######## seven_seg_scan_flat ########
## src/rtl/seven_seg_pkg.sv

```systemverilog
// Shared types and constants for the multiplexed seven-segment driver.
// Segment vectors are ordered g f e d c b a (bit 6 = g) and stored active-low.
package seven_seg_pkg;

   typedef logic [6:0] seg_t;

   localparam seg_t SEG_OFF_AL = 7'h7F;

   // Active-low gfedcba patterns for hex digits 0..F.
   localparam seg_t SEG_TABLE_AL [16] = '{
      7'h40, 7'h79, 7'h24, 7'h30, 7'h19, 7'h12, 7'h02, 7'h78,
      7'h00, 7'h10, 7'h08, 7'h03, 7'h46, 7'h21, 7'h06, 7'h0E
   };

endpackage

```

## src/rtl/seven_seg_scan_if.sv

```systemverilog
// Display-side bundle: hex value, load strobe, live blank mask in; segment bus and enables out.
interface seven_seg_scan_if
   import seven_seg_pkg::*;
#(
   parameter int unsigned NUM_DIGITS = 4
) ();

   logic [4*NUM_DIGITS-1:0] value;
   logic                    load;
   logic [NUM_DIGITS-1:0]   blank_mask;
   seg_t                    seg;
   logic [NUM_DIGITS-1:0]   an;

   modport master (output value, load, blank_mask, input seg, an);
   modport slave  (input value, load, blank_mask, output seg, an);

endinterface

```

## src/rtl/seg_decode.sv

```systemverilog
// Combinational hex nibble to active-low seven-segment pattern.
module seg_decode
   import seven_seg_pkg::*;
(
   input  logic [3:0] nibble,
   output seg_t       seg_al
);

   assign seg_al = SEG_TABLE_AL[nibble];

endmodule

```

## src/rtl/seven_seg_scan.sv

```systemverilog
// Multiplexed seven-segment scanner: shadow register, refresh prescaler, digit scan,
// per-digit blanking and a dead cycle at the start of every slot against ghosting.
// Optional: define SEVEN_SEG_LZB_EN to compile in leading-zero blanking.
// Outputs are registered and computed from next-state, so they always describe cnt_q/idx_q.
module seven_seg_scan
   import seven_seg_pkg::*;
#(
   parameter int unsigned NUM_DIGITS = 4,
   parameter int unsigned CLK_DIV    = 50000,
   parameter bit          ACTIVE_LOW = 1'b1
) (
   input logic              clk,
   input logic              rst,
   seven_seg_scan_if.slave  bus
);

   localparam int unsigned CntW = $clog2(CLK_DIV);
   localparam int unsigned IdxW = (NUM_DIGITS > 1) ? $clog2(NUM_DIGITS) : 1;

   localparam seg_t                  SegOff = ACTIVE_LOW ? SEG_OFF_AL : ~SEG_OFF_AL;
   localparam logic [NUM_DIGITS-1:0] AnOff  = ACTIVE_LOW ? '1 : '0;

   logic [CntW-1:0]         cnt_q, cnt_d;
   logic [IdxW-1:0]         idx_q, idx_d;
   logic [4*NUM_DIGITS-1:0] shadow_q, shadow_d;
   seg_t                    seg_q, seg_d;
   logic [NUM_DIGITS-1:0]   an_q, an_d;

   logic [3:0]              nibble;
   seg_t                    dec_al;
   logic                    dark;
   logic                    lit;
   logic [NUM_DIGITS-1:0]   an_sel_al;
   logic [NUM_DIGITS-1:0]   lz_dark;

   // Shadow capture and prescaler / digit-index advance.
   always_comb begin
      shadow_d = bus.load ? bus.value : shadow_q;
      cnt_d    = cnt_q + CntW'(1);
      idx_d    = idx_q;
      if (cnt_q == CntW'(CLK_DIV - 1)) begin
         cnt_d = '0;
         idx_d = (idx_q == IdxW'(NUM_DIGITS - 1)) ? '0 : idx_q + IdxW'(1);
      end
   end

`ifdef SEVEN_SEG_LZB_EN
   // Digit i > 0 is dark when it and every more-significant nibble are zero; digit 0 never is.
   always_comb begin
      logic zero_run;
      zero_run = 1'b1;
      lz_dark  = '0;
      for (int i = int'(NUM_DIGITS) - 1; i > 0; i--) begin
         zero_run   = zero_run & (shadow_d[4*i +: 4] == 4'h0);
         lz_dark[i] = zero_run;
      end
   end
`else
   assign lz_dark = '0;
`endif

   // Select the nibble, blanking state and active-low enable for the upcoming digit.
   always_comb begin
      nibble    = 4'h0;
      dark      = 1'b0;
      an_sel_al = '1;
      for (int i = 0; i < int'(NUM_DIGITS); i++) begin
         if (idx_d == IdxW'(i)) begin
            nibble       = shadow_d[4*i +: 4];
            dark         = bus.blank_mask[i] | lz_dark[i];
            an_sel_al[i] = 1'b0;
         end
      end
   end

   seg_decode u_seg_decode (
      .nibble (nibble),
      .seg_al (dec_al)
   );

   // Dead first cycle of each slot and dark digits drive everything off; then apply polarity.
   always_comb begin
      lit   = (cnt_d != '0) && !dark;
      seg_d = lit ? dec_al : SEG_OFF_AL;
      an_d  = lit ? an_sel_al : '1;
      if (!ACTIVE_LOW) begin
         seg_d = ~seg_d;
         an_d  = ~an_d;
      end
   end

   // State and output registers with synchronous reset.
   always_ff @(posedge clk) begin
      if (rst) begin
         cnt_q    <= '0;
         idx_q    <= '0;
         shadow_q <= '0;
         seg_q    <= SegOff;
         an_q     <= AnOff;
      end else begin
         cnt_q    <= cnt_d;
         idx_q    <= idx_d;
         shadow_q <= shadow_d;
         seg_q    <= seg_d;
         an_q     <= an_d;
      end
   end

   assign bus.seg = seg_q;
   assign bus.an  = an_q;

endmodule

```

## src/flat_wrapper.sv

```systemverilog
// flat-port wrapper written by rule: the top's interface ports become plain ports
module seven_seg_scan_flat import seven_seg_pkg::*;
#(
   parameter int unsigned NUM_DIGITS = 4,
   parameter int unsigned CLK_DIV    = 50000,
   parameter bit          ACTIVE_LOW = 1'b1
)
  (clk, rst, bus_value, bus_load, bus_blank_mask, bus_seg, bus_an);
  seven_seg_scan_if #(.NUM_DIGITS(NUM_DIGITS)) bus_i ();
  input logic clk;
  input logic rst;
  input wire logic [$bits(bus_i.value)-1:0] bus_value;
  input wire logic [$bits(bus_i.load)-1:0] bus_load;
  input wire logic [$bits(bus_i.blank_mask)-1:0] bus_blank_mask;
  output wire logic [$bits(bus_i.seg)-1:0] bus_seg;
  output wire logic [$bits(bus_i.an)-1:0] bus_an;
  assign bus_i.value = bus_value;
  assign bus_i.load = bus_load;
  assign bus_i.blank_mask = bus_blank_mask;
  assign bus_seg = bus_i.seg;
  assign bus_an = bus_i.an;
  seven_seg_scan #(.NUM_DIGITS(NUM_DIGITS), .CLK_DIV(CLK_DIV), .ACTIVE_LOW(ACTIVE_LOW)) u_core (.clk(clk), .rst(rst), .bus(bus_i));
endmodule
```

## config.mk

```make
export PLATFORM = sky130hd
export DESIGN_NAME = seven_seg_scan_flat
export DESIGN_NICKNAME = d
export VERILOG_FILES = /design/src/rtl/seven_seg_pkg.sv /design/src/rtl/seven_seg_scan_if.sv /design/src/rtl/seg_decode.sv /design/src/rtl/seven_seg_scan.sv /design/src/flat_wrapper.sv
export SDC_FILE = /design/constraint.sdc
export NUM_CORES = 1
export LEC_CHECK = 0
export ABC_AREA = 1
export CAP_MARGIN = 20
export CORE_UTILIZATION = 50
export DETAILED_ROUTE_END_ITERATION = 10
export PLACE_DENSITY = 0.76
export SLEW_MARGIN = 20
export SYNTH_ARGS = -nofsm -noshare
export SYNTH_HDL_FRONTEND = slang
export SYNTH_SLANG_ARGS = --single-unit
```

## constraint.sdc

```tcl
create_clock -name clk -period 2.4 [get_ports clk]
set_clock_uncertainty 0.1 [all_clocks]
set_input_delay 0.48 -clock clk [delete_from_list [all_inputs] [get_ports clk]]
set_output_delay 0.48 -clock clk [all_outputs]
set_load 0.02 [all_outputs]
```

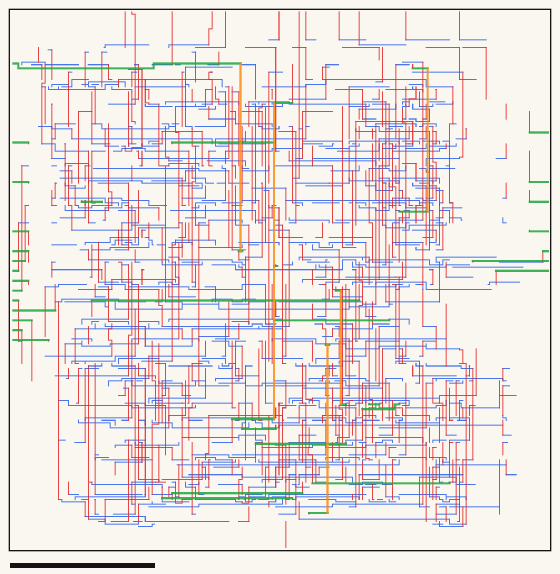
seven_seg_scan_flat: metal layers overlaid
Bar = 20 um.
green -> met3  # wire length 257 um
red -> met2  # wire length 2650 um
orange -> met4  # wire length 128 um
blue -> met1  # wire length 2900 um

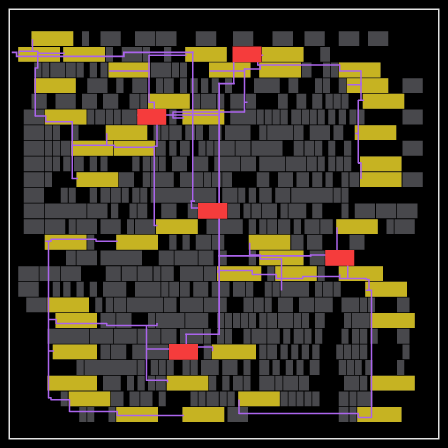
seven_seg_scan_flat: clock wires, drivers and flops
purple -> clock wires  # length 558 um
red -> cells driving clock nets  # count 5
yellow -> flip-flops  # count 45
flops lie = all over the die

==> GITHUB_STEP_SUMMARY <==
## Synthesis and layout report

| Metric | Value |
|---|---|
| Result of the run | complete, no violations |
| Wirelength, routed | 5.932 mm |
| Setup slack of the worst register-to-register path | between 0.09 and 0.1 ns |
| Xor+xnor area frac | 0.01674 |
| Boundary pin count | 34 |
| H-tree level count | 2 |
| CP Max Fanout | 5 |
| Transition time at the pin with the least slew margin | 0.3124 ns |
| Maximum clock path buffer count | 2 |
| Cts hold-fix bufs | 0 |
| Maximum clock frequency | approximately 430 MHz |
| Part of the total power dissipated in sequential elements | 0.496 |
| Largest logic family | simple AND/OR/NAND/NOR gates |
| P_sw | 0.4165 mW |
| Postcts setup bufs | 0 |
| Inverters excl. clock | 41 |
| Clock group power | 0.514 mW |
| Dominant cell type by area after synthesis | dfxtp_1 |
| Synth-to-layout area growth | 32.04% |
| Post-synthesis net count | 401 |
| Post-synthesis share of cell area spent on full adders, half adders and majority gates | 0.03826 |
| Area share of and/or/nand/nor cells after synthesis | 0.4696 |
| Synthesized-area fraction occupied by ao, oa, aoi and oai cells | 0.04161 |
| Synth Cell Area | 2616 um2 |
| EDFF count, synth | 0 |
| CTS tree | built |
| Yosys cell count | roughly 370 |
| Relative area of clock buffers and inverters in the final design | 0.02934 |
| Flops out of synthesis | 45 |
| Last weighted congestion value of the routability-driven placer | 0.8951 |
| Via density per instance | just under 5 |
| Fraction of power spent switching nets | 0.2610 |
| Worst IR drop on VDD | 0.3180 mV |
| Final count of pins violating max slew | 0 |
| Count of plain and timing-repair buffers | 70 |
| Antenna Cells | 0 |
| Largest cell class by area | combinational gates |
| Top area cell types | dfxtp_1 34%, nand2_1 13%, nor2_1 9.6% |
stage by stage:
stage | worst slack, ns | hold slack (ns) | setup TNS (ns) | instance area [um2] | std cells
final | 0.09982 | 0.4038 | 0 | 3455 | 508
after global routing | -0.08284 | 0.4448 | -0.1489 | 3455 | 508
after floorplan | 0.1247 | 0.3558 | 0 | 2616 | 370
after global placement | -0.1434 | 0.3745 | -0.8073 | 3277 | 498
after detailed placement | -0.1901 | 0.3814 | -1.066 | 3277 | 498
after CTS | 0.002818 | 0.4024 | 0 | 3378 | 506
layer usage:
layer,vias to the layer above,part of all wire,GRT usage
li1,1294,-,-
met1,1107,0.49,0.3163
met2,51,0.45,0.3838
met3,13,0.043,0.04878
met4,0,0.021,0.09015
met5,-,0,0
worst max-delay path, cell delays in order, from the launching register on:
cell     delay [ns]
dfxtp_4        0.37
ha_4           0.14
nand3_4        0.10
nor2_4         0.17
nand2_4        0.07
nand2_2        0.07
nand2_4        0.08
nor2_4         0.13
nand2_1        0.06
nand3_1        0.09
nand2_2        0.09
buf_4          0.14
ha_2           0.20
inv_2          0.06
nand3_1        0.12
nand3_1        0.12
nand3_1        0.07

######## muldiv_unit ########
**config.mk**
```make
export PLATFORM = sky130hd
export DESIGN_NAME = muldiv_unit
export DESIGN_NICKNAME = d
export VERILOG_FILES = /design/src/rtl/muldiv_pkg.sv /design/src/rtl/muldiv_sign_fix.sv /design/src/rtl/muldiv_unit.sv
export SDC_FILE = /design/constraint.sdc
export NUM_CORES = 1
export LEC_CHECK = 0
export ABC_CLOCK_PERIOD_IN_PS = 7700
export CELL_PAD_IN_SITES_DETAIL_PLACEMENT = 0
export CELL_PAD_IN_SITES_GLOBAL_PLACEMENT = 1
export CORE_MARGIN = 8
export CORE_UTILIZATION = 50
export CTS_BUF_LIST = sky130_fd_sc_hd__clkbuf_4 sky130_fd_sc_hd__clkbuf_8
export DETAILED_ROUTE_END_ITERATION = 12
export GPL_TIMING_DRIVEN = 0
export PLACE_DENSITY_LB_ADDON = 0.1
export SYNTH_ARGS = -nofsm -noshare
export SYNTH_HDL_FRONTEND = slang
export SYNTH_HIERARCHICAL = 1
export SYNTH_SLANG_ARGS = --single-unit
```
**constraint.sdc**
```tcl
create_clock -name clk -period 7.7 [get_ports clk]
set_input_delay 1.54 -clock clk [delete_from_list [all_inputs] [get_ports clk]]
set_output_delay 1.54 -clock clk [all_outputs]
set_load 0.005 [all_outputs]
```
**src/rtl/muldiv_pkg.sv**
```systemverilog
// Shared definitions for the iterative RV32M multiply/divide unit.
// Holds the funct3 op encodings, the FSM state encoding and the helpers
// that classify an op by its operand signedness and result kind.
package muldiv_pkg;

    localparam logic [2:0] F3_MUL    = 3'b000;
    localparam logic [2:0] F3_MULH   = 3'b001;
    localparam logic [2:0] F3_MULHSU = 3'b010;
    localparam logic [2:0] F3_MULHU  = 3'b011;
    localparam logic [2:0] F3_DIV    = 3'b100;
    localparam logic [2:0] F3_DIVU   = 3'b101;
    localparam logic [2:0] F3_REM    = 3'b110;
    localparam logic [2:0] F3_REMU   = 3'b111;

    typedef enum logic [1:0] {
        ST_IDLE = 2'd0,
        ST_PREP = 2'd1,
        ST_RUN  = 2'd2,
        ST_FIN  = 2'd3
    } state_e;

    // rs1 is treated as signed for MULH, MULHSU, DIV and REM
    function automatic logic is_signed_a(input logic [2:0] f3);
        logic s;
        s = 1'b0;
        case (f3)
            F3_MULH, F3_MULHSU, F3_DIV, F3_REM: s = 1'b1;
            F3_MUL, F3_MULHU, F3_DIVU, F3_REMU: s = 1'b0;
        endcase
        return s;
    endfunction

    // rs2 is treated as signed for MULH, DIV and REM
    function automatic logic is_signed_b(input logic [2:0] f3);
        logic s;
        s = 1'b0;
        case (f3)
            F3_MULH, F3_DIV, F3_REM:                       s = 1'b1;
            F3_MUL, F3_MULHSU, F3_MULHU, F3_DIVU, F3_REMU: s = 1'b0;
        endcase
        return s;
    endfunction

    function automatic logic is_div(input logic [2:0] f3);
        return f3[2];
    endfunction

    function automatic logic is_rem(input logic [2:0] f3);
        return (f3 == F3_REM) || (f3 == F3_REMU);
    endfunction

endpackage

```
**src/rtl/muldiv_sign_fix.sv**
```systemverilog
// Conditional two's-complement negate of a W-bit value (combinational).
// Ports:
//   data_i    value to fix
//   neg_i     1 = negate, 0 = pass through
//   data_o_c  fixed value
module muldiv_sign_fix #(
    parameter int unsigned W = 32
) (
    input  logic [W-1:0] data_i,
    input  logic         neg_i,
    output logic [W-1:0] data_o_c
);

    assign data_o_c = neg_i ? (~data_i + W'(1)) : data_i;

endmodule

```
**src/rtl/muldiv_unit.sv**
```systemverilog
// Iterative RV32M multiply/divide unit: radix-2 shift-add multiply and
// restoring divide over XLEN cycles, with a start/busy/done handshake.
// Ports:
//   clk, rst          clock, synchronous active-high reset
//   start             op request, sampled only while idle
//   funct3            M-extension op select
//   op_a, op_b        rs1 / rs2 operands
//   busy              high from PREP through FIN
//   done              one-cycle pulse with a valid result
//   result            op result, held until the next accepted start
module muldiv_unit
    import muldiv_pkg::*;
#(
    parameter int unsigned XLEN = 32
) (
    input  logic            clk,
    input  logic            rst,
    input  logic            start,
    input  logic [2:0]      funct3,
    input  logic [XLEN-1:0] op_a,
    input  logic [XLEN-1:0] op_b,
    output logic            busy,
    output logic            done,
    output logic [XLEN-1:0] result
);

    localparam int unsigned CNT_W = $clog2(XLEN) + 1;
    localparam int unsigned PW    = 2 * XLEN;

    state_e            state_q;
    logic [2:0]        f3_q;
    logic [XLEN-1:0]   a_q;
    logic [XLEN-1:0]   b_q;
    logic [PW-1:0]     acc_q;
    logic [CNT_W-1:0]  cnt_q;
    logic              neg_q;
    logic              busy_q;
    logic              done_q;
    logic [XLEN-1:0]   result_q;

    // Operand sign handling (meaningful in PREP, where a_q/b_q hold raw operands)
    logic            sa_c;
    logic            sb_c;
    logic [XLEN-1:0] a_abs_c;
    logic [XLEN-1:0] b_abs_c;

    assign sa_c = is_signed_a(f3_q) & a_q[XLEN-1];
    assign sb_c = is_signed_b(f3_q) & b_q[XLEN-1];

    muldiv_sign_fix #(.W(XLEN)) u_fix_a (
        .data_i   (a_q),
        .neg_i    (sa_c),
        .data_o_c (a_abs_c)
    );

    muldiv_sign_fix #(.W(XLEN)) u_fix_b (
        .data_i   (b_q),
        .neg_i    (sb_c),
        .data_o_c (b_abs_c)
    );

    // Special divide cases bypass the iteration entirely
    logic div_by_zero_c;
    logic div_ovf_c;
    logic special_c;
    logic neg_prep_c;

    assign div_by_zero_c = is_div(f3_q) & (b_q == '0);
    assign div_ovf_c     = is_div(f3_q) & is_signed_b(f3_q)
                         & (a_q == {1'b1, {(XLEN-1){1'b0}}}) & (b_q == '1);
    assign special_c     = div_by_zero_c | div_ovf_c;
    // Remainder takes the dividend's sign; product and quotient take sa^sb
    assign neg_prep_c    = is_rem(f3_q) ? sa_c : (sa_c ^ sb_c);

    // Multiply step: acc = {partial product, remaining multiplier bits}
    logic [XLEN:0]   mul_sum_c;
    logic [PW-1:0]   mul_step_c;

    assign mul_sum_c  = {1'b0, acc_q[PW-1:XLEN]} + (acc_q[0] ? {1'b0, a_q} : '0);
    assign mul_step_c = {mul_sum_c, acc_q[XLEN-1:1]};

    // Divide step: acc = {partial remainder, dividend bits shifting into quotient}
    logic [XLEN:0]   div_rem_c;
    logic            div_ge_c;
    logic [XLEN-1:0] div_diff_c;
    logic [PW-1:0]   div_step_c;

    assign div_rem_c  = {acc_q[PW-1:XLEN], acc_q[XLEN-1]};
    assign div_ge_c   = div_rem_c >= {1'b0, b_q};
    // Only used when div_ge_c, so the true difference fits in XLEN bits
    assign div_diff_c = div_rem_c[XLEN-1:0] - b_q;
    assign div_step_c = {(div_ge_c ? div_diff_c : div_rem_c[XLEN-1:0]),
                         acc_q[XLEN-2:0], div_ge_c};

    // Next accumulator value and its sign flag
    logic [PW-1:0] acc_d;
    logic          neg_d;

    always_comb begin
        acc_d = acc_q;
        neg_d = neg_q;
        case (state_q)
            ST_PREP: begin
                if (div_by_zero_c) begin
                    acc_d = {a_q, {XLEN{1'b1}}};
                    neg_d = 1'b0;
                end else if (div_ovf_c) begin
                    acc_d = {{XLEN{1'b0}}, a_q};
                    neg_d = 1'b0;
                end else begin
                    acc_d = {{XLEN{1'b0}}, (is_div(f3_q) ? a_abs_c : b_abs_c)};
                    neg_d = neg_prep_c;
                end
            end
            ST_RUN:  acc_d = is_div(f3_q) ? div_step_c : mul_step_c;
            default: acc_d = acc_q;
        endcase
    end

    // Result sign correction, formed on the edge entering FIN so the
    // registered result is presented together with done
    logic [PW-1:0]   prod_fix_c;
    logic [XLEN-1:0] div_sel_c;
    logic [XLEN-1:0] div_fix_c;
    logic [XLEN-1:0] res_c;

    assign div_sel_c = is_rem(f3_q) ? acc_d[PW-1:XLEN] : acc_d[XLEN-1:0];

    muldiv_sign_fix #(.W(PW)) u_fix_prod (
        .data_i   (acc_d),
        .neg_i    (neg_d),
        .data_o_c (prod_fix_c)
    );

    muldiv_sign_fix #(.W(XLEN)) u_fix_div (
        .data_i   (div_sel_c),
        .neg_i    (neg_d),
        .data_o_c (div_fix_c)
    );

    always_comb begin
        res_c = prod_fix_c[XLEN-1:0];
        if (is_div(f3_q)) begin
            res_c = div_fix_c;
        end else if (f3_q != F3_MUL) begin
            res_c = prod_fix_c[PW-1:XLEN];
        end
    end

    // Control FSM and datapath registers
    always_ff @(posedge clk) begin
        if (rst) begin
            state_q  <= ST_IDLE;
            f3_q     <= '0;
            a_q      <= '0;
            b_q      <= '0;
            acc_q    <= '0;
            cnt_q    <= '0;
            neg_q    <= 1'b0;
            busy_q   <= 1'b0;
            done_q   <= 1'b0;
            result_q <= '0;
        end else begin
            done_q <= 1'b0;
            case (state_q)
                ST_IDLE: begin
                    if (start) begin
                        f3_q    <= funct3;
                        a_q     <= op_a;
                        b_q     <= op_b;
                        busy_q  <= 1'b1;
                        state_q <= ST_PREP;
                    end
                end
                ST_PREP: begin
                    a_q   <= a_abs_c;
                    b_q   <= b_abs_c;
                    acc_q <= acc_d;
                    neg_q <= neg_d;
                    cnt_q <= '0;
                    if (special_c) begin
                        result_q <= res_c;
                        done_q   <= 1'b1;
                        state_q  <= ST_FIN;
                    end else begin
                        state_q  <= ST_RUN;
                    end
                end
                ST_RUN: begin
                    acc_q <= acc_d;
                    cnt_q <= cnt_q + CNT_W'(1);
                    if (cnt_q == CNT_W'(XLEN - 1)) begin
                        result_q <= res_c;
                        done_q   <= 1'b1;
                        state_q  <= ST_FIN;
                    end
                end
                ST_FIN: begin
                    busy_q  <= 1'b0;
                    state_q <= ST_IDLE;
                end
                default: state_q <= ST_IDLE;
            endcase
        end
    end

    assign busy   = busy_q;
    assign done   = done_q;
    assign result = result_q;

endmodule

```
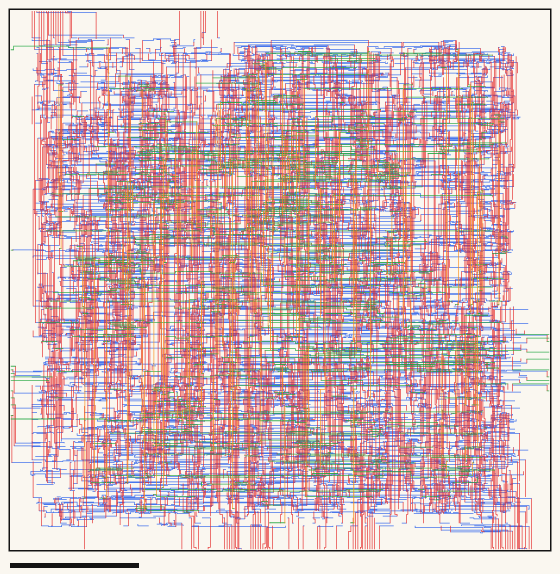
muldiv_unit: metal layers overlaid
Bar = 50 um.
orange -> met4  # wire length 5120 um
blue -> met1  # wire length 33.3 mm
green -> met3  # wire length 8590 um
red -> met2  # wire length 36.8 mm

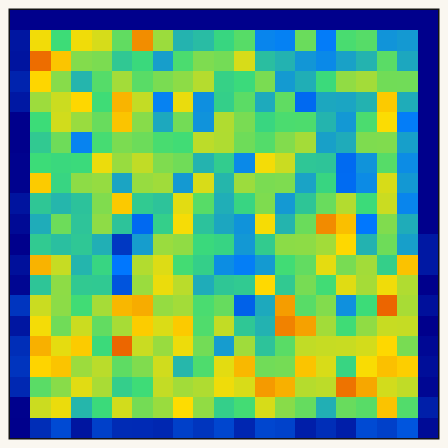
muldiv_unit: cell area per tile
21 x 21 tiles, from dark blue (low) to red (high), 0 to 100% covered.
tiles over 75% full = 8.8%
fullest tile = 89%
nearly empty tiles = 9.8%
emptiest ninth of the die = upper right

==> GITHUB_STEP_SUMMARY <==
## Synthesis and layout report

| Metric | Value |
|---|---|
| Clock skew after layout | 0.03225 ns |
| Number of DRC violations after detailed-routing iteration 0 | approximately 2800 |
| Final count of negative-setup-slack endpoints | 0 |
| Worst path bufs/invs | 3 |
| Min Tclk post-route | ~7 ns |
| Via density per instance | approximately 6.7 |
| FFs & Latches | 176 |
| Clock buffers created by TritonCTS | 17 |
| Via count of the routed design | 20220 |
| Setup repair after global routing missed its margin | false |
| Placed Instances | between 2000 and 3000 |
| Tap Count | 468 |
| Non-clock buffer area fraction after layout | 0.08229 |
| Relative area of clock buffers and inverters in the final design | 0.01962 |
| Yosys cell count | 2395 |
| P per Cell Area | 522.7 nW/um2 |
| Last weighted congestion value of the routability-driven placer | 1.018 |
| EDFF count, synth | 0 |
| Number of I/O port buffers | 102 |
| Worst Min Path Start | busy |
| Initial antenna violation count | 0 |
| Maximum clock frequency | 142.4 MHz |
| Dominant cell type by area after synthesis | dfxtp_1 |
| Result of the run | complete, no violations |
| Global routing met3 resource utilization | 0.08336 |
| Required time reported for the critical path endpoint | 8.20 ns |
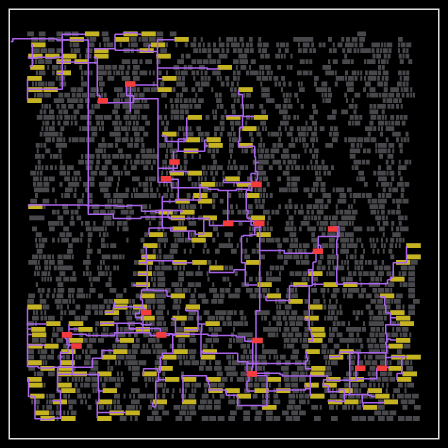
muldiv_unit: clock wires, drivers and flops
purple -> clock wires  # length 2760 um
yellow -> flip-flops  # count 176
red -> cells driving clock nets  # count 17
flops lie = all over the die
routed clock nets = 18

==> cell families (layout without fill, tap and decap cells) <==
logic type	count (synthesis)	in the layout	synth area share
xor+xnor	205	205	0.09657
mux	214	214	0.1202
flops	176	176	0.1895
simple gates	825	825	0.2367
compound gates	659	659	0.2522
fa+ha+maj	76	76	0.05196
buf+inv	240	374	0.05283
==> layout by cell type, fill, tap and decap left out, drive strengths merged, types with 27 or more instances in the layout <==
cell / n
o41ai: 41
a21oi: 136
nor2b: 55
inv: 88
nand3: 52
buf: 53
xnor2: 182
clkdlybuf4s50: 102
o21ai: 163
or3: 27
a211oi: 81
nor3: 37
clkbuf: 122
o31ai: 64
nand4: 35
dfxtp: 176
a221oi: 39
nor4: 49
mux2i: 143
ha: 74
nand2: 200
mux2: 71
and2: 37
nor2: 240
==> through the flow <==
stage | cell area [um2] | total power, mW
after detailed placement | 20200 | 9.721
final | 20600 | 10.77
after CTS | 20600 | 10.44
after floorplan | 18590 | 7.087
after global placement | 20200 | 9.644
after global routing | 20600 | 11.27
==> registers in the layout, summed over array words and instances (netlist names), named ones only <==
name,flops
cnt_q,6
a_q,32
state_q,2
result,32
f3_q,3
b_q,32
done,1
acc_q,64
neg_q,1
busy,1

######## pe_array_ctrl_flat ########
pe_array_ctrl_flat, congestion heat map:
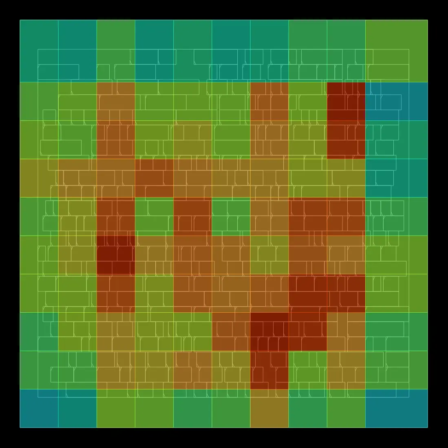
pe_array_ctrl_flat, clock wires, drivers and flops:
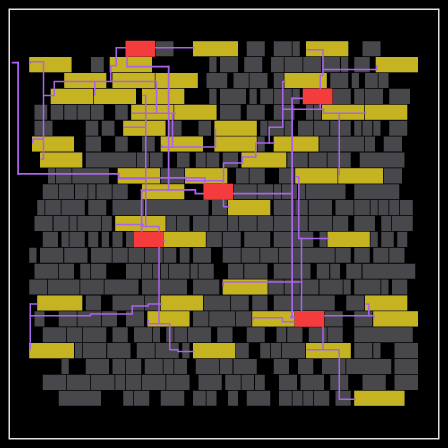
pe_array_ctrl_flat, metal layers overlaid:
Bar = 20 um.
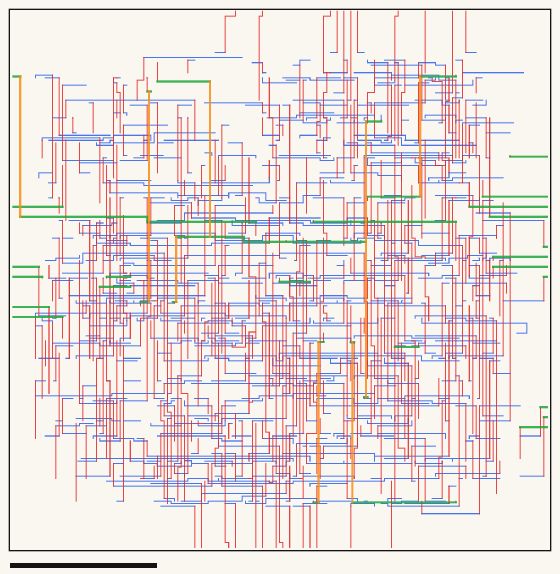
`src/rtl/pe_array_ctrl_if.sv`:
```
// Command and buffer-control bundle between the top level and pe_array_ctrl.
// The master side issues commands; the slave side is the sequencer.
interface pe_array_ctrl_if #(
    parameter int CNT_W = 8
);
    logic             start;
    logic [CNT_W-1:0] num_vectors;
    logic             busy;
    logic             done;
    logic             w_rd_en;
    logic [CNT_W-1:0] w_rd_addr;
    logic             d_rd_en;
    logic [CNT_W-1:0] d_rd_addr;
    logic             wwrite;
    logic             active;
    logic             res_valid;
    logic [CNT_W-1:0] res_addr;

    modport master (
        output start, num_vectors,
        input  busy, done, w_rd_en, w_rd_addr, d_rd_en, d_rd_addr,
        input  wwrite, active, res_valid, res_addr
    );

    modport slave (
        input  start, num_vectors,
        output busy, done, w_rd_en, w_rd_addr, d_rd_en, d_rd_addr,
        output wwrite, active, res_valid, res_addr
    );
endinterface

```
`src/rtl/pe_array_ctrl.sv`:
```
// Sequencer for a ROWS x COLS systolic array: weight load, activation
// streaming, then result write-back strobes once the wavefront drains.
module pe_array_ctrl #(
    parameter int ROWS  = 8,
    parameter int COLS  = 8,
    parameter int CNT_W = 8
) (
    input logic           clock,
    input logic           reset,
    pe_array_ctrl_if.slave bus
);
    localparam int LAT = ROWS + COLS - 1;

    typedef enum logic [2:0] {
        S_IDLE,
        S_LOAD_W,
        S_STREAM,
        S_DRAIN,
        S_DONE
    } state_t;

    state_t           r_state;
    state_t           w_next;
    logic [CNT_W-1:0] r_cnt;
    logic [CNT_W-1:0] r_n;
    logic [CNT_W-1:0] r_res_addr;
    logic             r_wwrite;
    logic             r_active;
    logic [LAT-1:0]   r_dly;
    logic             w_cmd;
    logic             w_accept;
    logic             w_last;
    logic             w_w_rd_en;
    logic             w_d_rd_en;

    assign w_cmd    = (r_state == S_IDLE) && bus.start;
    assign w_accept = w_cmd && (bus.num_vectors != '0);

    always_comb begin
        w_next    = r_state;
        w_w_rd_en = 1'b0;
        w_d_rd_en = 1'b0;
        w_last    = 1'b0;
        unique case (r_state)
            S_IDLE: begin
                if (bus.start) begin
                    w_next = (bus.num_vectors == '0) ? S_DONE : S_LOAD_W;
                end
            end
            S_LOAD_W: begin
                w_w_rd_en = 1'b1;
                if (r_cnt == CNT_W'(ROWS - 1)) begin
                    w_last = 1'b1;
                    w_next = S_STREAM;
                end
            end
            S_STREAM: begin
                w_d_rd_en = 1'b1;
                if (r_cnt == r_n - CNT_W'(1)) begin
                    w_last = 1'b1;
                    w_next = S_DRAIN;
                end
            end
            // Leave once the current res_valid is the last one in flight.
            S_DRAIN: begin
                if (!r_active && (r_dly[LAT-2:0] == '0)) begin
                    w_next = S_DONE;
                end
            end
            S_DONE:  w_next = S_IDLE;
            default: w_next = S_IDLE;
        endcase
    end

    always_ff @(posedge clock) begin
        if (reset) begin
            r_state <= S_IDLE;
        end else begin
            r_state <= w_next;
        end
    end

    always_ff @(posedge clock) begin
        if (reset) begin
            r_cnt      <= '0;
            r_n        <= '0;
            r_res_addr <= '0;
            r_wwrite   <= 1'b0;
            r_active   <= 1'b0;
            r_dly      <= '0;
        end else begin
            if (w_accept) begin
                r_n <= bus.num_vectors;
            end
            if (w_accept || w_last) begin
                r_cnt <= '0;
            end else if (w_w_rd_en || w_d_rd_en) begin
                r_cnt <= r_cnt + CNT_W'(1);
            end
            r_wwrite <= w_w_rd_en;
            r_active <= w_d_rd_en;
            r_dly    <= {r_dly[LAT-2:0], r_active};
            if (w_cmd) begin
                r_res_addr <= '0;
            end else if (r_dly[LAT-1]) begin
                r_res_addr <= r_res_addr + CNT_W'(1);
            end
        end
    end

    assign bus.busy      = (r_state == S_LOAD_W) || (r_state == S_STREAM) ||
                           (r_state == S_DRAIN);
    assign bus.done      = (r_state == S_DONE);
    assign bus.w_rd_en   = w_w_rd_en;
    assign bus.w_rd_addr = w_w_rd_en ? r_cnt : '0;
    assign bus.d_rd_en   = w_d_rd_en;
    assign bus.d_rd_addr = w_d_rd_en ? r_cnt : '0;
    assign bus.wwrite    = r_wwrite;
    assign bus.active    = r_active;
    assign bus.res_valid = r_dly[LAT-1];
    assign bus.res_addr  = r_res_addr;
endmodule

```
`src/flat_wrapper.sv`:
```
// flat-port wrapper written by rule: the top's interface ports become plain ports
module pe_array_ctrl_flat 
#(
    parameter int ROWS  = 8,
    parameter int COLS  = 8,
    parameter int CNT_W = 8
)
  (clock, reset, bus_start, bus_num_vectors, bus_busy, bus_done, bus_w_rd_en, bus_w_rd_addr, bus_d_rd_en, bus_d_rd_addr, bus_wwrite, bus_active, bus_res_valid, bus_res_addr);
  pe_array_ctrl_if #(.CNT_W(CNT_W)) bus_i ();
  input logic clock;
  input logic reset;
  input wire logic [$bits(bus_i.start)-1:0] bus_start;
  input wire logic [$bits(bus_i.num_vectors)-1:0] bus_num_vectors;
  output wire logic [$bits(bus_i.busy)-1:0] bus_busy;
  output wire logic [$bits(bus_i.done)-1:0] bus_done;
  output wire logic [$bits(bus_i.w_rd_en)-1:0] bus_w_rd_en;
  output wire logic [$bits(bus_i.w_rd_addr)-1:0] bus_w_rd_addr;
  output wire logic [$bits(bus_i.d_rd_en)-1:0] bus_d_rd_en;
  output wire logic [$bits(bus_i.d_rd_addr)-1:0] bus_d_rd_addr;
  output wire logic [$bits(bus_i.wwrite)-1:0] bus_wwrite;
  output wire logic [$bits(bus_i.active)-1:0] bus_active;
  output wire logic [$bits(bus_i.res_valid)-1:0] bus_res_valid;
  output wire logic [$bits(bus_i.res_addr)-1:0] bus_res_addr;
  assign bus_i.start = bus_start;
  assign bus_i.num_vectors = bus_num_vectors;
  assign bus_busy = bus_i.busy;
  assign bus_done = bus_i.done;
  assign bus_w_rd_en = bus_i.w_rd_en;
  assign bus_w_rd_addr = bus_i.w_rd_addr;
  assign bus_d_rd_en = bus_i.d_rd_en;
  assign bus_d_rd_addr = bus_i.d_rd_addr;
  assign bus_wwrite = bus_i.wwrite;
  assign bus_active = bus_i.active;
  assign bus_res_valid = bus_i.res_valid;
  assign bus_res_addr = bus_i.res_addr;
  pe_array_ctrl #(.ROWS(ROWS), .COLS(COLS), .CNT_W(CNT_W)) u_core (.clock(clock), .reset(reset), .bus(bus_i));
endmodule
```
`config.mk`:
```
export PLATFORM = sky130hd
export DESIGN_NAME = pe_array_ctrl_flat
export DESIGN_NICKNAME = d
export VERILOG_FILES = /design/src/rtl/pe_array_ctrl_if.sv /design/src/rtl/pe_array_ctrl.sv /design/src/flat_wrapper.sv
export SDC_FILE = /design/constraint.sdc
export NUM_CORES = 1
export LEC_CHECK = 0
export CAP_MARGIN = 20
export CORE_MARGIN = 3
export CORE_UTILIZATION = 46
export CTS_CLUSTER_DIAMETER = 50
export DETAILED_ROUTE_END_ITERATION = 12
export PLACE_DENSITY = 0.75
export SYNTH_ARGS = -nofsm -noshare
export SYNTH_HDL_FRONTEND = slang
export SYNTH_SLANG_ARGS = --single-unit
```
`constraint.sdc`:
```
create_clock -name clock -period 1.9 [get_ports clock]
set_clock_uncertainty 0.2 [all_clocks]
set_input_delay 0.57 -clock clock [delete_from_list [all_inputs] [get_ports clock]]
set_output_delay 0.57 -clock clock [all_outputs]
set_load 0.01 [all_outputs]
```
==> GITHUB_STEP_SUMMARY <==
## Synthesis and layout report

| Metric | Value |
|---|---|
| Sinks on Clock Net | 44 |
| Min Tclk post-route | 2.170 ns |
| Part of the total power dissipated in sequential elements | 0.463 |
| Synth-to-layout area growth | 66.53% |
| Most flops, register | u_core.r_dly |
| Number of rows created at floorplan | 23 |
| Overall power | 2.071 mW |
| Synth Cell Area | 2082 um2 |
| Top area cell types | dfxtp_1 42%, xor2_1 7.2%, nor2_1 5.6% |
| Slowest stage cell, crit path | dfxtp_2 |
| Initial antenna violation count | 0 |
| Main synth FF type | dfxtp_1 |
| Largest logic family | simple AND/OR/NAND/NOR gates |
| Placed Instances | 360 |
| Clock buffers created by TritonCTS | 5 |
| P_sw | 0.5503 mW |
| Antenna Cells | 0 |
| Total die size | 5369 um2 |
| Critical path class | flop to output port |
| Total length of routed met2 wires | 3.279 mm |
| Result of the run | finished with violations |
| Later-pin clock latency in the skew report | 0.31 ns |
| Power Combinational | 0.365 mW |
| Mean area per synthesized cell | 8.936 um2 |
| Final TNS setup | -4.779 ns |
| EDFF count, synth | 0 |
| Utilization after layout | 0.8309 |
| Violations in the final reports | setup timing |
| CTS tree | built |
| Final worst slack | -0.2697 ns |
| H-tree level count | 2 |
| Global-route wire length before repair | 10.12 mm |
| Part of the Yosys area used for sequential elements | 0.4231 |
| Startpoint type of the worst setup path | flop |
| Maximum clock path buffer count | 2 |
| Delay contributed by the slowest stage of the critical path | 0.33 ns |
| Leak | 1.569 nW |
| Clock group power | ~0.75 mW |
| Type of destination of the critical path | output port |
| Final count of negative-setup-slack endpoints | 37 |
About 'congestion heat map' of pe_array_ctrl_flat:
global routing met3 resource utilization: 0.04514
met1 usage in global routing: 0.3101
Total Routing Usage GR: 0.2518
met2 capacity usage during global routing: 0.4201

About 'clock wires, drivers and flops' of pe_array_ctrl_flat:
yellow -> flip-flops  # count 44
purple -> clock wires  # length 548 um
red -> cells driving clock nets  # count 5
routed clock nets = 6

About 'metal layers overlaid' of pe_array_ctrl_flat:
green -> met3  # wire length 211 um
orange -> met4  # wire length 175 um
red -> met2  # wire length 3280 um
blue -> met1  # wire length 2740 um

-- layout make-up --
| type | count | area [um2] |
|---|---|---|
| multi-input cells | 172 | 1440 |
| clock buffers | 5 | 68.82 |
| repair buffers | 109 | 927.1 |
| clock inverters | 3 | 46.29 |
| inverters | 6 | 22.52 |
| well taps | 50 | 62.56 |
| fillers | 253 | 705.7 |
| flip-flops and latches | 44 | 899.6 |
-- timing repair --
item,in CTS,in global routing
buffers inserted,16,7
gates cloned,1,0
pin swaps,23,14
setup endpoints to repair,49,39
resized,176,38
-- worst max-delay path by stage --
stage                                  start          endpoint  slack (ns)  depth (start not counted)
after floorplan            u_core.r_state[1]  bus_w_rd_addr[0]        0.02                          4
after CTS                  u_core.r_state[1]       bus_w_rd_en       -0.25                          4
after global placement    bus_num_vectors[7]   u_core.r_cnt[5]       -0.70                          6
after detailed placement  bus_num_vectors[3]   u_core.r_cnt[0]       -0.74                          6
final                      u_core.r_state[1]       bus_w_rd_en       -0.27                          5
after global routing       u_core.r_state[1]       bus_w_rd_en       -0.33                          5

######## gate_eval_sched ########
gate_eval_sched, cell area per tile:
11 x 6 tiles, from dark blue (low) to red (high), 0 to 100% covered.
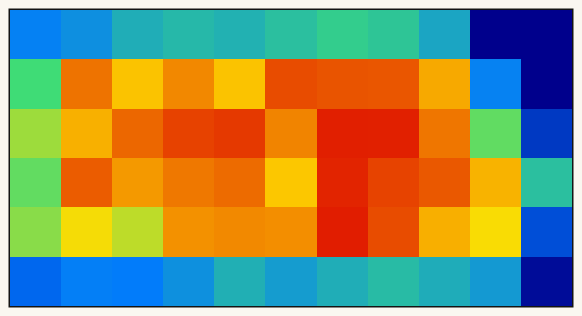
`config.mk`:
```
export PLATFORM = sky130hd
export DESIGN_NAME = gate_eval_sched
export DESIGN_NICKNAME = d
export VERILOG_FILES = /design/src/rtl/gate_eval_sched.sv
export SDC_FILE = /design/constraint.sdc
export NUM_CORES = 1
export LEC_CHECK = 0
export ABC_AREA = 1
export CORE_ASPECT_RATIO = 0.5
export CORE_MARGIN = 3
export CORE_UTILIZATION = 37
export CTS_CLUSTER_DIAMETER = 40
export DETAILED_ROUTE_END_ITERATION = 7
export GPL_ROUTABILITY_DRIVEN = 0
export GPL_TIMING_DRIVEN = 0
export MAX_ROUTING_LAYER = met4
export PLACE_DENSITY = 0.76
export SETUP_SLACK_MARGIN = 0.2
export SYNTH_ARGS = -nofsm -noshare
export SYNTH_HDL_FRONTEND = slang
export SYNTH_SLANG_ARGS = --single-unit
```
`constraint.sdc`:
```
create_clock -name clk -period 1.5 [get_ports clk]
set_clock_uncertainty 0.05 [all_clocks]
set_input_delay 0.3 -clock clk [delete_from_list [all_inputs] [get_ports clk]]
set_output_delay 0.3 -clock clk [all_outputs]
set_load 0.01 [all_outputs]
```
`src/rtl/gate_eval_sched.sv`:
```
// Round-robin scheduler sharing one conditional-AND unit (f = a ? (c & b) : c) among NREQ requesters.
// Optional grant statistics counter enabled by defining GATE_SCHED_STATS_EN.
module gate_eval_sched #(
  parameter int NREQ = 4,
  parameter int W    = 8,
  parameter int IDW  = 2
) (
  input  logic              clk,
  input  logic              rst,
  input  logic [NREQ-1:0]   req,
  input  logic [NREQ-1:0]   op_a,
  input  logic [NREQ*W-1:0] op_b,
  input  logic [NREQ*W-1:0] op_c,
  output logic [NREQ-1:0]   gnt,
  output logic              busy,
  output logic              res_valid,
  input  logic              res_ready,
  output logic [IDW-1:0]    res_id,
  output logic [W-1:0]      res_data,
  output logic [15:0]       stat_grants
);

  typedef enum logic [1:0] {
    IDLE  = 2'd0,
    GRANT = 2'd1,
    EVAL  = 2'd2,
    RESP  = 2'd3
  } state_t;

  localparam logic [IDW-1:0] LAST_ID = IDW'(NREQ - 1);
  localparam logic [IDW:0]   NREQ_X  = (IDW + 1)'(NREQ);

  state_t           state;
  state_t           state_nxt;
  logic [IDW-1:0]   rr_ptr;
  logic [IDW-1:0]   win_idx;
  logic             win_found;
  logic [IDW:0]     scan;

  logic [W-1:0]     b_arr [NREQ];
  logic [W-1:0]     c_arr [NREQ];

  logic             a_p1;
  logic [W-1:0]     b_p1;
  logic [W-1:0]     c_p1;

  function automatic logic [W-1:0] eval_gate(input logic a,
                                             input logic [W-1:0] b,
                                             input logic [W-1:0] c);
    return a ? (c & b) : c;
  endfunction

  function automatic logic [IDW-1:0] next_ptr(input logic [IDW-1:0] id);
    return (id == LAST_ID) ? '0 : id + 1'b1;
  endfunction

  for (genvar i = 0; i < NREQ; i++) begin : g_slice
    assign b_arr[i] = op_b[i*W +: W];
    assign c_arr[i] = op_c[i*W +: W];
  end

  // Search req starting at rr_ptr, wrapping past NREQ-1 back to 0.
  always_comb begin
    win_found = 1'b0;
    win_idx   = '0;
    scan      = '0;
    for (int i = 0; i < NREQ; i++) begin
      scan = {1'b0, rr_ptr} + (IDW + 1)'(i);
      if (scan >= NREQ_X) begin
        scan = scan - NREQ_X;
      end
      if (!win_found && req[scan[IDW-1:0]]) begin
        win_found = 1'b1;
        win_idx   = scan[IDW-1:0];
      end
    end
  end

  always_ff @(posedge clk) begin
    if (rst) begin
      state <= IDLE;
    end else begin
      state <= state_nxt;
    end
  end

  always_comb begin
    state_nxt = state;
    case (state)
      IDLE:    if (win_found) state_nxt = GRANT;
      GRANT:   state_nxt = EVAL;
      EVAL:    state_nxt = RESP;
      RESP:    if (res_ready) state_nxt = IDLE;
      default: state_nxt = IDLE;
    endcase
  end

  always_comb begin
    gnt = '0;
    if (state == GRANT) begin
      gnt[res_id] = 1'b1;
    end
    busy = (state != IDLE);
  end

  // Stage p0 -> p1: winner operands captured during the GRANT cycle.
  always_ff @(posedge clk) begin
    if (state == GRANT) begin
      a_p1 <= op_a[res_id];
      b_p1 <= b_arr[res_id];
      c_p1 <= c_arr[res_id];
    end
  end

  // Stage p1 -> result: evaluated in EVAL, held through RESP until accepted.
  always_ff @(posedge clk) begin
    if (rst) begin
      rr_ptr    <= '0;
      res_id    <= '0;
      res_data  <= '0;
      res_valid <= 1'b0;
    end else begin
      case (state)
        IDLE: begin
          if (win_found) res_id <= win_idx;
        end
        GRANT: begin
          rr_ptr <= next_ptr(res_id);
        end
        EVAL: begin
          res_data  <= eval_gate(a_p1, b_p1, c_p1);
          res_valid <= 1'b1;
        end
        RESP: begin
          if (res_ready) res_valid <= 1'b0;
        end
        default: ;
      endcase
    end
  end

`ifdef GATE_SCHED_STATS_EN
  logic [15:0] grant_cnt;

  function automatic logic [15:0] sat_inc(input logic [15:0] v);
    return (v == 16'hFFFF) ? v : v + 16'd1;
  endfunction

  always_ff @(posedge clk) begin
    if (rst) begin
      grant_cnt <= '0;
    end else if (state == GRANT) begin
      grant_cnt <= sat_inc(grant_cnt);
    end
  end

  assign stat_grants = grant_cnt;
`else
  assign stat_grants = 16'h0000;
`endif

endmodule

```
==> GITHUB_STEP_SUMMARY <==
## Synthesis and layout report

| Metric | Value |
|---|---|
| Main synth FF type | edfxtp_1 |
| Mux area share | 0 |
| Number of hold violations in the final report | 0 |
| Reg2reg end | state[0] |
| Seq area share | 0.2010 |
| Terminating pin of the worst hold path | res_valid |
| Final count of negative-setup-slack endpoints | 5 |
| Group drawing the most power | combinational logic |
| CP Max Fanout | 3 |
| Result of the run | finished with violations |
| Final worst slack | -0.1541 ns |
| Chip area from the yosys synthesis statistics | 2128 um2 |
| DRC | 0 |
| Post-synthesis cell type count | 24 |
| Horizontal die dimension | about 110 um |
| Violations in the final reports | setup timing |
| Overall power | 6.878 mW |
Notes on 'cell area per tile' of gate_eval_sched above:
nearly empty tiles = 4.5%
emptiest ninth of the die = upper right
fullest tile = 97%

registers in the layout (all words and copies together) (netlist names):
signal and count:
b_p1 8, rr_ptr 2, state 2, a_p1 1
res_data 8, res_id 2, res_valid 1, c_p1 8
worst max-delay path by stage:
stage / from / endpoint / cells after the start
after CTS: res_id[0] / gnt[2] / 7
after global placement: res_id[1] / gnt[0] / 6
after floorplan: rr_ptr[0] / res_id[1] / 11
after detailed placement: res_id[1] / gnt[0] / 6
after global routing: res_id[0] / gnt[2] / 7
final: res_id[0] / gnt[2] / 7
cells in the mapped netlist (2+ instances only):
library cell / n
a21oi_1: 14
buf_4: 17
clkbuf_1: 11
dfxtp_1: 15
edfxtp_1: 17
ha_1: 9
inv_1: 18
inv_2: 2
nand2_1: 45
nand2_2: 7
nand3_1: 8
nand3_2: 2
nor2_1: 44
o21ai_0: 53
o22ai_1: 17
routing by layer:
metal,up-vias,track usage,routed length (um)
li1,1226,-,-
met1,1205,0.2684,3232
met2,133,0.4285,4358
met3,16,0.05301,586
met4,0,0.07192,130
met5,-,-,0
cells by family after synthesis:
logic type / Yosys count
buf+inv: 51
fa+ha+maj: 9
flops: 32
other cells: 1
simple gates: 109
compound gates: 86

######## dest_reg_decoder ########
dest_reg_decoder, clock wires, drivers and flops:
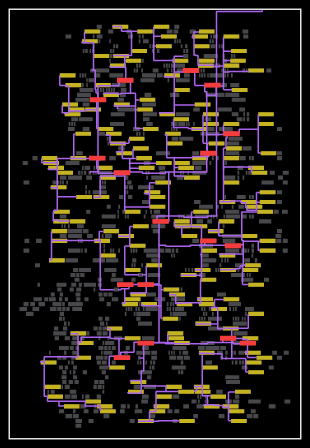
dest_reg_decoder, cell area per tile:
16 x 24 tiles, from dark blue (low) to red (high), 0 to 100% covered.
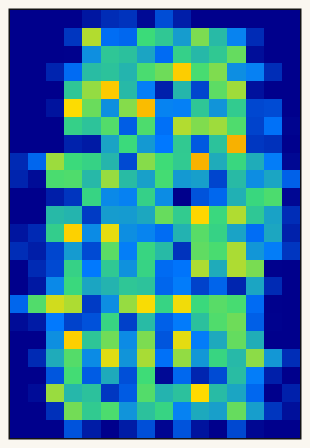
--- src/rtl/dest_reg_decoder.sv ---
// Destination register bank with one-hot write strobe, pending scoreboard and two bypassed read ports.
// Optional build macro DEST_REG_R0_ZERO_EN hardwires register 0 to zero.
module dest_reg_decoder #(
    parameter int DATA_W = 16,
    parameter int NREG   = 8
) (
    input  logic              clk,
    input  logic              rst_n,
    input  logic              alloc_valid,
    input  logic [2:0]        alloc_addr,
    input  logic              wb_valid,
    input  logic [2:0]        wb_addr,
    input  logic [DATA_W-1:0] wb_data,
    input  logic [2:0]        rd_addr_a,
    input  logic [2:0]        rd_addr_b,
    output logic [DATA_W-1:0] rd_data_a,
    output logic [DATA_W-1:0] rd_data_b,
    output logic              rd_pend_a,
    output logic              rd_pend_b,
    output logic [7:0]        we_onehot,
    output logic [7:0]        pending,
    output logic              wb_err
);

    logic [DATA_W-1:0] bank_q [NREG];
    logic [DATA_W-1:0] bank_d [NREG];
    logic [NREG-1:0]   pending_q, pending_d;
    logic [NREG-1:0]   we_onehot_q, we_onehot_d;
    logic [NREG-1:0]   set_vec, clr_vec;
    logic              wb_err_q, wb_err_d;
    logic [DATA_W-1:0] rd_data_a_q, rd_data_a_d;
    logic [DATA_W-1:0] rd_data_b_q, rd_data_b_d;
    logic              rd_pend_a_q, rd_pend_a_d;
    logic              rd_pend_b_q, rd_pend_b_d;

    always_comb begin
        set_vec = '0;
        clr_vec = '0;
        if (alloc_valid) set_vec[alloc_addr] = 1'b1;
        if (wb_valid)    clr_vec[wb_addr]    = 1'b1;
`ifdef DEST_REG_R0_ZERO_EN
        // Index 0 is inert: never allocated, never written, never flagged.
        set_vec[0] = 1'b0;
        clr_vec[0] = 1'b0;
`endif
        // Set dominates clear so a re-allocating producer keeps ownership.
        pending_d   = set_vec | (pending_q & ~clr_vec);
        we_onehot_d = clr_vec;
        wb_err_d    = |(clr_vec & ~pending_q);

        for (int i = 0; i < NREG; i++) begin
            bank_d[i] = clr_vec[i] ? wb_data : bank_q[i];
        end

        rd_data_a_d = clr_vec[rd_addr_a] ? wb_data : bank_q[rd_addr_a];
        rd_data_b_d = clr_vec[rd_addr_b] ? wb_data : bank_q[rd_addr_b];
        rd_pend_a_d = pending_d[rd_addr_a];
        rd_pend_b_d = pending_d[rd_addr_b];
    end

    always_ff @(posedge clk or negedge rst_n) begin
        if (!rst_n) begin
            for (int i = 0; i < NREG; i++) begin
                bank_q[i] <= '0;
            end
            pending_q   <= '0;
            we_onehot_q <= '0;
            wb_err_q    <= 1'b0;
            rd_data_a_q <= '0;
            rd_data_b_q <= '0;
            rd_pend_a_q <= 1'b0;
            rd_pend_b_q <= 1'b0;
        end else begin
            for (int i = 0; i < NREG; i++) begin
                bank_q[i] <= bank_d[i];
            end
            pending_q   <= pending_d;
            we_onehot_q <= we_onehot_d;
            wb_err_q    <= wb_err_d;
            rd_data_a_q <= rd_data_a_d;
            rd_data_b_q <= rd_data_b_d;
            rd_pend_a_q <= rd_pend_a_d;
            rd_pend_b_q <= rd_pend_b_d;
        end
    end

    assign rd_data_a = rd_data_a_q;
    assign rd_data_b = rd_data_b_q;
    assign rd_pend_a = rd_pend_a_q;
    assign rd_pend_b = rd_pend_b_q;
    assign we_onehot = we_onehot_q;
    assign pending   = pending_q;
    assign wb_err    = wb_err_q;

endmodule

--- config.mk ---
export PLATFORM = sky130hd
export DESIGN_NAME = dest_reg_decoder
export DESIGN_NICKNAME = d
export VERILOG_FILES = /design/src/rtl/dest_reg_decoder.sv
export SDC_FILE = /design/constraint.sdc
export NUM_CORES = 1
export LEC_CHECK = 0
export CAP_MARGIN = 20
export CORE_ASPECT_RATIO = 1.5
export CORE_MARGIN = 4
export CORE_UTILIZATION = 25
export DETAILED_ROUTE_END_ITERATION = 12
export PLACE_DENSITY_LB_ADDON = 0.08
export SLEW_MARGIN = 30
export SYNTH_ARGS = -nofsm -noshare
export SYNTH_HDL_FRONTEND = slang
export SYNTH_SLANG_ARGS = --single-unit
export TNS_END_PERCENT = 1
--- constraint.sdc ---
create_clock -name clk -period 1.5 [get_ports clk]
set_clock_uncertainty 0.05 [all_clocks]
set_input_delay 0.225 -clock clk [delete_from_list [all_inputs] [get_ports clk]]
set_output_delay 0.225 -clock clk [all_outputs]
set_load 0.02 [all_outputs]
==> GITHUB_STEP_SUMMARY <==
## Synthesis and layout report

| Metric | Value |
|---|---|
| Non-clock buffer area fraction after layout | 0.1428 |
| Most common cell after layout, fill and taps aside | nand2_1 |
| Relative area of clock buffers and inverters in the final design | 0.05700 |
| Boundary pin count | 83 |
| Class of the tightest hold or removal check | primary input to async pin |
| Signal arrival time at the worst endpoint | 1.78 ns |
| Reg2reg end | rd_pend_b |
| Area of all placed cells without fillers | roughly 12000 um2 |
| Number of hold violations in the final report | 0 |
| Post-Synthesis Cells | 738 |
| Met3 WL | 980 um |
| Delay contributed by the slowest stage of the critical path | roughly 0.44 ns |
| CP delay by family, top | simple AND/OR/NAND/NOR gates |
| Main synth FF type | dfrtp_1 |
| Fraction of power spent switching nets | 0.2890 |
| Final net count | 892 |
| Largest cell class by area | sequential cells |
| Final count of negative-setup-slack endpoints | 0 |
| Maximum number of pins on one net before global-route repair | 47 |
| FFs & Latches | 179 |
| Tally of nets with antenna violations remaining after routing | 0 |
| Multi-input combinational cell count | 485 |
| H-tree level count | 4 |
| Chip area from the yosys synthesis statistics | 8907 um2 |
| Share of the clock period used by the worst path after layout | 0.9937 |
| Number of warning messages in the yosys log | 0 |
| Synth-to-layout area growth | 29.37% |
| Count of non-filler cells in the finished layout | 1346 |
| Number of rows created at floorplan | 84 |
| Slowest stage cell, crit path | clkdlybuf4s50_1 |
| Wirelength, routed | about 29 mm |
| Max-slew headroom | 0.7094 |
| Largest logic family | multiplexers |
| Post-synthesis net count | 770 |
| Result of the run | complete, no violations |
| Setup repair after global routing missed its margin | true |
| Number of DRC violations after detailed-routing iteration 0 | 373 |
| Global routing met3 resource utilization | 0.02720 |
| Maximum clock frequency | 670.9 MHz |
| Placeable core region | 35100 um2 |
| OpenROAD warning count | 29 |
| Power Combinational | 3.68 mW |
| Part of the total power dissipated in sequential elements | 0.425 |
| Post-synthesis share of cell area spent on full adders, half adders and majority gates | 0 |
| Met2 capacity usage during global routing | 0.2656 |
| DRC | 0 |
| Wire length per cell | 21.22 um |
| Flops out of synthesis | about 180 |
| Final worst slack | roughly 0.0094 ns |
| P_int | 10.83 mW |
| Dominant cell type by area after synthesis | dfrtp_1 |
| Final TNS setup | 0 ns |
| Detailed Routing Iterations Pass 1 | 5 |
| Total area of multi-input combinational cells | 4079 um2 |
| Required time reported for the critical path endpoint | 1.79 ns |
| Fillers | 3557 |
| CP Max Fanout | 3 |
| Last weighted congestion value of the routability-driven placer | 0.8119 |
| P per Cell Area | roughly 1300 nW/um2 |
| Total Routing Usage GR | 0.1507 |
Notes on 'clock wires, drivers and flops' of dest_reg_decoder above:
yellow -> flip-flops  # count 179
red -> cells driving clock nets  # count 17
purple -> clock wires  # length 2680 um
routed clock nets = 18
flops lie = all over the die

Notes on 'cell area per tile' of dest_reg_decoder above:
mean over tiles = 28%
tiles over 75% full = 2.3%
emptiest ninth of the die = upper left

## what timing repair did
| action | CTS | global route |
|---|---|---|
| gates cloned | 0 | 2 |
| pin swaps | 0 | 4 |
| setup endpoints to repair | 99 | 79 |
| setup buffers | 0 | 1 |
| gates resized | 67 | 10 |
| hold buffers | 1 | 0 |
| hold endpoints to repair | 179 | 0 |
## synthesized netlist by cell type (2+ instances only)
cell type,instances
nor2_1,37
o221ai_1,2
clkinv_1,4
mux2i_1,32
and2b_1,2
mux2_2,55
nand4_1,3
dfrtp_1,179
inv_1,6
buf_2,21
o21ai_0,2
buf_6,4
nand3_1,3
a32o_1,2
a32oi_1,2
nand2_1,197
nor4b_1,2
nor2b_1,2
clkbuf_1,28
xnor2_1,6
nand3b_1,3
buf_4,5
mux4_2,64
o22ai_1,2
buf_1,3
mux2_4,9
nor4_1,2
a21oi_1,34
## state kept, by name, indices dropped and copies added (netlist names)
| name | count |
|---|---|
| pending | 8 |
| rd_data_a | 16 |
| we_onehot | 8 |
| wb_err | 1 |
| bank_q | 128 |
| rd_data_b | 16 |
| rd_pend_a | 1 |
| rd_pend_b | 1 |

######## otter_uart_tx_mmio ########
otter_uart_tx_mmio, metal layers overlaid:
Bar = 50 um.
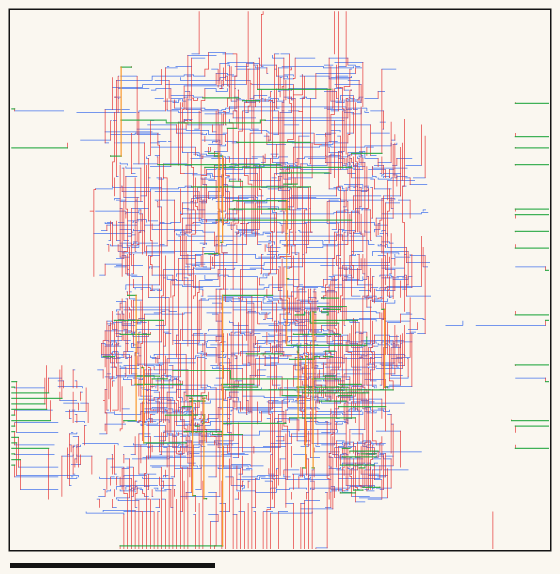
otter_uart_tx_mmio, gate-type map:
Bar = 50 um.
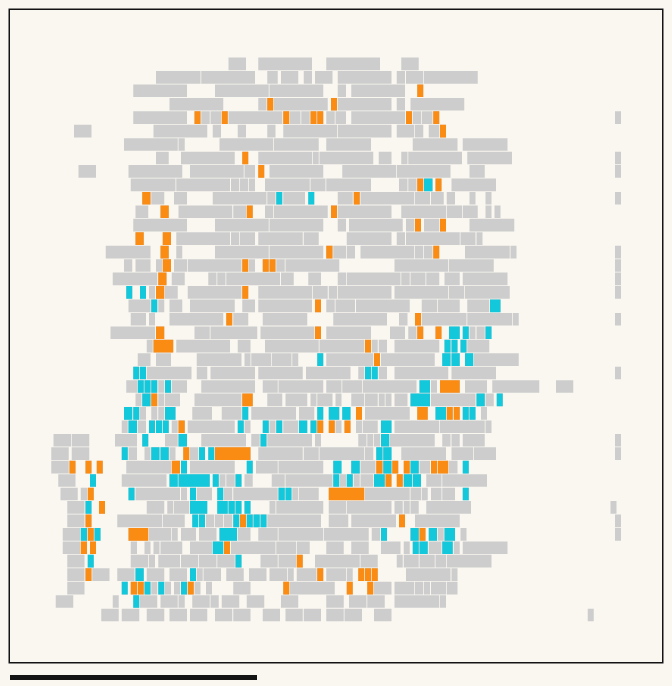
**src/rtl/otter_uart_tx_mmio.sv**
```systemverilog
// Memory-mapped 8N1 UART transmitter for the OTTER IOBUS with a TX FIFO and a drain interrupt.
// Define UART_PARITY_EN to add CTRL PAR_EN/PAR_ODD and a PARITY bit between DATA and STOP.
module otter_uart_tx_mmio #(
  parameter logic [31:0] BASE_ADDR   = 32'h1100_0100,
  parameter int unsigned FIFO_DEPTH  = 8,
  parameter logic [15:0] DEFAULT_DIV = 16'd867
) (
  input  logic        CLK,
  input  logic        RESET_N,
  input  logic [31:0] IOBUS_ADDR,
  input  logic [31:0] IOBUS_OUT,
  input  logic        IOBUS_WR,
  output logic [31:0] RD_DATA,
  output logic        RD_HIT,
  output logic        TX,
  output logic        INTR
);

  localparam int unsigned AW = $clog2(FIFO_DEPTH);
  localparam int unsigned CW = AW + 1;

  typedef enum logic [2:0] {
    IDLE,
    START,
    DATA,
    STOP
`ifdef UART_PARITY_EN
    , PARITY
`endif
  } state_t;

  state_t          state, state_nxt;
  logic [7:0]      mem [FIFO_DEPTH];
  logic [AW-1:0]   wptr, rptr;
  logic [CW-1:0]   count;
  logic            full, empty;
  logic            wr_en, push_req, push, pop;
  logic [1:0]      reg_sel;
  logic [15:0]     bauddiv;
  logic            int_en, ovf;
  logic [15:0]     baud_cnt;
  logic            bit_done;
  logic [7:0]      shift;
  logic [2:0]      bit_cnt;
  logic            tx_nxt;
  logic            unused_bits;
`ifdef UART_PARITY_EN
  logic            par_en, par_odd, par_bit;
`endif

  assign unused_bits = ^{IOBUS_ADDR[1:0], IOBUS_OUT[31:16]};

  assign RD_HIT   = (IOBUS_ADDR[31:4] == BASE_ADDR[31:4]);
  assign reg_sel  = IOBUS_ADDR[3:2];
  assign wr_en    = IOBUS_WR & RD_HIT;
  assign push_req = wr_en && (reg_sel == 2'd0);
  assign full     = (count == CW'(FIFO_DEPTH));
  assign empty    = (count == '0);
  assign pop      = (state == IDLE) && !empty;
  // A pop in the same cycle frees the slot, so a push at full still lands.
  assign push     = push_req && (!full || pop);
  assign bit_done = (baud_cnt == '0);

  always_ff @(posedge CLK) begin
    if (push) mem[wptr] <= IOBUS_OUT[7:0];
  end

  always_ff @(posedge CLK or negedge RESET_N) begin
    if (!RESET_N) begin
      wptr  <= '0;
      rptr  <= '0;
      count <= '0;
    end else begin
      if (push) wptr <= wptr + AW'(1);
      if (pop)  rptr <= rptr + AW'(1);
      case ({push, pop})
        2'b10:   count <= count + CW'(1);
        2'b01:   count <= count - CW'(1);
        default: count <= count;
      endcase
    end
  end

  always_ff @(posedge CLK or negedge RESET_N) begin
    if (!RESET_N) begin
      bauddiv <= DEFAULT_DIV;
      int_en  <= 1'b0;
      ovf     <= 1'b0;
`ifdef UART_PARITY_EN
      par_en  <= 1'b0;
      par_odd <= 1'b0;
`endif
    end else begin
      if (push_req && full && !pop) ovf <= 1'b1;
      if (wr_en) begin
        case (reg_sel)
          2'd1: if (IOBUS_OUT[3]) ovf <= 1'b0;
          2'd2: bauddiv <= IOBUS_OUT[15:0];
          2'd3: begin
            int_en  <= IOBUS_OUT[0];
`ifdef UART_PARITY_EN
            par_en  <= IOBUS_OUT[1];
            par_odd <= IOBUS_OUT[2];
`endif
          end
          default: ;
        endcase
      end
    end
  end

  always_comb begin
    state_nxt = state;
    tx_nxt    = 1'b1;
    case (state)
      IDLE: begin
        if (!empty) state_nxt = START;
      end
      START: begin
        tx_nxt = 1'b0;
        if (bit_done) state_nxt = DATA;
      end
      DATA: begin
        tx_nxt = shift[0];
        if (bit_done && bit_cnt == 3'd7) begin
`ifdef UART_PARITY_EN
          state_nxt = par_en ? PARITY : STOP;
`else
          state_nxt = STOP;
`endif
        end
      end
`ifdef UART_PARITY_EN
      PARITY: begin
        tx_nxt = par_bit ^ par_odd;
        if (bit_done) state_nxt = STOP;
      end
`endif
      STOP: begin
        tx_nxt = 1'b1;
        if (bit_done) state_nxt = IDLE;
      end
      default: state_nxt = IDLE;
    endcase
  end

  // TX is registered from the state-decoded level, so the line lags the FSM by one clock.
  always_ff @(posedge CLK or negedge RESET_N) begin
    if (!RESET_N) begin
      state    <= IDLE;
      TX       <= 1'b1;
      INTR     <= 1'b0;
      baud_cnt <= '0;
      shift    <= '0;
      bit_cnt  <= '0;
`ifdef UART_PARITY_EN
      par_bit  <= 1'b0;
`endif
    end else begin
      state <= state_nxt;
      TX    <= tx_nxt;
      INTR  <= int_en & empty & (state == IDLE);
      if (pop) begin
        shift    <= mem[rptr];
        baud_cnt <= bauddiv;
        bit_cnt  <= '0;
`ifdef UART_PARITY_EN
        par_bit  <= ^mem[rptr];
`endif
      end else if (state != IDLE) begin
        if (bit_done) begin
          baud_cnt <= bauddiv;
          if (state == DATA) begin
            shift   <= shift >> 1;
            bit_cnt <= bit_cnt + 3'd1;
          end
        end else begin
          baud_cnt <= baud_cnt - 16'd1;
        end
      end
    end
  end

  always_comb begin
    RD_DATA = '0;
    if (RD_HIT) begin
      case (reg_sel)
        2'd1: begin
          RD_DATA[0]    = full;
          RD_DATA[1]    = empty;
          RD_DATA[2]    = (state != IDLE);
          RD_DATA[3]    = ovf;
          RD_DATA[14:8] = 7'(count);
        end
        2'd2: RD_DATA[15:0] = bauddiv;
        2'd3: begin
          RD_DATA[0] = int_en;
`ifdef UART_PARITY_EN
          RD_DATA[1] = par_en;
          RD_DATA[2] = par_odd;
`endif
        end
        default: RD_DATA = '0;
      endcase
    end
  end

endmodule

```
**config.mk**
```make
export PLATFORM = sky130hd
export DESIGN_NAME = otter_uart_tx_mmio
export DESIGN_NICKNAME = d
export VERILOG_FILES = /design/src/rtl/otter_uart_tx_mmio.sv
export SDC_FILE = /design/constraint.sdc
export NUM_CORES = 1
export LEC_CHECK = 0
export ABC_AREA = 1
export CORE_MARGIN = 8
export CORE_UTILIZATION = 45
export DETAILED_ROUTE_END_ITERATION = 7
export PLACE_DENSITY = 0.81
export SLEW_MARGIN = 20
export SYNTH_ARGS = -nofsm -noshare
export SYNTH_HDL_FRONTEND = slang
export SYNTH_SLANG_ARGS = --single-unit
```
**constraint.sdc**
```tcl
create_clock -name CLK -period 3.95 [get_ports CLK]
set_input_delay 0.79 -clock CLK [delete_from_list [all_inputs] [get_ports CLK]]
set_output_delay 0.79 -clock CLK [all_outputs]
set_load 0.005 [all_outputs]
```
==> GITHUB_STEP_SUMMARY <==
## Synthesis and layout report

| Metric | Value |
|---|---|
| Global routing met3 resource utilization | 0.04688 |
| Startpoint type of the worst setup path | primary input |
| Setup slack of the worst register-to-register path | 1.33 ns |
| Worst IR drop on VDD | about 0.3 mV |
| Post-synthesis share of cell area spent on full adders, half adders and majority gates | 0.03309 |
| Final count of negative-setup-slack endpoints | 0 |
| Part of the Yosys area used for sequential elements | 0.5632 |
| Boundary pin count | 102 |
| Required time reported for the critical path endpoint | 3.16 ns |
| Synth Cell Area | a little over 6000 um2 |
| Transition time at the pin with the least slew margin | 0.9301 ns |
| Most used cell, CP | nand2_1 |
| Detailed Routing Iterations Pass 1 | 7 |
| Clk pin slew, worst setup/hold paths | 0.05 ns |
| Initial antenna violation count | 0 |
| Clock group power | about 1.5 mW |
| Xor+xnor area frac | 0.01448 |
| Share of the clock period used by the worst path after layout | 0.8964 |
| Fraction of power spent switching nets | 0.2848 |
| Postcts setup bufs | 0 |
| CTS tree | built |
| Number of rows created at floorplan | 42 |
| Tap Count | approximately 180 |
| Via count of the first global-routing pass | 4926 |
| Launch point of the critical path | IOBUS_ADDR[24] |
| Seq area share | 0.4591 |
| Later-pin clock latency in the skew report | around 0.41 ns |
| Fillers | approximately 1100 |
| Worst path bufs/invs | 3 |
| Share of the core filled by cells before placement | 0.4586 |
| Result of the run | finished with violations |
| Final TNS setup | 0 ns |
| DRC | 1 |
| Inverters excl. clock | 78 |
| CP delay by family, top | buffers and inverters |
| Post-Synthesis Cells | 597 |
| Chip area from the yosys synthesis statistics | just over 6000 um2 |
| Synth-to-layout area growth | 22.67% |
| Violations in the final reports | DRC |
| Vertical die dimension | 131.9 um |
| Power Combinational | 0.690 mW |
| Utilization after layout | 0.5626 |
| Placed cell area | between 6000 and 7000 um2 |
| Launch point of the worst reg-to-reg path | state[1] |
| Type of destination of the critical path | output port |
| Number of hold violations in the final report | 0 |
| Tally of nets with antenna violations remaining after routing | 0 |
| Power drawn by the sequential cells | 1.49 mW |
| Layout cell share with drive strength beyond 1 | 0.1266 |
| Horizontal die dimension | 131.9 um |
| Reg2reg end | shift[6] |
| Max capacitance violation total | 0 |
| Hold slack final | 0.4118 ns |
| Main synth FF type | edfxtp_1 |
| Max-slew headroom | 0.3792 |
About 'metal layers overlaid' of otter_uart_tx_mmio:
orange -> met4  # wire length 361 um
red -> met2  # wire length 7540 um
green -> met3  # wire length 938 um
blue -> met1  # wire length 5460 um

About 'gate-type map' of otter_uart_tx_mmio:
cyan -> NAND gates  # cells 116
orange -> NOR gates  # cells 92

-- routing by layer --
metal / share of wire / vias up
met5: 0 / -
met1: 0.38 / 2241
met2: 0.53 / 202
met3: 0.066 / 30
met4: 0.025 / 0
li1: - / 2172
-- cells in the final DEF (no fill, tap or decap), drive strengths merged --
master,count
nand3,29
o21a,1
mux2,14
a22oi,2
and3b,1
clkbuf,19
a21oi,12
o221ai,22
nor3,10
nor2,81
o41ai,1
o31ai,1
o211ai,11
a221o,1
buf,11
o311ai,1
clkinv,7
dfrtp,52
dfstp,7
bufinv,2
nand2,80
clkdlybuf4s50,66
nand4,7
nor4,1
o22ai,9
xnor2,1
conb,16
inv,78
ha,16
a31oi,3
o21bai,1
mux2i,1
clkinvlp,3
o21ai,47
edfxtp,64
xor2,9
-- worst max-delay path by stage --
stage	end	slack (ns)	cells past startpoint
3_5_place_dp	RD_DATA[8]	0.40	10
6_report	RD_DATA[8]	0.41	10
4_1_cts	RD_DATA[8]	0.40	10
2_1_floorplan	mem[0][0]	1.26	9
5_1_grt	RD_DATA[1]	0.26	9
3_3_place_gp	RD_DATA[1]	0.40	10

######## bus_arb_mux ########
bus_arb_mux, cell area per tile:
34 x 34 tiles, from dark blue (low) to red (high), 0 to 100% covered.
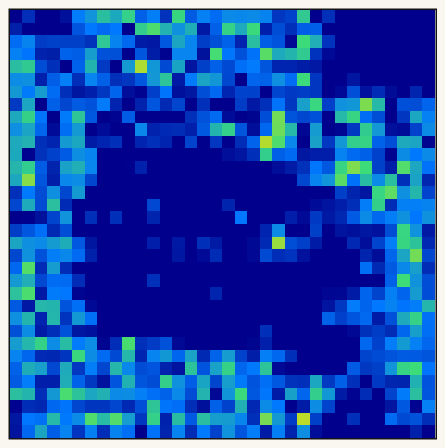
bus_arb_mux, gate-type map:
Bar = 100 um.
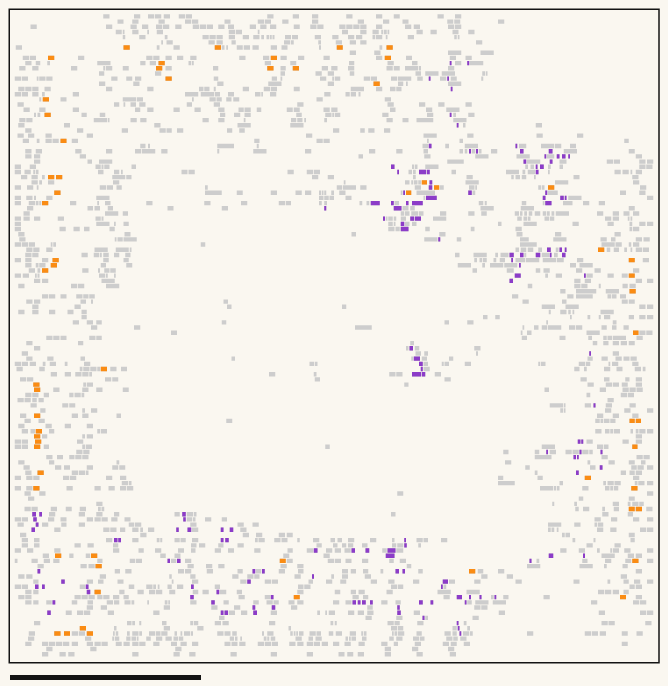
**src/rtl/bus_pkg.sv**
```systemverilog
// bus_pkg: shared constants for the system-bus multiplexer.
//   - default WIDTH / NUM_SRC / CNT_W
//   - arbitration mode encodings (ARB_FIXED, ARB_RR)
//   - named source indices matching the legacy strobe order
package bus_pkg;

  localparam int BUS_WIDTH_DEF   = 32;
  localparam int BUS_NUM_SRC_DEF = 24;
  localparam int BUS_CNT_W_DEF   = 16;

  localparam int ARB_FIXED = 0;
  localparam int ARB_RR    = 1;

  // Source indices; lower index = higher fixed priority.
  localparam int SRC_R0     = 0;
  localparam int SRC_R1     = 1;
  localparam int SRC_R2     = 2;
  localparam int SRC_R3     = 3;
  localparam int SRC_R4     = 4;
  localparam int SRC_R5     = 5;
  localparam int SRC_R6     = 6;
  localparam int SRC_R7     = 7;
  localparam int SRC_R8     = 8;
  localparam int SRC_R9     = 9;
  localparam int SRC_R10    = 10;
  localparam int SRC_R11    = 11;
  localparam int SRC_R12    = 12;
  localparam int SRC_R13    = 13;
  localparam int SRC_R14    = 14;
  localparam int SRC_R15    = 15;
  localparam int SRC_HI     = 16;
  localparam int SRC_LO     = 17;
  localparam int SRC_ZHI    = 18;
  localparam int SRC_ZLO    = 19;
  localparam int SRC_PC     = 20;
  localparam int SRC_MDR    = 21;
  localparam int SRC_INPORT = 22;
  localparam int SRC_C      = 23;

  // Pointer width that is never zero, even for a single source.
  function automatic int ptr_width(input int n);
    return (n > 1) ? $clog2(n) : 1;
  endfunction

endpackage

```
**src/rtl/bus_rr_arbiter.sv**
```systemverilog
// bus_rr_arbiter: combinational arbiter for the system bus.
//   req_i   : per-source requests (output enables)
//   ptr_i   : last granted index (round-robin only)
//   gnt_o   : one-hot grant, all-zero when no request
//   idx_o   : binary index of the granted source
//   any_o   : at least one request
//   multi_o : two or more requests (conflict)
// Fixed mode is the round-robin search with the start forced to index 0.
module bus_rr_arbiter import bus_pkg::*; #(
  parameter int NUM_SRC = BUS_NUM_SRC_DEF,
  parameter int RR_MODE = ARB_FIXED,
  parameter int PTR_W   = ptr_width(NUM_SRC)
) (
  input  logic [NUM_SRC-1:0] req_i,
  input  logic [PTR_W-1:0]   ptr_i,
  output logic [NUM_SRC-1:0] gnt_o,
  output logic [PTR_W-1:0]   idx_o,
  output logic               any_o,
  output logic               multi_o
);

  always_comb begin
    int start;
    int idx;
    logic found;
    gnt_o = '0;
    idx_o = '0;
    found = 1'b0;
    start = (RR_MODE == ARB_RR) ? ((int'(ptr_i) + 1) % NUM_SRC) : 0;
    for (int k = 0; k < NUM_SRC; k++) begin
      idx = start + k;
      if (idx >= NUM_SRC) idx = idx - NUM_SRC;
      if (!found && req_i[idx]) begin
        gnt_o[idx] = 1'b1;
        idx_o      = PTR_W'(idx);
        found      = 1'b1;
      end
    end
  end

  assign any_o   = |req_i;
  // Clearing the lowest set bit leaves something only if 2+ bits were set.
  assign multi_o = |(req_i & (req_i - NUM_SRC'(1)));

endmodule

```
**src/rtl/bus_arb_mux.sv**
```systemverilog
// bus_arb_mux: arbitrated, registered system-bus multiplexer.
//   clock          : rising-edge clock
//   clear          : synchronous active-high reset (beats hold)
//   src_data       : NUM_SRC concatenated words, source i at [i*WIDTH +: WIDTH]
//   src_out        : per-source output enables
//   hold           : freeze every register for the cycle
//   bus_out        : registered bus word (0 when idle)
//   bus_valid      : bus_out came from a granted source
//   grant          : registered one-hot grant behind bus_out
//   conflict       : registered flag, 2+ enables in the sampled cycle
//   conflict_count : saturating count of conflict cycles
//   bus_parity     : XOR of bus_out (only with BUS_PARITY_EN defined)
// Optional feature macro: BUS_PARITY_EN.
module bus_arb_mux import bus_pkg::*; #(
  parameter int WIDTH   = BUS_WIDTH_DEF,
  parameter int NUM_SRC = BUS_NUM_SRC_DEF,
  parameter int RR_MODE = ARB_FIXED,
  parameter int CNT_W   = BUS_CNT_W_DEF
) (
  input  logic                     clock,
  input  logic                     clear,
  input  logic [NUM_SRC*WIDTH-1:0] src_data,
  input  logic [NUM_SRC-1:0]       src_out,
  input  logic                     hold,
  output logic [WIDTH-1:0]         bus_out,
  output logic                     bus_valid,
  output logic [NUM_SRC-1:0]       grant,
  output logic                     conflict,
  output logic [CNT_W-1:0]         conflict_count
`ifdef BUS_PARITY_EN
  , output logic                   bus_parity
`endif
);

  localparam int PTR_W = ptr_width(NUM_SRC);
  localparam logic [PTR_W-1:0] PTR_RST = PTR_W'(NUM_SRC - 1);

  logic [NUM_SRC-1:0] arb_gnt;
  logic [PTR_W-1:0]   arb_idx;
  logic               arb_any, arb_multi;

  logic [WIDTH-1:0]   bus_d, bus_q;
  logic               vld_d, vld_q;
  logic [NUM_SRC-1:0] gnt_d, gnt_q;
  logic               conf_d, conf_q;
  logic [CNT_W-1:0]   cnt_d, cnt_q;
  logic [PTR_W-1:0]   ptr_d, ptr_q;

  bus_rr_arbiter #(
    .NUM_SRC (NUM_SRC),
    .RR_MODE (RR_MODE),
    .PTR_W   (PTR_W)
  ) u_arb (
    .req_i   (src_out),
    .ptr_i   (ptr_q),
    .gnt_o   (arb_gnt),
    .idx_o   (arb_idx),
    .any_o   (arb_any),
    .multi_o (arb_multi)
  );

  // AND-OR mux: masked-off sources contribute zero, so their data
  // (even X) never reaches the bus.
  always_comb begin
    bus_d = '0;
    for (int i = 0; i < NUM_SRC; i++)
      bus_d = bus_d | (src_data[i*WIDTH +: WIDTH] & {WIDTH{arb_gnt[i]}});
  end

  always_comb begin
    vld_d  = arb_any;
    gnt_d  = arb_gnt;
    conf_d = arb_multi;
    cnt_d  = cnt_q;
    ptr_d  = ptr_q;
    if (arb_multi && (cnt_q != {CNT_W{1'b1}})) cnt_d = cnt_q + CNT_W'(1);
    if (arb_any) ptr_d = arb_idx;
  end

  always_ff @(posedge clock) begin
    if (clear) begin
      bus_q  <= '0;
      vld_q  <= 1'b0;
      gnt_q  <= '0;
      conf_q <= 1'b0;
      cnt_q  <= '0;
      ptr_q  <= PTR_RST;
    end else if (!hold) begin
      bus_q  <= bus_d;
      vld_q  <= vld_d;
      gnt_q  <= gnt_d;
      conf_q <= conf_d;
      cnt_q  <= cnt_d;
      ptr_q  <= ptr_d;
    end
  end

  assign bus_out        = bus_q;
  assign bus_valid      = vld_q;
  assign grant          = gnt_q;
  assign conflict       = conf_q;
  assign conflict_count = cnt_q;

`ifdef BUS_PARITY_EN
  logic par_q;
  always_ff @(posedge clock) begin
    if (clear)      par_q <= 1'b0;
    else if (!hold) par_q <= ^bus_d;
  end
  assign bus_parity = par_q;
`endif

endmodule

```
**config.mk**
```make
export PLATFORM = sky130hd
export DESIGN_NAME = bus_arb_mux
export DESIGN_NICKNAME = d
export VERILOG_FILES = /design/src/rtl/bus_pkg.sv /design/src/rtl/bus_rr_arbiter.sv /design/src/rtl/bus_arb_mux.sv
export SDC_FILE = /design/constraint.sdc
export NUM_CORES = 1
export LEC_CHECK = 0
export CAP_MARGIN = 15
export CORE_AREA = 2 2 338 340
export CTS_CLUSTER_SIZE = 28
export DETAILED_ROUTE_END_ITERATION = 8
export DIE_AREA = 0 0 340 342
export PLACE_DENSITY_LB_ADDON = 0.12
export SLEW_MARGIN = 10
export SYNTH_ARGS = -nofsm -noshare
export SYNTH_HDL_FRONTEND = slang
export SYNTH_SLANG_ARGS = --single-unit
```
**constraint.sdc**
```tcl
create_clock -name clock -period 6.2 [get_ports clock]
set_clock_uncertainty 0.1 [all_clocks]
set_input_delay 1.24 -clock clock [delete_from_list [all_inputs] [get_ports clock]]
set_output_delay 1.24 -clock clock [all_outputs]
set_load 0.005 [all_outputs]
```
==> GITHUB_STEP_SUMMARY <==
## Synthesis and layout report

| Metric | Value |
|---|---|
| Final count of pins violating max slew | 0 |
| Result of the run | complete, no violations |
| FFs & Latches | 74 |
| Synth Cell Area | 7914 um2 |
| Resize count post-CTS | 0 |
| Worst path bufs/invs | 4 |
| Startpoint type of the worst setup path | primary input |
| Share of the clock period used by the worst path after layout | 0.7919 |
| Setup slack of the worst register-to-register path | about 3.5 ns |
| Wire length per cell | 31.62 um |
| Fillers | 12760 |
| Max reg flops | 32 |
| Final count of negative-setup-slack endpoints | 0 |
| Cts hold-fix bufs | 0 |
| Share of cell area taken by multi-input logic gates | 0.3102 |
| Later-pin clock latency in the skew report | around 0.4 ns |
| Count of non-filler cells in the finished layout | 3383 |
About 'cell area per tile' of bus_arb_mux:
nearly empty tiles = 36%
mean over tiles = 14%
emptiest ninth of the die = center
fullest tile = 66%

About 'gate-type map' of bus_arb_mux:
orange -> AND-OR and OR-AND gates  # cells 62, where all over the die
purple -> NOR gates  # cells 148, where all over the die

[cells by family after synthesis]
logic type | count (synthesis)
multiplexers | 19
flip-flops | 74
buffers and inverters | 172
AND/OR/NAND/NOR | 307
adder cells (fa/ha/maj) | 3
AND-OR/OR-AND | 483
[power by group]
group	total, mW	switching [mW]	internal [mW]
clock network	0.593	0.271	0.322
registers	0.510	0.0155	0.494
logic	0.951	0.379	0.572
[through the flow]
stage	hold slack, ns	area, um2
finish	0.3669	18760
global route	0.3932	18750
CTS	0.3715	18730
detailed placement	0.3621	18440
global placement	0.3500	18430
floorplan	0.3574	7914
[metal layers]
layer	wire length (um)	track usage	part of all wire	vias to the layer above
met5	266	0	0.0025	-
met4	2089	0.03678	0.020	42
met3	7951	0.05232	0.074	114
met2	54730	0.3232	0.51	684
met1	41950	0.2015	0.39	6585
li1	-	-	-	6039
[Yosys cell counts, types with 10 or more instances]
master,n
a2111oi_0,10
a21oi_1,63
a221o_1,54
a221oi_1,164
a222oi_1,64
a22oi_1,47
and3_1,14
buf_2,14
clkbuf_1,112
dfxtp_1,74
inv_1,37
mux2i_1,10
nand2_1,77
nand3_1,35
nor2_1,47
nor2b_1,40
nor3_1,42
o21ai_0,44

######## jtdsp16_sio_rx ########
## config.mk

```make
export PLATFORM = sky130hd
export DESIGN_NAME = jtdsp16_sio_rx
export DESIGN_NICKNAME = d
export VERILOG_FILES = /design/src/rtl/jtdsp16_sio_pkg.sv /design/src/rtl/jtdsp16_sio_sync.sv /design/src/rtl/jtdsp16_sio_rx.sv
export SDC_FILE = /design/constraint.sdc
export NUM_CORES = 1
export LEC_CHECK = 0
export CAP_MARGIN = 10
export CORE_MARGIN = 2
export CORE_UTILIZATION = 29
export CTS_BUF_LIST = sky130_fd_sc_hd__clkbuf_8 sky130_fd_sc_hd__clkbuf_16
export DETAILED_ROUTE_END_ITERATION = 7
export GPL_ROUTABILITY_DRIVEN = 0
export HOLD_SLACK_MARGIN = 0.03
export PLACE_DENSITY = 0.43
export SLEW_MARGIN = 30
export SYNTH_ARGS = -nofsm -noshare
export SYNTH_HDL_FRONTEND = slang
export SYNTH_SLANG_ARGS = --single-unit
```

## constraint.sdc

```tcl
create_clock -name clk -period 3.75 [get_ports clk]
set_input_delay 0.75 -clock clk [delete_from_list [all_inputs] [get_ports clk]]
set_output_delay 0.75 -clock clk [all_outputs]
set_load 0.02 [all_outputs]
```

## src/rtl/jtdsp16_sio_pkg.sv

```systemverilog
`default_nettype none
// ============================================================================
// Module      : jtdsp16_sio_pkg
// Description : Shared definitions for the jtdsp16 serial input receiver.
//               Holds the FSM state encoding, the word-length codes, the bit
//               counter width and the bit-placement helper.
// Revision    : 1.0 - initial release
// ============================================================================
package jtdsp16_sio_pkg;

  // Bit counter width: must hold the value 16
  localparam int CNT_W = 5;

  // Word-length codes as seen on the ilen pin
  localparam logic LEN16 = 1'b0;
  localparam logic LEN8  = 1'b1;

  typedef enum logic [1:0] {
    ST_IDLE  = 2'd0,
    ST_SHIFT = 2'd1,
    ST_LOAD  = 2'd2
  } sio_state_t;

  // Number of bits in a frame for the given word-length code
  function automatic logic [CNT_W-1:0] frame_bits(input logic len);
    return (len == LEN8) ? 5'd8 : 5'd16;
  endfunction

  // Insert one received bit into the partial word.
  // MSB-first shifts left with the new bit at bit 0. LSB-first shifts right
  // with the new bit at the top of the active field (bit 7 or bit 15), so an
  // 8-bit word always ends up in [7:0] with the upper byte zero.
  function automatic logic [15:0] shift_in(input logic [15:0] word,
                                           input logic        din,
                                           input logic        len,
                                           input logic        msb_first);
    logic [15:0] w_next;
    w_next = word;
    if (msb_first)
      w_next = {word[14:0], din};
    else if (len == LEN8)
      w_next = {8'h00, din, word[7:1]};
    else
      w_next = {din, word[15:1]};
    return w_next;
  endfunction

endpackage
`default_nettype wire

```

## src/rtl/jtdsp16_sio_sync.sv

```systemverilog
`default_nettype none
// ============================================================================
// Module      : jtdsp16_sio_sync
// Description : SYNC_STAGES-deep synchronizer for ick, ild and sdi plus an
//               ick rising-edge detector. ild/sdi are tapped at the same
//               depth as the synchronized ick so they stay aligned with it.
// Ports       : clk, rst, clk_en     - core clock, sync reset, clock enable
//               ick, ild, sdi        - asynchronous pin inputs
//               ick_rise             - one-cycle pulse on a synced ick rise
//               ild_s, sdi_s         - synced ild/sdi aligned to ick_rise
// Revision    : 1.0 - initial release
// ============================================================================
module jtdsp16_sio_sync #(
  parameter int SYNC_STAGES = 2
) (
  input  logic clk,
  input  logic rst,
  input  logic clk_en,
  input  logic ick,
  input  logic ild,
  input  logic sdi,
  output logic ick_rise,
  output logic ild_s,
  output logic sdi_s
);

  logic [SYNC_STAGES-1:0] r_ick_sync;
  logic [SYNC_STAGES-1:0] r_ild_sync;
  logic [SYNC_STAGES-1:0] r_sdi_sync;
  logic                   r_ick_prev;

  always_ff @(posedge clk) begin
    if (rst) begin
      r_ick_sync <= '0;
      r_ild_sync <= '0;
      r_sdi_sync <= '0;
      r_ick_prev <= 1'b0;
    end else if (clk_en) begin
      for (int i = SYNC_STAGES - 1; i > 0; i--) begin
        r_ick_sync[i] <= r_ick_sync[i-1];
        r_ild_sync[i] <= r_ild_sync[i-1];
        r_sdi_sync[i] <= r_sdi_sync[i-1];
      end
      r_ick_sync[0] <= ick;
      r_ild_sync[0] <= ild;
      r_sdi_sync[0] <= sdi;
      r_ick_prev    <= r_ick_sync[SYNC_STAGES-1];
    end
  end

  assign ick_rise = r_ick_sync[SYNC_STAGES-1] & ~r_ick_prev;
  assign ild_s    = r_ild_sync[SYNC_STAGES-1];
  assign sdi_s    = r_sdi_sync[SYNC_STAGES-1];

endmodule
`default_nettype wire

```

## src/rtl/jtdsp16_sio_rx.sv

```systemverilog
`default_nettype none
// ============================================================================
// Module      : jtdsp16_sio_rx
// Description : jtdsp16 serial input receiver. Assembles 8/16-bit words from
//               ick/ild/sdi, loads them into sdx and raises ibf, ovf and ise.
// Ports       : clk, rst, clk_en - core clock, sync reset, clock enable
//               ick, ild, sdi    - external bit clock, frame sync, data
//               ilen, msb_first  - word length (1 = 8 bit), bit order
//               rd               - core read strobe, clears ibf/ovf
//               sdx              - received word
//               ibf, ovf, ise    - buffer full, sticky overrun, load pulse
// Revision    : 1.0 - initial release
// ============================================================================
module jtdsp16_sio_rx
  import jtdsp16_sio_pkg::*;
#(
  parameter int SYNC_STAGES = 2
) (
  input  logic        clk,
  input  logic        rst,
  input  logic        clk_en,
  input  logic        ick,
  input  logic        ild,
  input  logic        sdi,
  input  logic        ilen,
  input  logic        msb_first,
  input  logic        rd,
  output logic [15:0] sdx,
  output logic        ibf,
  output logic        ovf,
  output logic        ise
);

  logic             w_rise;
  logic             w_ild;
  logic             w_sdi;
  logic [CNT_W-1:0] w_cnt_nx;

  sio_state_t       r_state;
  logic [CNT_W-1:0] r_cnt;
  logic [15:0]      r_word;
  logic             r_len;
  logic             r_msb;
  logic [15:0]      r_sdx;
  logic             r_ibf;
  logic             r_ovf;
  logic             r_ise;

  jtdsp16_sio_sync #(
    .SYNC_STAGES (SYNC_STAGES)
  ) u_sync (
    .clk      (clk),
    .rst      (rst),
    .clk_en   (clk_en),
    .ick      (ick),
    .ild      (ild),
    .sdi      (sdi),
    .ick_rise (w_rise),
    .ild_s    (w_ild),
    .sdi_s    (w_sdi)
  );

  assign w_cnt_nx = r_cnt + 5'd1;

  always_ff @(posedge clk) begin
    if (rst) begin
      r_state <= ST_IDLE;
      r_cnt   <= '0;
      r_word  <= '0;
      r_len   <= LEN16;
      r_msb   <= 1'b0;
      r_sdx   <= '0;
      r_ibf   <= 1'b0;
      r_ovf   <= 1'b0;
      r_ise   <= 1'b0;
    end else if (clk_en) begin
      r_ise <= 1'b0;
      // Read clears the flags; a coincident load below overrides ibf
      if (rd) begin
        r_ibf <= 1'b0;
        r_ovf <= 1'b0;
      end
      case (r_state)
        ST_IDLE, ST_SHIFT: begin
          if (w_rise) begin
            if (w_ild) begin
              // Frame start (or restart): drop any partial word and
              // re-latch the frame format from the pins
              r_word  <= shift_in(16'h0000, w_sdi, ilen, msb_first);
              r_cnt   <= 5'd1;
              r_len   <= ilen;
              r_msb   <= msb_first;
              r_state <= ST_SHIFT;
            end else if (r_state == ST_SHIFT) begin
              r_word <= shift_in(r_word, w_sdi, r_len, r_msb);
              r_cnt  <= w_cnt_nx;
              if (w_cnt_nx == frame_bits(r_len))
                r_state <= ST_LOAD;
            end
          end
        end
        ST_LOAD: begin
          r_sdx   <= r_word;
          r_ibf   <= 1'b1;
          r_ise   <= 1'b1;
          if (r_ibf && !rd)
            r_ovf <= 1'b1;
          r_state <= ST_IDLE;
        end
        default: r_state <= ST_IDLE;
      endcase
    end
  end

  assign sdx = r_sdx;
  assign ibf = r_ibf;
  assign ovf = r_ovf;
  assign ise = r_ise;

endmodule
`default_nettype wire

```

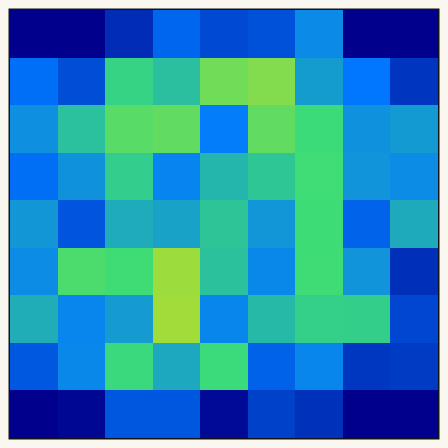
jtdsp16_sio_rx: cell area per tile
9 x 9 tiles, from dark blue (low) to red (high), 0 to 100% covered.
mean over tiles = 30%
fullest tile = 63%
emptiest ninth of the die = lower right

==> GITHUB_STEP_SUMMARY <==
## Synthesis and layout report

| Metric | Value |
|---|---|
| Result of the run | complete, no violations |
| Part of the total power dissipated in sequential elements | 0.592 |
| Max-slew headroom | 0.4371 |
| Cts hold-fix bufs | 0 |
| P per Cell Area | ~360 nW/um2 |
| Total length of routed met2 wires | 1.985 mm |
| Via count of the routed design | approximately 1800 |
| Comb power frac | 0.036 |
| H-tree level count | 2 |
| Setup slack of the worst register-to-register path | 2.11 ns |
| Min Tclk post-route | 2.367 ns |
| Reg area | approximately 1000 um2 |
| Metal1 wirelength | around 2.7 mm |
| Synth Cell Area | approximately 2200 um2 |
| Hold slack final | roughly 0.46 ns |
| Critical path class | primary input to flop |
| CP delay by family, top | buffers and inverters |
| Initial antenna violation count | 0 |
| Async set or reset register ratio after synthesis | 0 |
| Dominant cell type by area after synthesis | dfxtp_1 |
| Overall power | 0.9261 mW |
| Clock group power | about 0.35 mW |
| Final count of negative-setup-slack endpoints | 0 |
| Resize count post-CTS | 0 |
| CP Max Fanout | 16 |
| CTS tree | built |
| Number of hold violations in the final report | 0 |
| Terminating pin of the worst hold path | sdx[1] |
| Group drawing the most power | registers |
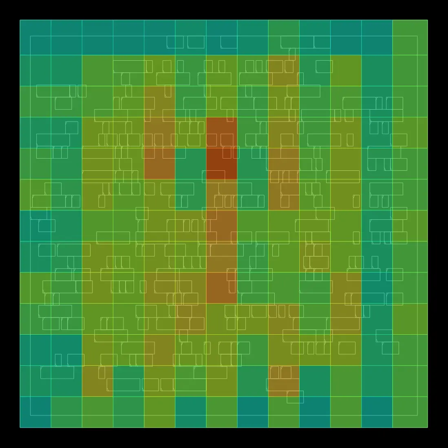
jtdsp16_sio_rx: congestion heat map
wire length per cell: 12.82 um
utilization after layout: 0.3576
met1 usage in global routing: 0.1699
global routing met3 resource utilization: 0.02588

[layout by cell type, fill, tap and decap left out, types with 3 or more instances in the layout]
cell type        instances
nor2_1                  26
clkdlybuf4s50_1         26
o21ai_0                 10
a211oi_1                 3
mux2i_1                  8
nand2b_1                 8
nand2_1                 53
a22oi_1                 10
mux2_2                   7
dfxtp_1                 51
a21oi_1                 29
buf_4                    3
clkbuf_8                 7
inv_1                    3
nand3_1                 10
[area by class of cell]
cell class | count | area share
inverter | 2 | 0.002894
clock buffer | 7 | 0.03714
clock inverter | 1 | 0.001447
tap | 99 | 0.04776
timing repair buffer | 30 | 0.1110
sequential | 51 | 0.3936
multi-input combinational | 189 | 0.4062
[tightest hold or removal path, stage by stage, from the launching register on]
cell and delay (ns):
dfxtp_1 0.32, nand2_1 0.05, a21oi_1 0.05
[kinds of logic (layout without fill, tap and decap cells)]
kind of cell	after synthesis	count (layout)	synth area share
multiplexers	15	15	0.07308
AND/OR/NAND/NOR	108	108	0.2192
buffers and inverters	22	40	0.04603
AND-OR/OR-AND	64	64	0.1824
adder cells (fa/ha/maj)	1	1	0.005753
XOR/XNOR	1	1	0.004028
flip-flops	51	51	0.4695

######## scan_param_loader ########
scan_param_loader, cell area per tile:
7 x 7 tiles, from dark blue (low) to red (high), 0 to 100% covered.
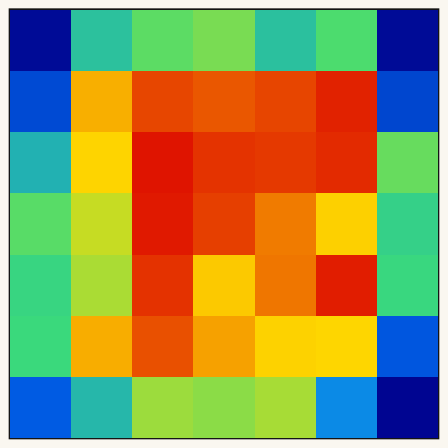
scan_param_loader, clock wires, drivers and flops:
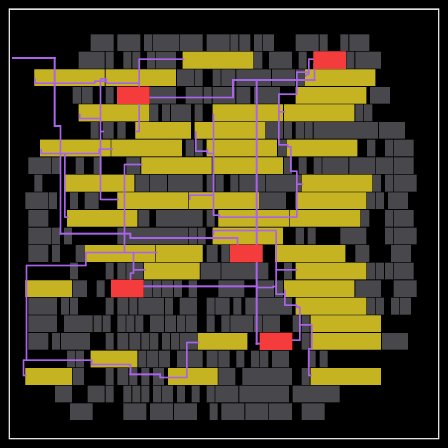
File: config.mk
export PLATFORM = sky130hd
export DESIGN_NAME = scan_param_loader
export DESIGN_NICKNAME = d
export VERILOG_FILES = /design/src/rtl/scan_pkg.sv /design/src/rtl/scan_param_buf.sv /design/src/rtl/scan_param_loader.sv
export SDC_FILE = /design/constraint.sdc
export NUM_CORES = 1
export LEC_CHECK = 0
export ABC_AREA = 1
export CORE_MARGIN = 2
export CORE_UTILIZATION = 53
export CTS_BUF_LIST = sky130_fd_sc_hd__clkbuf_4 sky130_fd_sc_hd__clkbuf_8
export DETAILED_ROUTE_END_ITERATION = 12
export GPL_TIMING_DRIVEN = 1
export PLACE_DENSITY = 0.82
export SYNTH_ARGS = -nofsm -noshare
export SYNTH_HDL_FRONTEND = slang
export SYNTH_SLANG_ARGS = --single-unit
File: constraint.sdc
create_clock -name timeclk -period 2.3 [get_ports timeclk]
set_clock_uncertainty 0.15 [all_clocks]
set_input_delay 0.575 -clock timeclk [delete_from_list [all_inputs] [get_ports timeclk]]
set_output_delay 0.575 -clock timeclk [all_outputs]
set_load 0.005 [all_outputs]
File: src/rtl/scan_pkg.sv
// Shared definitions for the scan parameter loader: FSM state encoding,
// default timing constants and small elaboration-time helpers.
package scan_pkg;

    // Default parameter word width and serial timing (in timeclk cycles).
    localparam int SCAN_DATA_W     = 16;
    localparam int DEF_SETUP_CYC   = 2;
    localparam int DEF_STROBE_CYC  = 1;
    localparam int DEF_HOLD_CYC    = 2;

    // Load-and-scan sequence states.
    typedef enum logic [2:0] {
        S_IDLE   = 3'd0,
        S_SETUP  = 3'd1,
        S_STROBE = 3'd2,
        S_HOLD   = 3'd3,
        S_START  = 3'd4,
        S_WAIT   = 3'd5,
        S_DONE   = 3'd6
    } scan_state_t;

    // Index width for a buffer of n words; never narrower than one bit.
    function automatic int scan_sel_w(input int n);
        return (n > 1) ? $clog2(n) : 1;
    endfunction

    // Largest of the three phase lengths, used to size the phase counter.
    function automatic int scan_max3(input int a, input int b, input int c);
        int m;
        m = a;
        if (b > m) m = b;
        if (c > m) m = c;
        return m;
    endfunction

endpackage

File: src/rtl/scan_param_buf.sv
// Parameter word buffer: one write port from the DSP side and a
// combinational read port indexed by the word currently being scanned.
module scan_param_buf #(
    parameter int NUM_PARAM = 2,
    parameter int DATA_W    = 16,
    parameter int SEL_W     = 1
) (
    input  logic              clk,
    input  logic              rst,
    input  logic              wr_en,
    input  logic [SEL_W-1:0]  wr_addr,
    input  logic [DATA_W-1:0] wr_data,
    input  logic [SEL_W-1:0]  rd_idx,
    output logic [DATA_W-1:0] rd_data
);

    logic [DATA_W-1:0] mem [NUM_PARAM];

    // Clear on reset; otherwise accept a qualified write (range and FSM
    // state are checked by the caller).
    always_ff @(posedge clk) begin
        if (rst) begin
            for (int i = 0; i < NUM_PARAM; i++) begin
                mem[i] <= '0;
            end
        end else if (wr_en) begin
            mem[wr_addr] <= wr_data;
        end
    end

    assign rd_data = mem[rd_idx];

endmodule

File: src/rtl/scan_param_loader.sv
// Host-side transmitter for the scan state machine's parameter-load
// interface. Buffers DSP-written parameter words, presents each one as
// datain/scanchoice around a scanload strobe, pulses scanstart, then waits
// for a rising edge on intertodsp and raises done_irq for one cycle.
//
// Optional feature: define SCAN_TIMEOUT_EN to add parameter TIMEOUT_CYC and
// output timeout; a WAIT phase lasting TIMEOUT_CYC cycles without an edge
// then ends with timeout and done_irq pulsed together.
//
// Phase lengths SETUP_CYC, STROBE_CYC and HOLD_CYC are assumed to be >= 1.
module scan_param_loader
    import scan_pkg::*;
#(
    parameter int NUM_PARAM  = 2,
    parameter int DATA_W     = SCAN_DATA_W,
    parameter int SETUP_CYC  = DEF_SETUP_CYC,
    parameter int STROBE_CYC = DEF_STROBE_CYC,
`ifdef SCAN_TIMEOUT_EN
    parameter int HOLD_CYC   = DEF_HOLD_CYC,
    parameter int TIMEOUT_CYC = 65535
`else
    parameter int HOLD_CYC   = DEF_HOLD_CYC
`endif
) (
    input  logic                               timeclk,
    input  logic                               scanrst,
    input  logic                               wr_en,
    input  logic [scan_sel_w(NUM_PARAM)-1:0]   wr_addr,
    input  logic [DATA_W-1:0]                  wr_data,
    input  logic                               go,
    input  logic                               intertodsp,
    output logic [DATA_W-1:0]                  datain,
    output logic [scan_sel_w(NUM_PARAM)-1:0]   scanchoice,
    output logic                               scanload,
    output logic                               scanstart,
    output logic                               busy,
`ifdef SCAN_TIMEOUT_EN
    output logic                               timeout,
`endif
    output logic                               done_irq
);

    localparam int SEL_W   = scan_sel_w(NUM_PARAM);
    localparam int CNT_MAX = scan_max3(SETUP_CYC, STROBE_CYC, HOLD_CYC);
    localparam int CNT_W   = (CNT_MAX > 0) ? $clog2(CNT_MAX + 1) : 1;

    localparam logic [CNT_W-1:0] SETUP_LAST  = CNT_W'(SETUP_CYC - 1);
    localparam logic [CNT_W-1:0] STROBE_LAST = CNT_W'(STROBE_CYC - 1);
    localparam logic [CNT_W-1:0] HOLD_LAST   = CNT_W'(HOLD_CYC - 1);
    localparam logic [SEL_W-1:0] IDX_LAST    = SEL_W'(NUM_PARAM - 1);
    // One bit wider than the address so the range check is meaningful
    // even when NUM_PARAM is a power of two.
    localparam logic [SEL_W:0]   NUM_EXT     = (SEL_W + 1)'(NUM_PARAM);

    scan_state_t       state, nxt_state;
    logic [CNT_W-1:0]  cnt, nxt_cnt;
    logic [SEL_W-1:0]  idx, nxt_idx;
    logic              itd_prev;
    logic              itd_rise;
    logic              buf_we;
    logic [DATA_W-1:0] rd_data;

`ifdef SCAN_TIMEOUT_EN
    localparam int TO_W = $clog2(TIMEOUT_CYC + 1);
    localparam logic [TO_W-1:0] TO_LAST = TO_W'(TIMEOUT_CYC - 1);

    logic [TO_W-1:0] wait_cnt;
    logic            to_flag, nxt_to;
`endif

    // Writes land only while idle and in range; a write coinciding with go
    // is committed on the same edge, so the sequence sees the new word.
    assign buf_we = wr_en && (state == S_IDLE) && ({1'b0, wr_addr} < NUM_EXT);

    // Done is a rising edge only: a level already high on entry to WAIT
    // was high in the previous cycle too and does not qualify.
    assign itd_rise = intertodsp && !itd_prev;

    scan_param_buf #(
        .NUM_PARAM (NUM_PARAM),
        .DATA_W    (DATA_W),
        .SEL_W     (SEL_W)
    ) u_buf (
        .clk     (timeclk),
        .rst     (scanrst),
        .wr_en   (buf_we),
        .wr_addr (wr_addr),
        .wr_data (wr_data),
        .rd_idx  (idx),
        .rd_data (rd_data)
    );

    // State, phase counter, word index and intertodsp history registers.
    always_ff @(posedge timeclk) begin
        if (scanrst) begin
            state    <= S_IDLE;
            cnt      <= '0;
            idx      <= '0;
            itd_prev <= 1'b0;
        end else begin
            state    <= nxt_state;
            cnt      <= nxt_cnt;
            idx      <= nxt_idx;
            itd_prev <= intertodsp;
        end
    end

`ifdef SCAN_TIMEOUT_EN
    // WAIT-phase cycle count and the flag marking a timed-out completion.
    always_ff @(posedge timeclk) begin
        if (scanrst) begin
            wait_cnt <= '0;
            to_flag  <= 1'b0;
        end else begin
            wait_cnt <= (state == S_WAIT) ? wait_cnt + TO_W'(1) : '0;
            to_flag  <= nxt_to;
        end
    end
`endif

    // Next-state sequencing and Moore outputs.
    always_comb begin
        nxt_state  = state;
        nxt_cnt    = cnt;
        nxt_idx    = idx;
        datain     = '0;
        scanchoice = '0;
        scanload   = 1'b0;
        scanstart  = 1'b0;
        busy       = 1'b0;
        done_irq   = 1'b0;
`ifdef SCAN_TIMEOUT_EN
        nxt_to     = 1'b0;
        timeout    = to_flag;
`endif
        case (state)
            S_IDLE: begin
                if (go) begin
                    nxt_state = S_SETUP;
                    nxt_idx   = '0;
                    nxt_cnt   = '0;
                end
            end
            S_SETUP: begin
                busy       = 1'b1;
                datain     = rd_data;
                scanchoice = idx;
                if (cnt == SETUP_LAST) begin
                    nxt_state = S_STROBE;
                    nxt_cnt   = '0;
                end else begin
                    nxt_cnt = cnt + CNT_W'(1);
                end
            end
            S_STROBE: begin
                busy       = 1'b1;
                datain     = rd_data;
                scanchoice = idx;
                scanload   = 1'b1;
                if (cnt == STROBE_LAST) begin
                    nxt_state = S_HOLD;
                    nxt_cnt   = '0;
                end else begin
                    nxt_cnt = cnt + CNT_W'(1);
                end
            end
            S_HOLD: begin
                busy       = 1'b1;
                datain     = rd_data;
                scanchoice = idx;
                if (cnt == HOLD_LAST) begin
                    nxt_cnt = '0;
                    if (idx == IDX_LAST) begin
                        nxt_state = S_START;
                    end else begin
                        nxt_state = S_SETUP;
                        nxt_idx   = idx + SEL_W'(1);
                    end
                end else begin
                    nxt_cnt = cnt + CNT_W'(1);
                end
            end
            S_START: begin
                busy      = 1'b1;
                scanstart = 1'b1;
                nxt_state = S_WAIT;
            end
            S_WAIT: begin
                busy = 1'b1;
                if (itd_rise) begin
                    nxt_state = S_DONE;
`ifdef SCAN_TIMEOUT_EN
                end else if (wait_cnt == TO_LAST) begin
                    nxt_state = S_DONE;
                    nxt_to    = 1'b1;
`endif
                end
            end
            S_DONE: begin
                done_irq  = 1'b1;
                nxt_state = S_IDLE;
            end
            default: begin
                nxt_state = S_IDLE;
            end
        endcase
    end

endmodule

==> GITHUB_STEP_SUMMARY <==
## Synthesis and layout report

| Metric | Value |
|---|---|
| Placeable core region | 3689 um2 |
| Layout cell share with drive strength beyond 1 | 0.2305 |
| Part of the Yosys area used for sequential elements | 0.5460 |
| Final net count | 307 |
| Final worst slack | 0.03489 ns |
| Fillers | 246 |
| Startpoint type of the worst setup path | flop |
| Number of I/O port buffers | 42 |
| Reg area | 1131 um2 |
| Flops out of synthesis | 40 |
| Number of DRC violations after detailed-routing iteration 0 | 74 |
| DRC | 0 |
| Clock Root Buffer | clkbuf_8 |
| Synthesized-area fraction occupied by ao, oa, aoi and oai cells | 0.02986 |
| Maximum clock frequency | 441.5 MHz |
| Last weighted congestion value of the routability-driven placer | 0.8652 |
| H-tree level count | 2 |
| Max-slew headroom | 0.7943 |
| Clock buffer count | 5 |
| Overall power | about 2.1 mW |
| Most common cell after layout, fill and taps aside | inv_1 |
| Multi-input combinational cell count | 123 |
| Post-synthesis net count | approximately 250 |
| Setup slack of the worst register-to-register path | 0.77 ns |
| Result of the run | complete, no violations |
| Worst IR drop on VDD | 0.5034 mV |
| Maximum clock path buffer count | 2 |
| Number of hold violations in the final report | 0 |
| FFs & Latches | roughly 40 |
| Total Routing Usage GR | 0.2230 |
| Sinks on Clock Net | 40 |
| Hold slack final | between 0.3 and 0.4 ns |
| Top library cells by usage in the layout, fill and taps aside | 48 x inv_1, 42 x nor2_1, 32 x edfxtp_1, 30 x nand2_1, 24 x clkdlybuf4s50_1 |
| Xor+xnor area frac | 0 |
| Horizontal die dimension | 66.24 um |
| Seq area share | 0.4025 |
About 'cell area per tile' of scan_param_loader:
fullest tile = 98%
densest ninth of the die = center
mean over tiles = 63%

About 'clock wires, drivers and flops' of scan_param_loader:
purple -> clock wires  # length 483 um
yellow -> flip-flops  # count 40
red -> cells driving clock nets  # count 5
routed clock nets = 6

[routing by layer]
metal  vias up  GRT usage  part of all wire
met5         -          0                 0
met4         0     0.1199             0.027
met3        12    0.06644             0.063
met2        56     0.3763              0.53
met1       757     0.2517              0.38
li1        805          -                 -
[synthesized netlist by cell type, drive strengths merged]
cell type,instances
inv,52
nor2,46
nand2,36
edfxtp,32
mux2,16
dfxtp,8
nand3,6
buf,5
o21ai,5
ha,4
a21oi,3
nand4,2
nor3,2
a22oi,1
a31oi,1
o21bai,1
[path summary, 6_finish.rpt]
path,startpoint,endpoint,depth (start not counted)
max reg2reg,state[0],u_buf.mem[1][2],6
min reg2reg,cnt[0],cnt[0],2
max,flop,datain[9],5
min,cnt[0],cnt[0],2
[worst max-delay path: stages (launching register included)]
cell	delay, ns
dfxtp_4	0.41
buf_12	0.14
mux2_2	0.33
nand2_1	0.08
inv_1	0.04
dlygate4sd2_1	0.25
[power breakdown]
group,internal [mW],switching [mW],total (mW)
sequential,0.856,0.0358,0.892
combinational,0.299,0.345,0.645
clock,0.321,0.249,0.570
[registers in the layout (all words and copies together), names as in the netlist, named ones only]
name       count
u_buf.mem     32
state          3
cnt            2
idx            1
itd_prev       1

######## hazard_ctrl ########
File: config.mk
export PLATFORM = sky130hd
export DESIGN_NAME = hazard_ctrl
export DESIGN_NICKNAME = d
export VERILOG_FILES = /design/src/rtl/mips_pkg.sv /design/src/rtl/fwd_unit.sv /design/src/rtl/hazard_ctrl.sv
export SDC_FILE = /design/constraint.sdc
export NUM_CORES = 1
export LEC_CHECK = 0
export ABC_AREA = 0
export CAP_MARGIN = 0
export CORE_MARGIN = 2
export CORE_UTILIZATION = 33
export DETAILED_ROUTE_END_ITERATION = 8
export PLACE_DENSITY = 0.84
export RECOVER_POWER = 50
export SYNTH_ARGS = -nofsm -noshare
export SYNTH_HDL_FRONTEND = slang
export SYNTH_SLANG_ARGS = --single-unit
export TNS_END_PERCENT = 1
File: constraint.sdc
create_clock -name clk -period 4.19 [get_ports clk]
set_clock_uncertainty 0.2 [all_clocks]
set_input_delay 0.6285 -clock clk [delete_from_list [all_inputs] [get_ports clk]]
set_output_delay 0.6285 -clock clk [all_outputs]
set_load 0.05 [all_outputs]
File: src/rtl/mips_pkg.sv
// mips_pkg: shared constants for the 5-stage MIPS pipeline control.
//   - Opcode encodings decoded by the hazard sequencer.
//   - Hazard sequencer FSM state encoding.
//   - ALU operand forwarding select codes.
package mips_pkg;

  localparam logic [5:0] OP_RTYPE = 6'b000000;
  localparam logic [5:0] OP_LW    = 6'b100011;
  localparam logic [5:0] OP_SW    = 6'b101011;
  localparam logic [5:0] OP_BEQ   = 6'b000100;
  localparam logic [5:0] OP_NOP   = 6'b100000;

  typedef enum logic [1:0] {
    ST_RUN   = 2'd0,
    ST_STALL = 2'd1,
    ST_FLUSH = 2'd2
  } state_e;

  // ALU operand select: regfile, EX/MEM forward, MEM/WB forward.
  localparam logic [1:0] FWD_RF    = 2'b00;
  localparam logic [1:0] FWD_EXMEM = 2'b10;
  localparam logic [1:0] FWD_MEMWB = 2'b01;

endpackage

File: src/rtl/fwd_unit.sv
// fwd_unit: combinational ALU operand forwarding selects.
//   Compares the EX-stage source registers against the EX/MEM and MEM/WB
//   destinations. The younger EX/MEM result wins when both match.
//   Register $0 never forwards.
// Ports:
//   ex_rs, ex_rt     in  REG_W  source registers of the instruction in EX
//   mem_regwrite     in  1      EX/MEM writer valid
//   mem_rd           in  REG_W  EX/MEM destination
//   wb_regwrite      in  1      MEM/WB writer valid
//   wb_rd            in  REG_W  MEM/WB destination
//   fwd_a, fwd_b     out 2      operand selects (00 regfile, 10 EX/MEM, 01 MEM/WB)
module fwd_unit
  import mips_pkg::*;
#(
  parameter int REG_W = 5
) (
  input  logic [REG_W-1:0] ex_rs,
  input  logic [REG_W-1:0] ex_rt,
  input  logic             mem_regwrite,
  input  logic [REG_W-1:0] mem_rd,
  input  logic             wb_regwrite,
  input  logic [REG_W-1:0] wb_rd,
  output logic [1:0]       fwd_a,
  output logic [1:0]       fwd_b
);

  logic mem_ok;
  logic wb_ok;

  always_comb begin
    mem_ok = mem_regwrite && (mem_rd != '0);
    wb_ok  = wb_regwrite && (wb_rd != '0);

    fwd_a = FWD_RF;
    if (mem_ok && (mem_rd == ex_rs))     fwd_a = FWD_EXMEM;
    else if (wb_ok && (wb_rd == ex_rs))  fwd_a = FWD_MEMWB;

    fwd_b = FWD_RF;
    if (mem_ok && (mem_rd == ex_rt))     fwd_b = FWD_EXMEM;
    else if (wb_ok && (wb_rd == ex_rt))  fwd_b = FWD_MEMWB;
  end

endmodule

File: src/rtl/hazard_ctrl.sv
// hazard_ctrl: pipeline sequencer for the 5-stage MIPS core.
//   Detects RAW hazards between the ID-stage sources and EX/MEM destinations,
//   stalls PC and IF/ID while bubbling ID/EX, and flushes younger stages when
//   a BEQ resolves taken in MEM (branch has priority over any stall).
//   Build option: define FORWARD_EN to instantiate fwd_unit; only load-use
//   hazards then stall (1 cycle). Without it fwd_a/fwd_b are constant 00,
//   wb_* are ignored and full RAW stalls are inserted (EX match 2, MEM match 1).
// Ports:
//   clk, rst                       clock, synchronous active-high reset
//   id_opcode, id_rs, id_rt        instruction in ID
//   ex_regwrite, ex_memread, ex_rd writer in EX
//   mem_regwrite, mem_rd           writer in MEM
//   mem_br_taken                   taken branch resolving in MEM
//   wb_regwrite, wb_rd             writer in WB (forwarding only)
//   pc_write, ifid_write           register enables (1 = load)
//   idex_bubble                    zero the ID/EX control bits
//   flush                          clear IF/ID, ID/EX, EX/MEM
//   fwd_a, fwd_b                   ALU operand selects
//   dbg_state                      current FSM state (RUN=0, STALL=1, FLUSH=2)
module hazard_ctrl
  import mips_pkg::*;
#(
  parameter int REG_W = 5,
  parameter int CNT_W = 2
) (
  input  logic             clk,
  input  logic             rst,
  input  logic [5:0]       id_opcode,
  input  logic [REG_W-1:0] id_rs,
  input  logic [REG_W-1:0] id_rt,
  input  logic             ex_regwrite,
  input  logic             ex_memread,
  input  logic [REG_W-1:0] ex_rd,
  input  logic             mem_regwrite,
  input  logic [REG_W-1:0] mem_rd,
  input  logic             mem_br_taken,
  input  logic             wb_regwrite,
  input  logic [REG_W-1:0] wb_rd,
  output logic             pc_write,
  output logic             ifid_write,
  output logic             idex_bubble,
  output logic             flush,
  output logic [1:0]       fwd_a,
  output logic [1:0]       fwd_b,
  output logic [1:0]       dbg_state
);

  state_e           state_q, state_d;
  logic [CNT_W-1:0] cnt_q, cnt_d;
  logic             uses_rs, uses_rt;
  logic             ex_hit;
  logic [CNT_W-1:0] need;

  assign dbg_state = state_q;

  // Which ID fields are real sources; unknown opcodes behave as NOP.
  always_comb begin
    uses_rs = 1'b0;
    uses_rt = 1'b0;
    case (id_opcode)
      OP_RTYPE, OP_SW, OP_BEQ: begin
        uses_rs = 1'b1;
        uses_rt = 1'b1;
      end
      OP_LW:   uses_rs = 1'b1;
      OP_NOP:  ;
      default: ;
    endcase
  end

  assign ex_hit = ex_regwrite && (ex_rd != '0) &&
                  ((uses_rs && (id_rs == ex_rd)) || (uses_rt && (id_rt == ex_rd)));

`ifdef FORWARD_EN
  // Only a load in EX cannot be forwarded in time.
  assign need = (ex_hit && ex_memread) ? CNT_W'(1) : '0;
`else
  logic mem_hit;
  assign mem_hit = mem_regwrite && (mem_rd != '0) &&
                   ((uses_rs && (id_rs == mem_rd)) || (uses_rt && (id_rt == mem_rd)));
  // WB writer is ignored: the regfile is write-first.
  assign need = ex_hit ? CNT_W'(2) : (mem_hit ? CNT_W'(1) : '0);
`endif

  always_comb begin
    state_d     = state_q;
    cnt_d       = cnt_q;
    pc_write    = 1'b1;
    ifid_write  = 1'b1;
    idex_bubble = 1'b0;
    flush       = 1'b0;

    if (mem_br_taken) begin
      // Branch target loads into PC; any stall in progress is abandoned.
      flush      = 1'b1;
      ifid_write = 1'b0;
      cnt_d      = '0;
      state_d    = ST_FLUSH;
    end else begin
      case (state_q)
        ST_STALL: begin
          pc_write    = 1'b0;
          ifid_write  = 1'b0;
          idex_bubble = 1'b1;
          cnt_d       = cnt_q - CNT_W'(1);
          if (cnt_q <= CNT_W'(1)) begin
            cnt_d   = '0;
            state_d = ST_RUN;
          end
        end
        default: begin
          // RUN and the single FLUSH cycle evaluate hazards identically.
          state_d = ST_RUN;
          cnt_d   = '0;
          if (need != '0) begin
            pc_write    = 1'b0;
            ifid_write  = 1'b0;
            idex_bubble = 1'b1;
            if (need > CNT_W'(1)) begin
              cnt_d   = need - CNT_W'(1);
              state_d = ST_STALL;
            end
          end
        end
      endcase
    end
  end

  always_ff @(posedge clk) begin
    if (rst) begin
      state_q <= ST_RUN;
      cnt_q   <= '0;
    end else begin
      state_q <= state_d;
      cnt_q   <= cnt_d;
    end
  end

`ifdef FORWARD_EN
  // Shadow of the ID/EX source fields; bubbles and flushes carry $0 so they
  // never forward. Non-source fields (e.g. LW rt) are also zeroed.
  logic [REG_W-1:0] ex_rs_q, ex_rs_d, ex_rt_q, ex_rt_d;

  always_comb begin
    ex_rs_d = '0;
    ex_rt_d = '0;
    if (!flush && !idex_bubble) begin
      if (uses_rs) ex_rs_d = id_rs;
      if (uses_rt) ex_rt_d = id_rt;
    end
  end

  always_ff @(posedge clk) begin
    if (rst) begin
      ex_rs_q <= '0;
      ex_rt_q <= '0;
    end else begin
      ex_rs_q <= ex_rs_d;
      ex_rt_q <= ex_rt_d;
    end
  end

  fwd_unit #(.REG_W(REG_W)) u_fwd (
    .ex_rs        (ex_rs_q),
    .ex_rt        (ex_rt_q),
    .mem_regwrite (mem_regwrite),
    .mem_rd       (mem_rd),
    .wb_regwrite  (wb_regwrite),
    .wb_rd        (wb_rd),
    .fwd_a        (fwd_a),
    .fwd_b        (fwd_b)
  );
`else
  assign fwd_a = FWD_RF;
  assign fwd_b = FWD_RF;

  logic unused_inputs;
  assign unused_inputs = ^{ex_memread, wb_regwrite, wb_rd};
`endif

endmodule
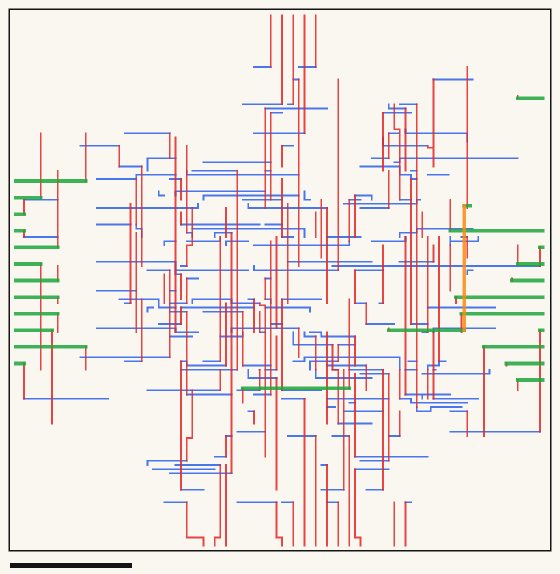
hazard_ctrl: metal layers overlaid
Bar = 10 um.
blue -> met1  # wire length 522 um
red -> met2  # wire length 701 um
orange -> met4  # wire length 10.2 um
green -> met3  # wire length 88.1 um

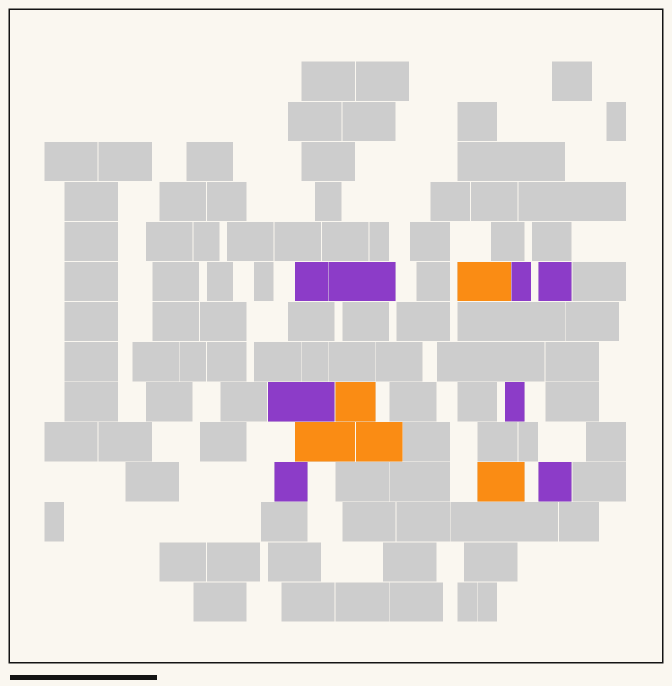
hazard_ctrl: gate-type map
Bar = 10 um.
purple -> NOR gates  # cells 8
orange -> AND-OR and OR-AND gates  # cells 5

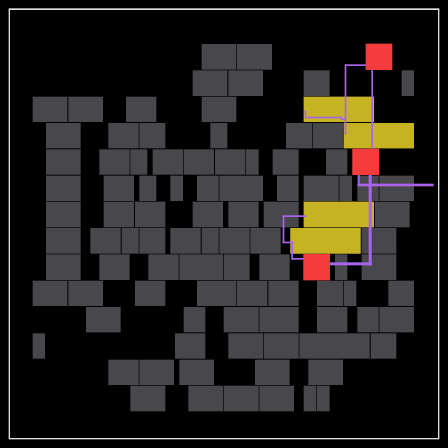
hazard_ctrl: clock wires, drivers and flops
purple -> clock wires  # length 63.8 um
red -> cells driving clock nets  # count 3
yellow -> flip-flops  # count 4
routed clock nets = 4

==> GITHUB_STEP_SUMMARY <==
## Synthesis and layout report

| Metric | Value |
|---|---|
| Global routing met3 resource utilization | 0.02041 |
| Highest metal used | met4 |
| Postcts setup bufs | 0 |
| Mux area share | 0 |
| Part of the total power dissipated in sequential elements | 0.237 |
| Worst IR drop on VDD | 0.06416 mV |
| Final count of negative-setup-slack endpoints | 0 |
| Placeable core region | 1506 um2 |
| Terminating pin of the worst hold path | cnt_q[1] |
| P per Cell Area | roughly 180 nW/um2 |
| Maximum number of pins on one net before global-route repair | 9 |
| Largest logic family | XOR/XNOR gates |
| Via count of the first global-routing pass | about 590 |
| Fraction of synthesized cell area taken by the top area cell type | 0.2617 |
| Cts hold-fix bufs | 0 |
| Boundary pin count | ~48 |
| Post-synthesis cell type count | 30 |
| Detailed Routing Iterations Pass 1 | 2 |
| Startpoint type of the worst setup path | primary input |
| Clock buffers created by TritonCTS | 3 |
| P_int | 0.1127 mW |
| Layout cell share with drive strength beyond 1 | 0.1100 |
| Share of power burned in the clock network | 0.286 |
| Max capacitance violation total | 0 |
| Met3 WL | between 80 and 90 um |
| EDFF count, synth | 0 |
| Result of the run | complete, no violations |
| Chip area from the yosys synthesis statistics | ~540 um2 |
| Horizontal die dimension | about 44 um |
| Setup slack of the worst register-to-register path | 2.91 ns |
| Maximum clock frequency | 271.9 MHz |
| Final count of pins violating max slew | 0 |
| Area of all placed cells without fillers | between 900 and 1000 um2 |
| Last weighted congestion value of the routability-driven placer | between 0.8 and 0.9 |
| Leak | 0.3296 nW |
| Most used standard cell by instance count after synthesis | xnor2_1 |
| Total length of routed met2 wires | 701 um |
| Number of I/O port buffers | 36 |
| Met1 usage in global routing | 0.1552 |
| Clock Root Buffer | clkbuf_4 |
| Delay contributed by the slowest stage of the critical path | 0.56 ns |
| Final TNS setup | 0 ns |
| Resize count post-CTS | 0 |
| Part of the Yosys area used for sequential elements | 0.1495 |
| Clk pin slew, worst setup/hold paths | 0.04 ns |
| Number of hold violations in the final report | 0 |
| Group drawing the most power | combinational logic |
| Vertical die dimension | 44.29 um |
| DRC | 0 |
| CP Max Fanout | 4 |
| Worst Min Path Start | cnt_q[1] |
| Main synth FF type | dfxtp_1 |
| Share of the clock period used by the worst path after layout | 0.8778 |
| Post-synthesis share of cell area spent on full adders, half adders and majority gates | 0 |
| Share of the core filled by cells before placement | 0.3555 |
| Wirelength, routed | 1.321 mm |
| Power drawn by the sequential cells | between 0.03 and 0.04 mW |
| Most common library cells after synthesis | 16 x xnor2_1, 5 x buf_4, 4 x dfxtp_1, 4 x nand3_1, 4 x xor2_1 |
| Met2 capacity usage during global routing | 0.2941 |
| Highest-utilization routing layer at the global route stage | met2 |
[through the flow]
stage / cells / setup slack (ns)
after floorplan: 67 / 0.2497
after global placement: 113 / 0.6557
after detailed placement: 113 / 0.6507
after CTS: 116 / 0.6389
after global routing: 116 / 0.3382
final: 116 / 0.5119
[cell usage in the layout, fill, tap and decap left out, types with 2 or more instances in the layout]
cell type / n
clkdlybuf4s50_1: 29
xnor2_1: 16
xor2_1: 4
nand3_1: 4
conb_1: 4
dfxtp_1: 4
dlygate4sd3_1: 4
nor4_1: 3
clkbuf_4: 3
or4_1: 2
nor4_2: 2
nand2_1: 2
nor2_1: 2
buf_4: 2
[area by class of cell]
class                   count  area, um2
fillers                   137      593.1
multi-input cells          56      421.7
repair buffers             36      365.4
flip-flops and latches      4      80.08
clock buffers               3      22.52
well taps                  16      20.02
inverters                   1      3.754
[worst max-delay path: cells and delay by family]
family                 cells  cell delay (ns)
AND/OR/NAND/NOR            3             1.12
AND-OR/OR-AND              2             0.39
buffers and inverters      2             0.71
[state kept, by name (all words and copies together) (netlist names)]
name and flops:
dbg_state 2, cnt_q 2
[cell families after synthesis]
kind of cell,after synthesis
flops,4
compound gates,9
buf+inv,7
xor+xnor,20
simple gates,23
other cells,1


==> layout pictures side by side <==
Cell area per tile.
(a)
9 x 9 tiles, from dark blue (low) to red (high), 0 to 100% covered.
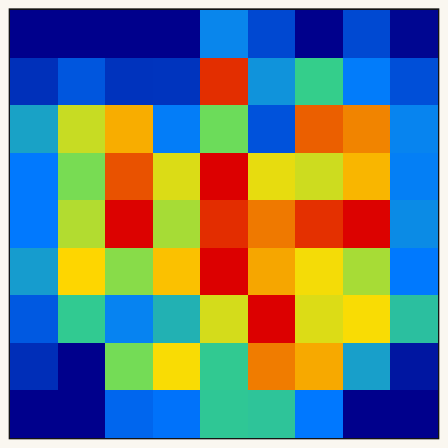
(b)
13 x 13 tiles, from dark blue (low) to red (high), 0 to 100% covered.
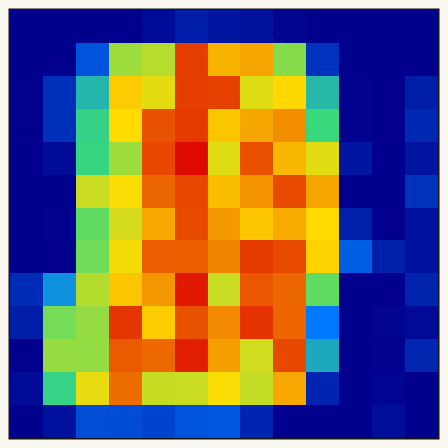
(c)
7 x 7 tiles, from dark blue (low) to red (high), 0 to 100% covered.
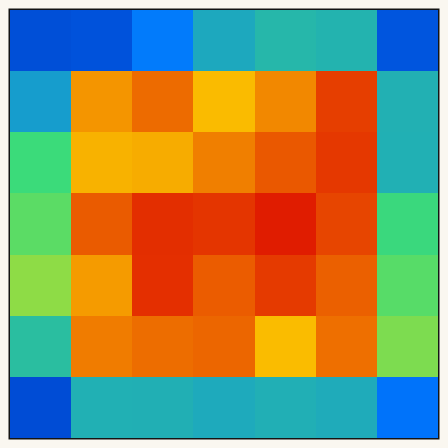
(d)
7 x 7 tiles, from dark blue (low) to red (high), 0 to 100% covered.
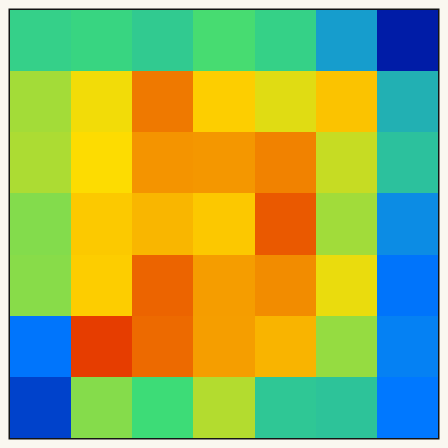
pe_array_ctrl_flat is (c).
seven_seg_scan_flat is (d).
otter_uart_tx_mmio is (b).
hazard_ctrl is (a).

Key to (b):
mean over tiles = 41%
tiles over 75% full = 31%
fullest tile = 99%
densest ninth of the die = center


==> gallery <==
Metal layers overlaid.
image #1
Bar = 100 um.
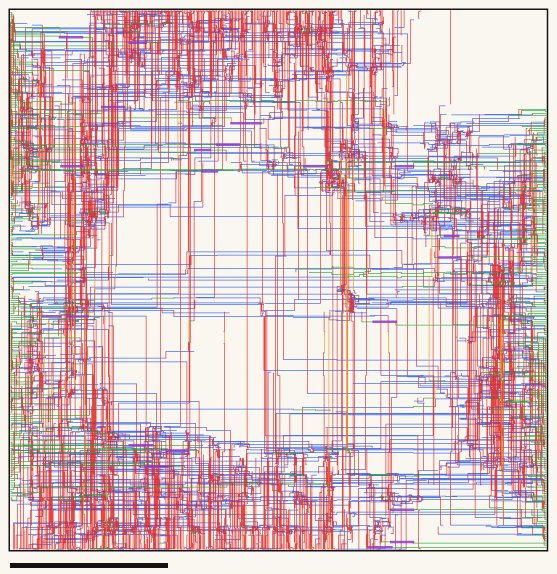
image #2
Bar = 20 um.
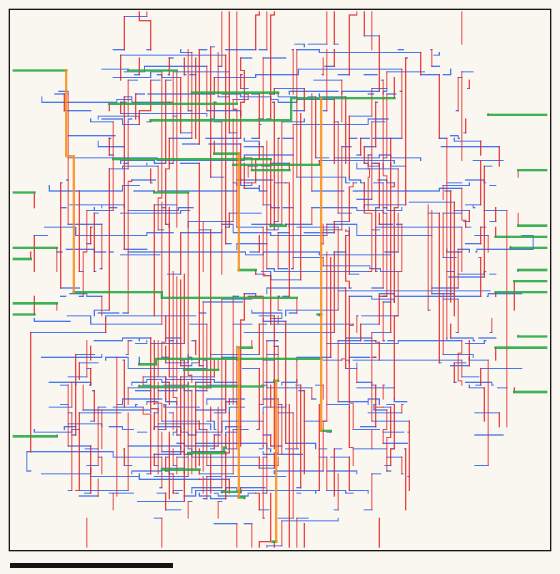
image #3
Bar = 20 um.
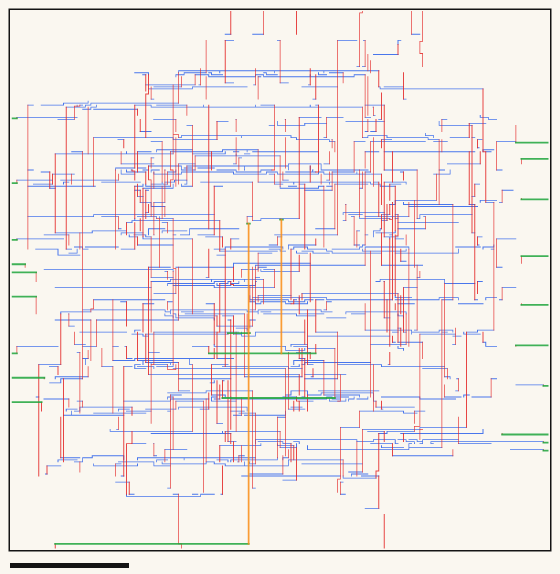
image #4
Bar = 20 um.
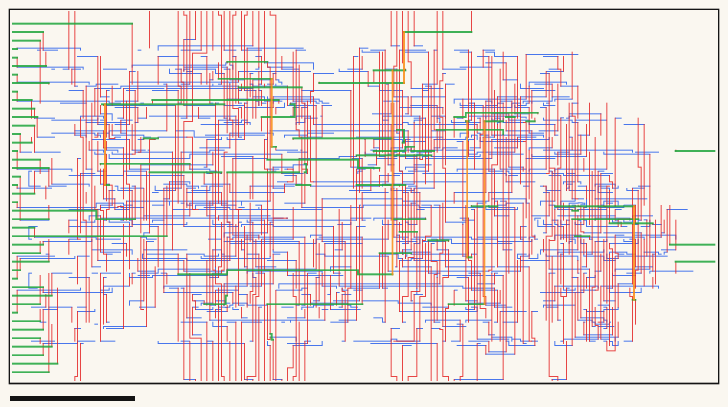
image #5
Bar = 50 um.
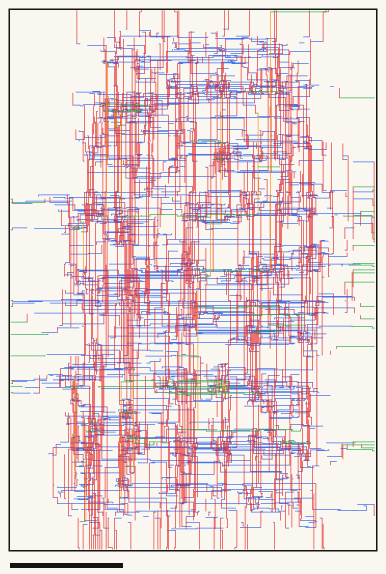
jtdsp16_sio_rx -> image #3
gate_eval_sched -> image #4
scan_param_loader -> image #2
dest_reg_decoder -> image #5
bus_arb_mux -> image #1
- smallest die: image #2

Key to image #2:
orange -> met4  # wire length 121 um
blue -> met1  # wire length 1670 um
red -> met2  # wire length 2370 um
green -> met3  # wire length 278 um

Power figures rest on the tool's default switching activity, not on a simulated workload.
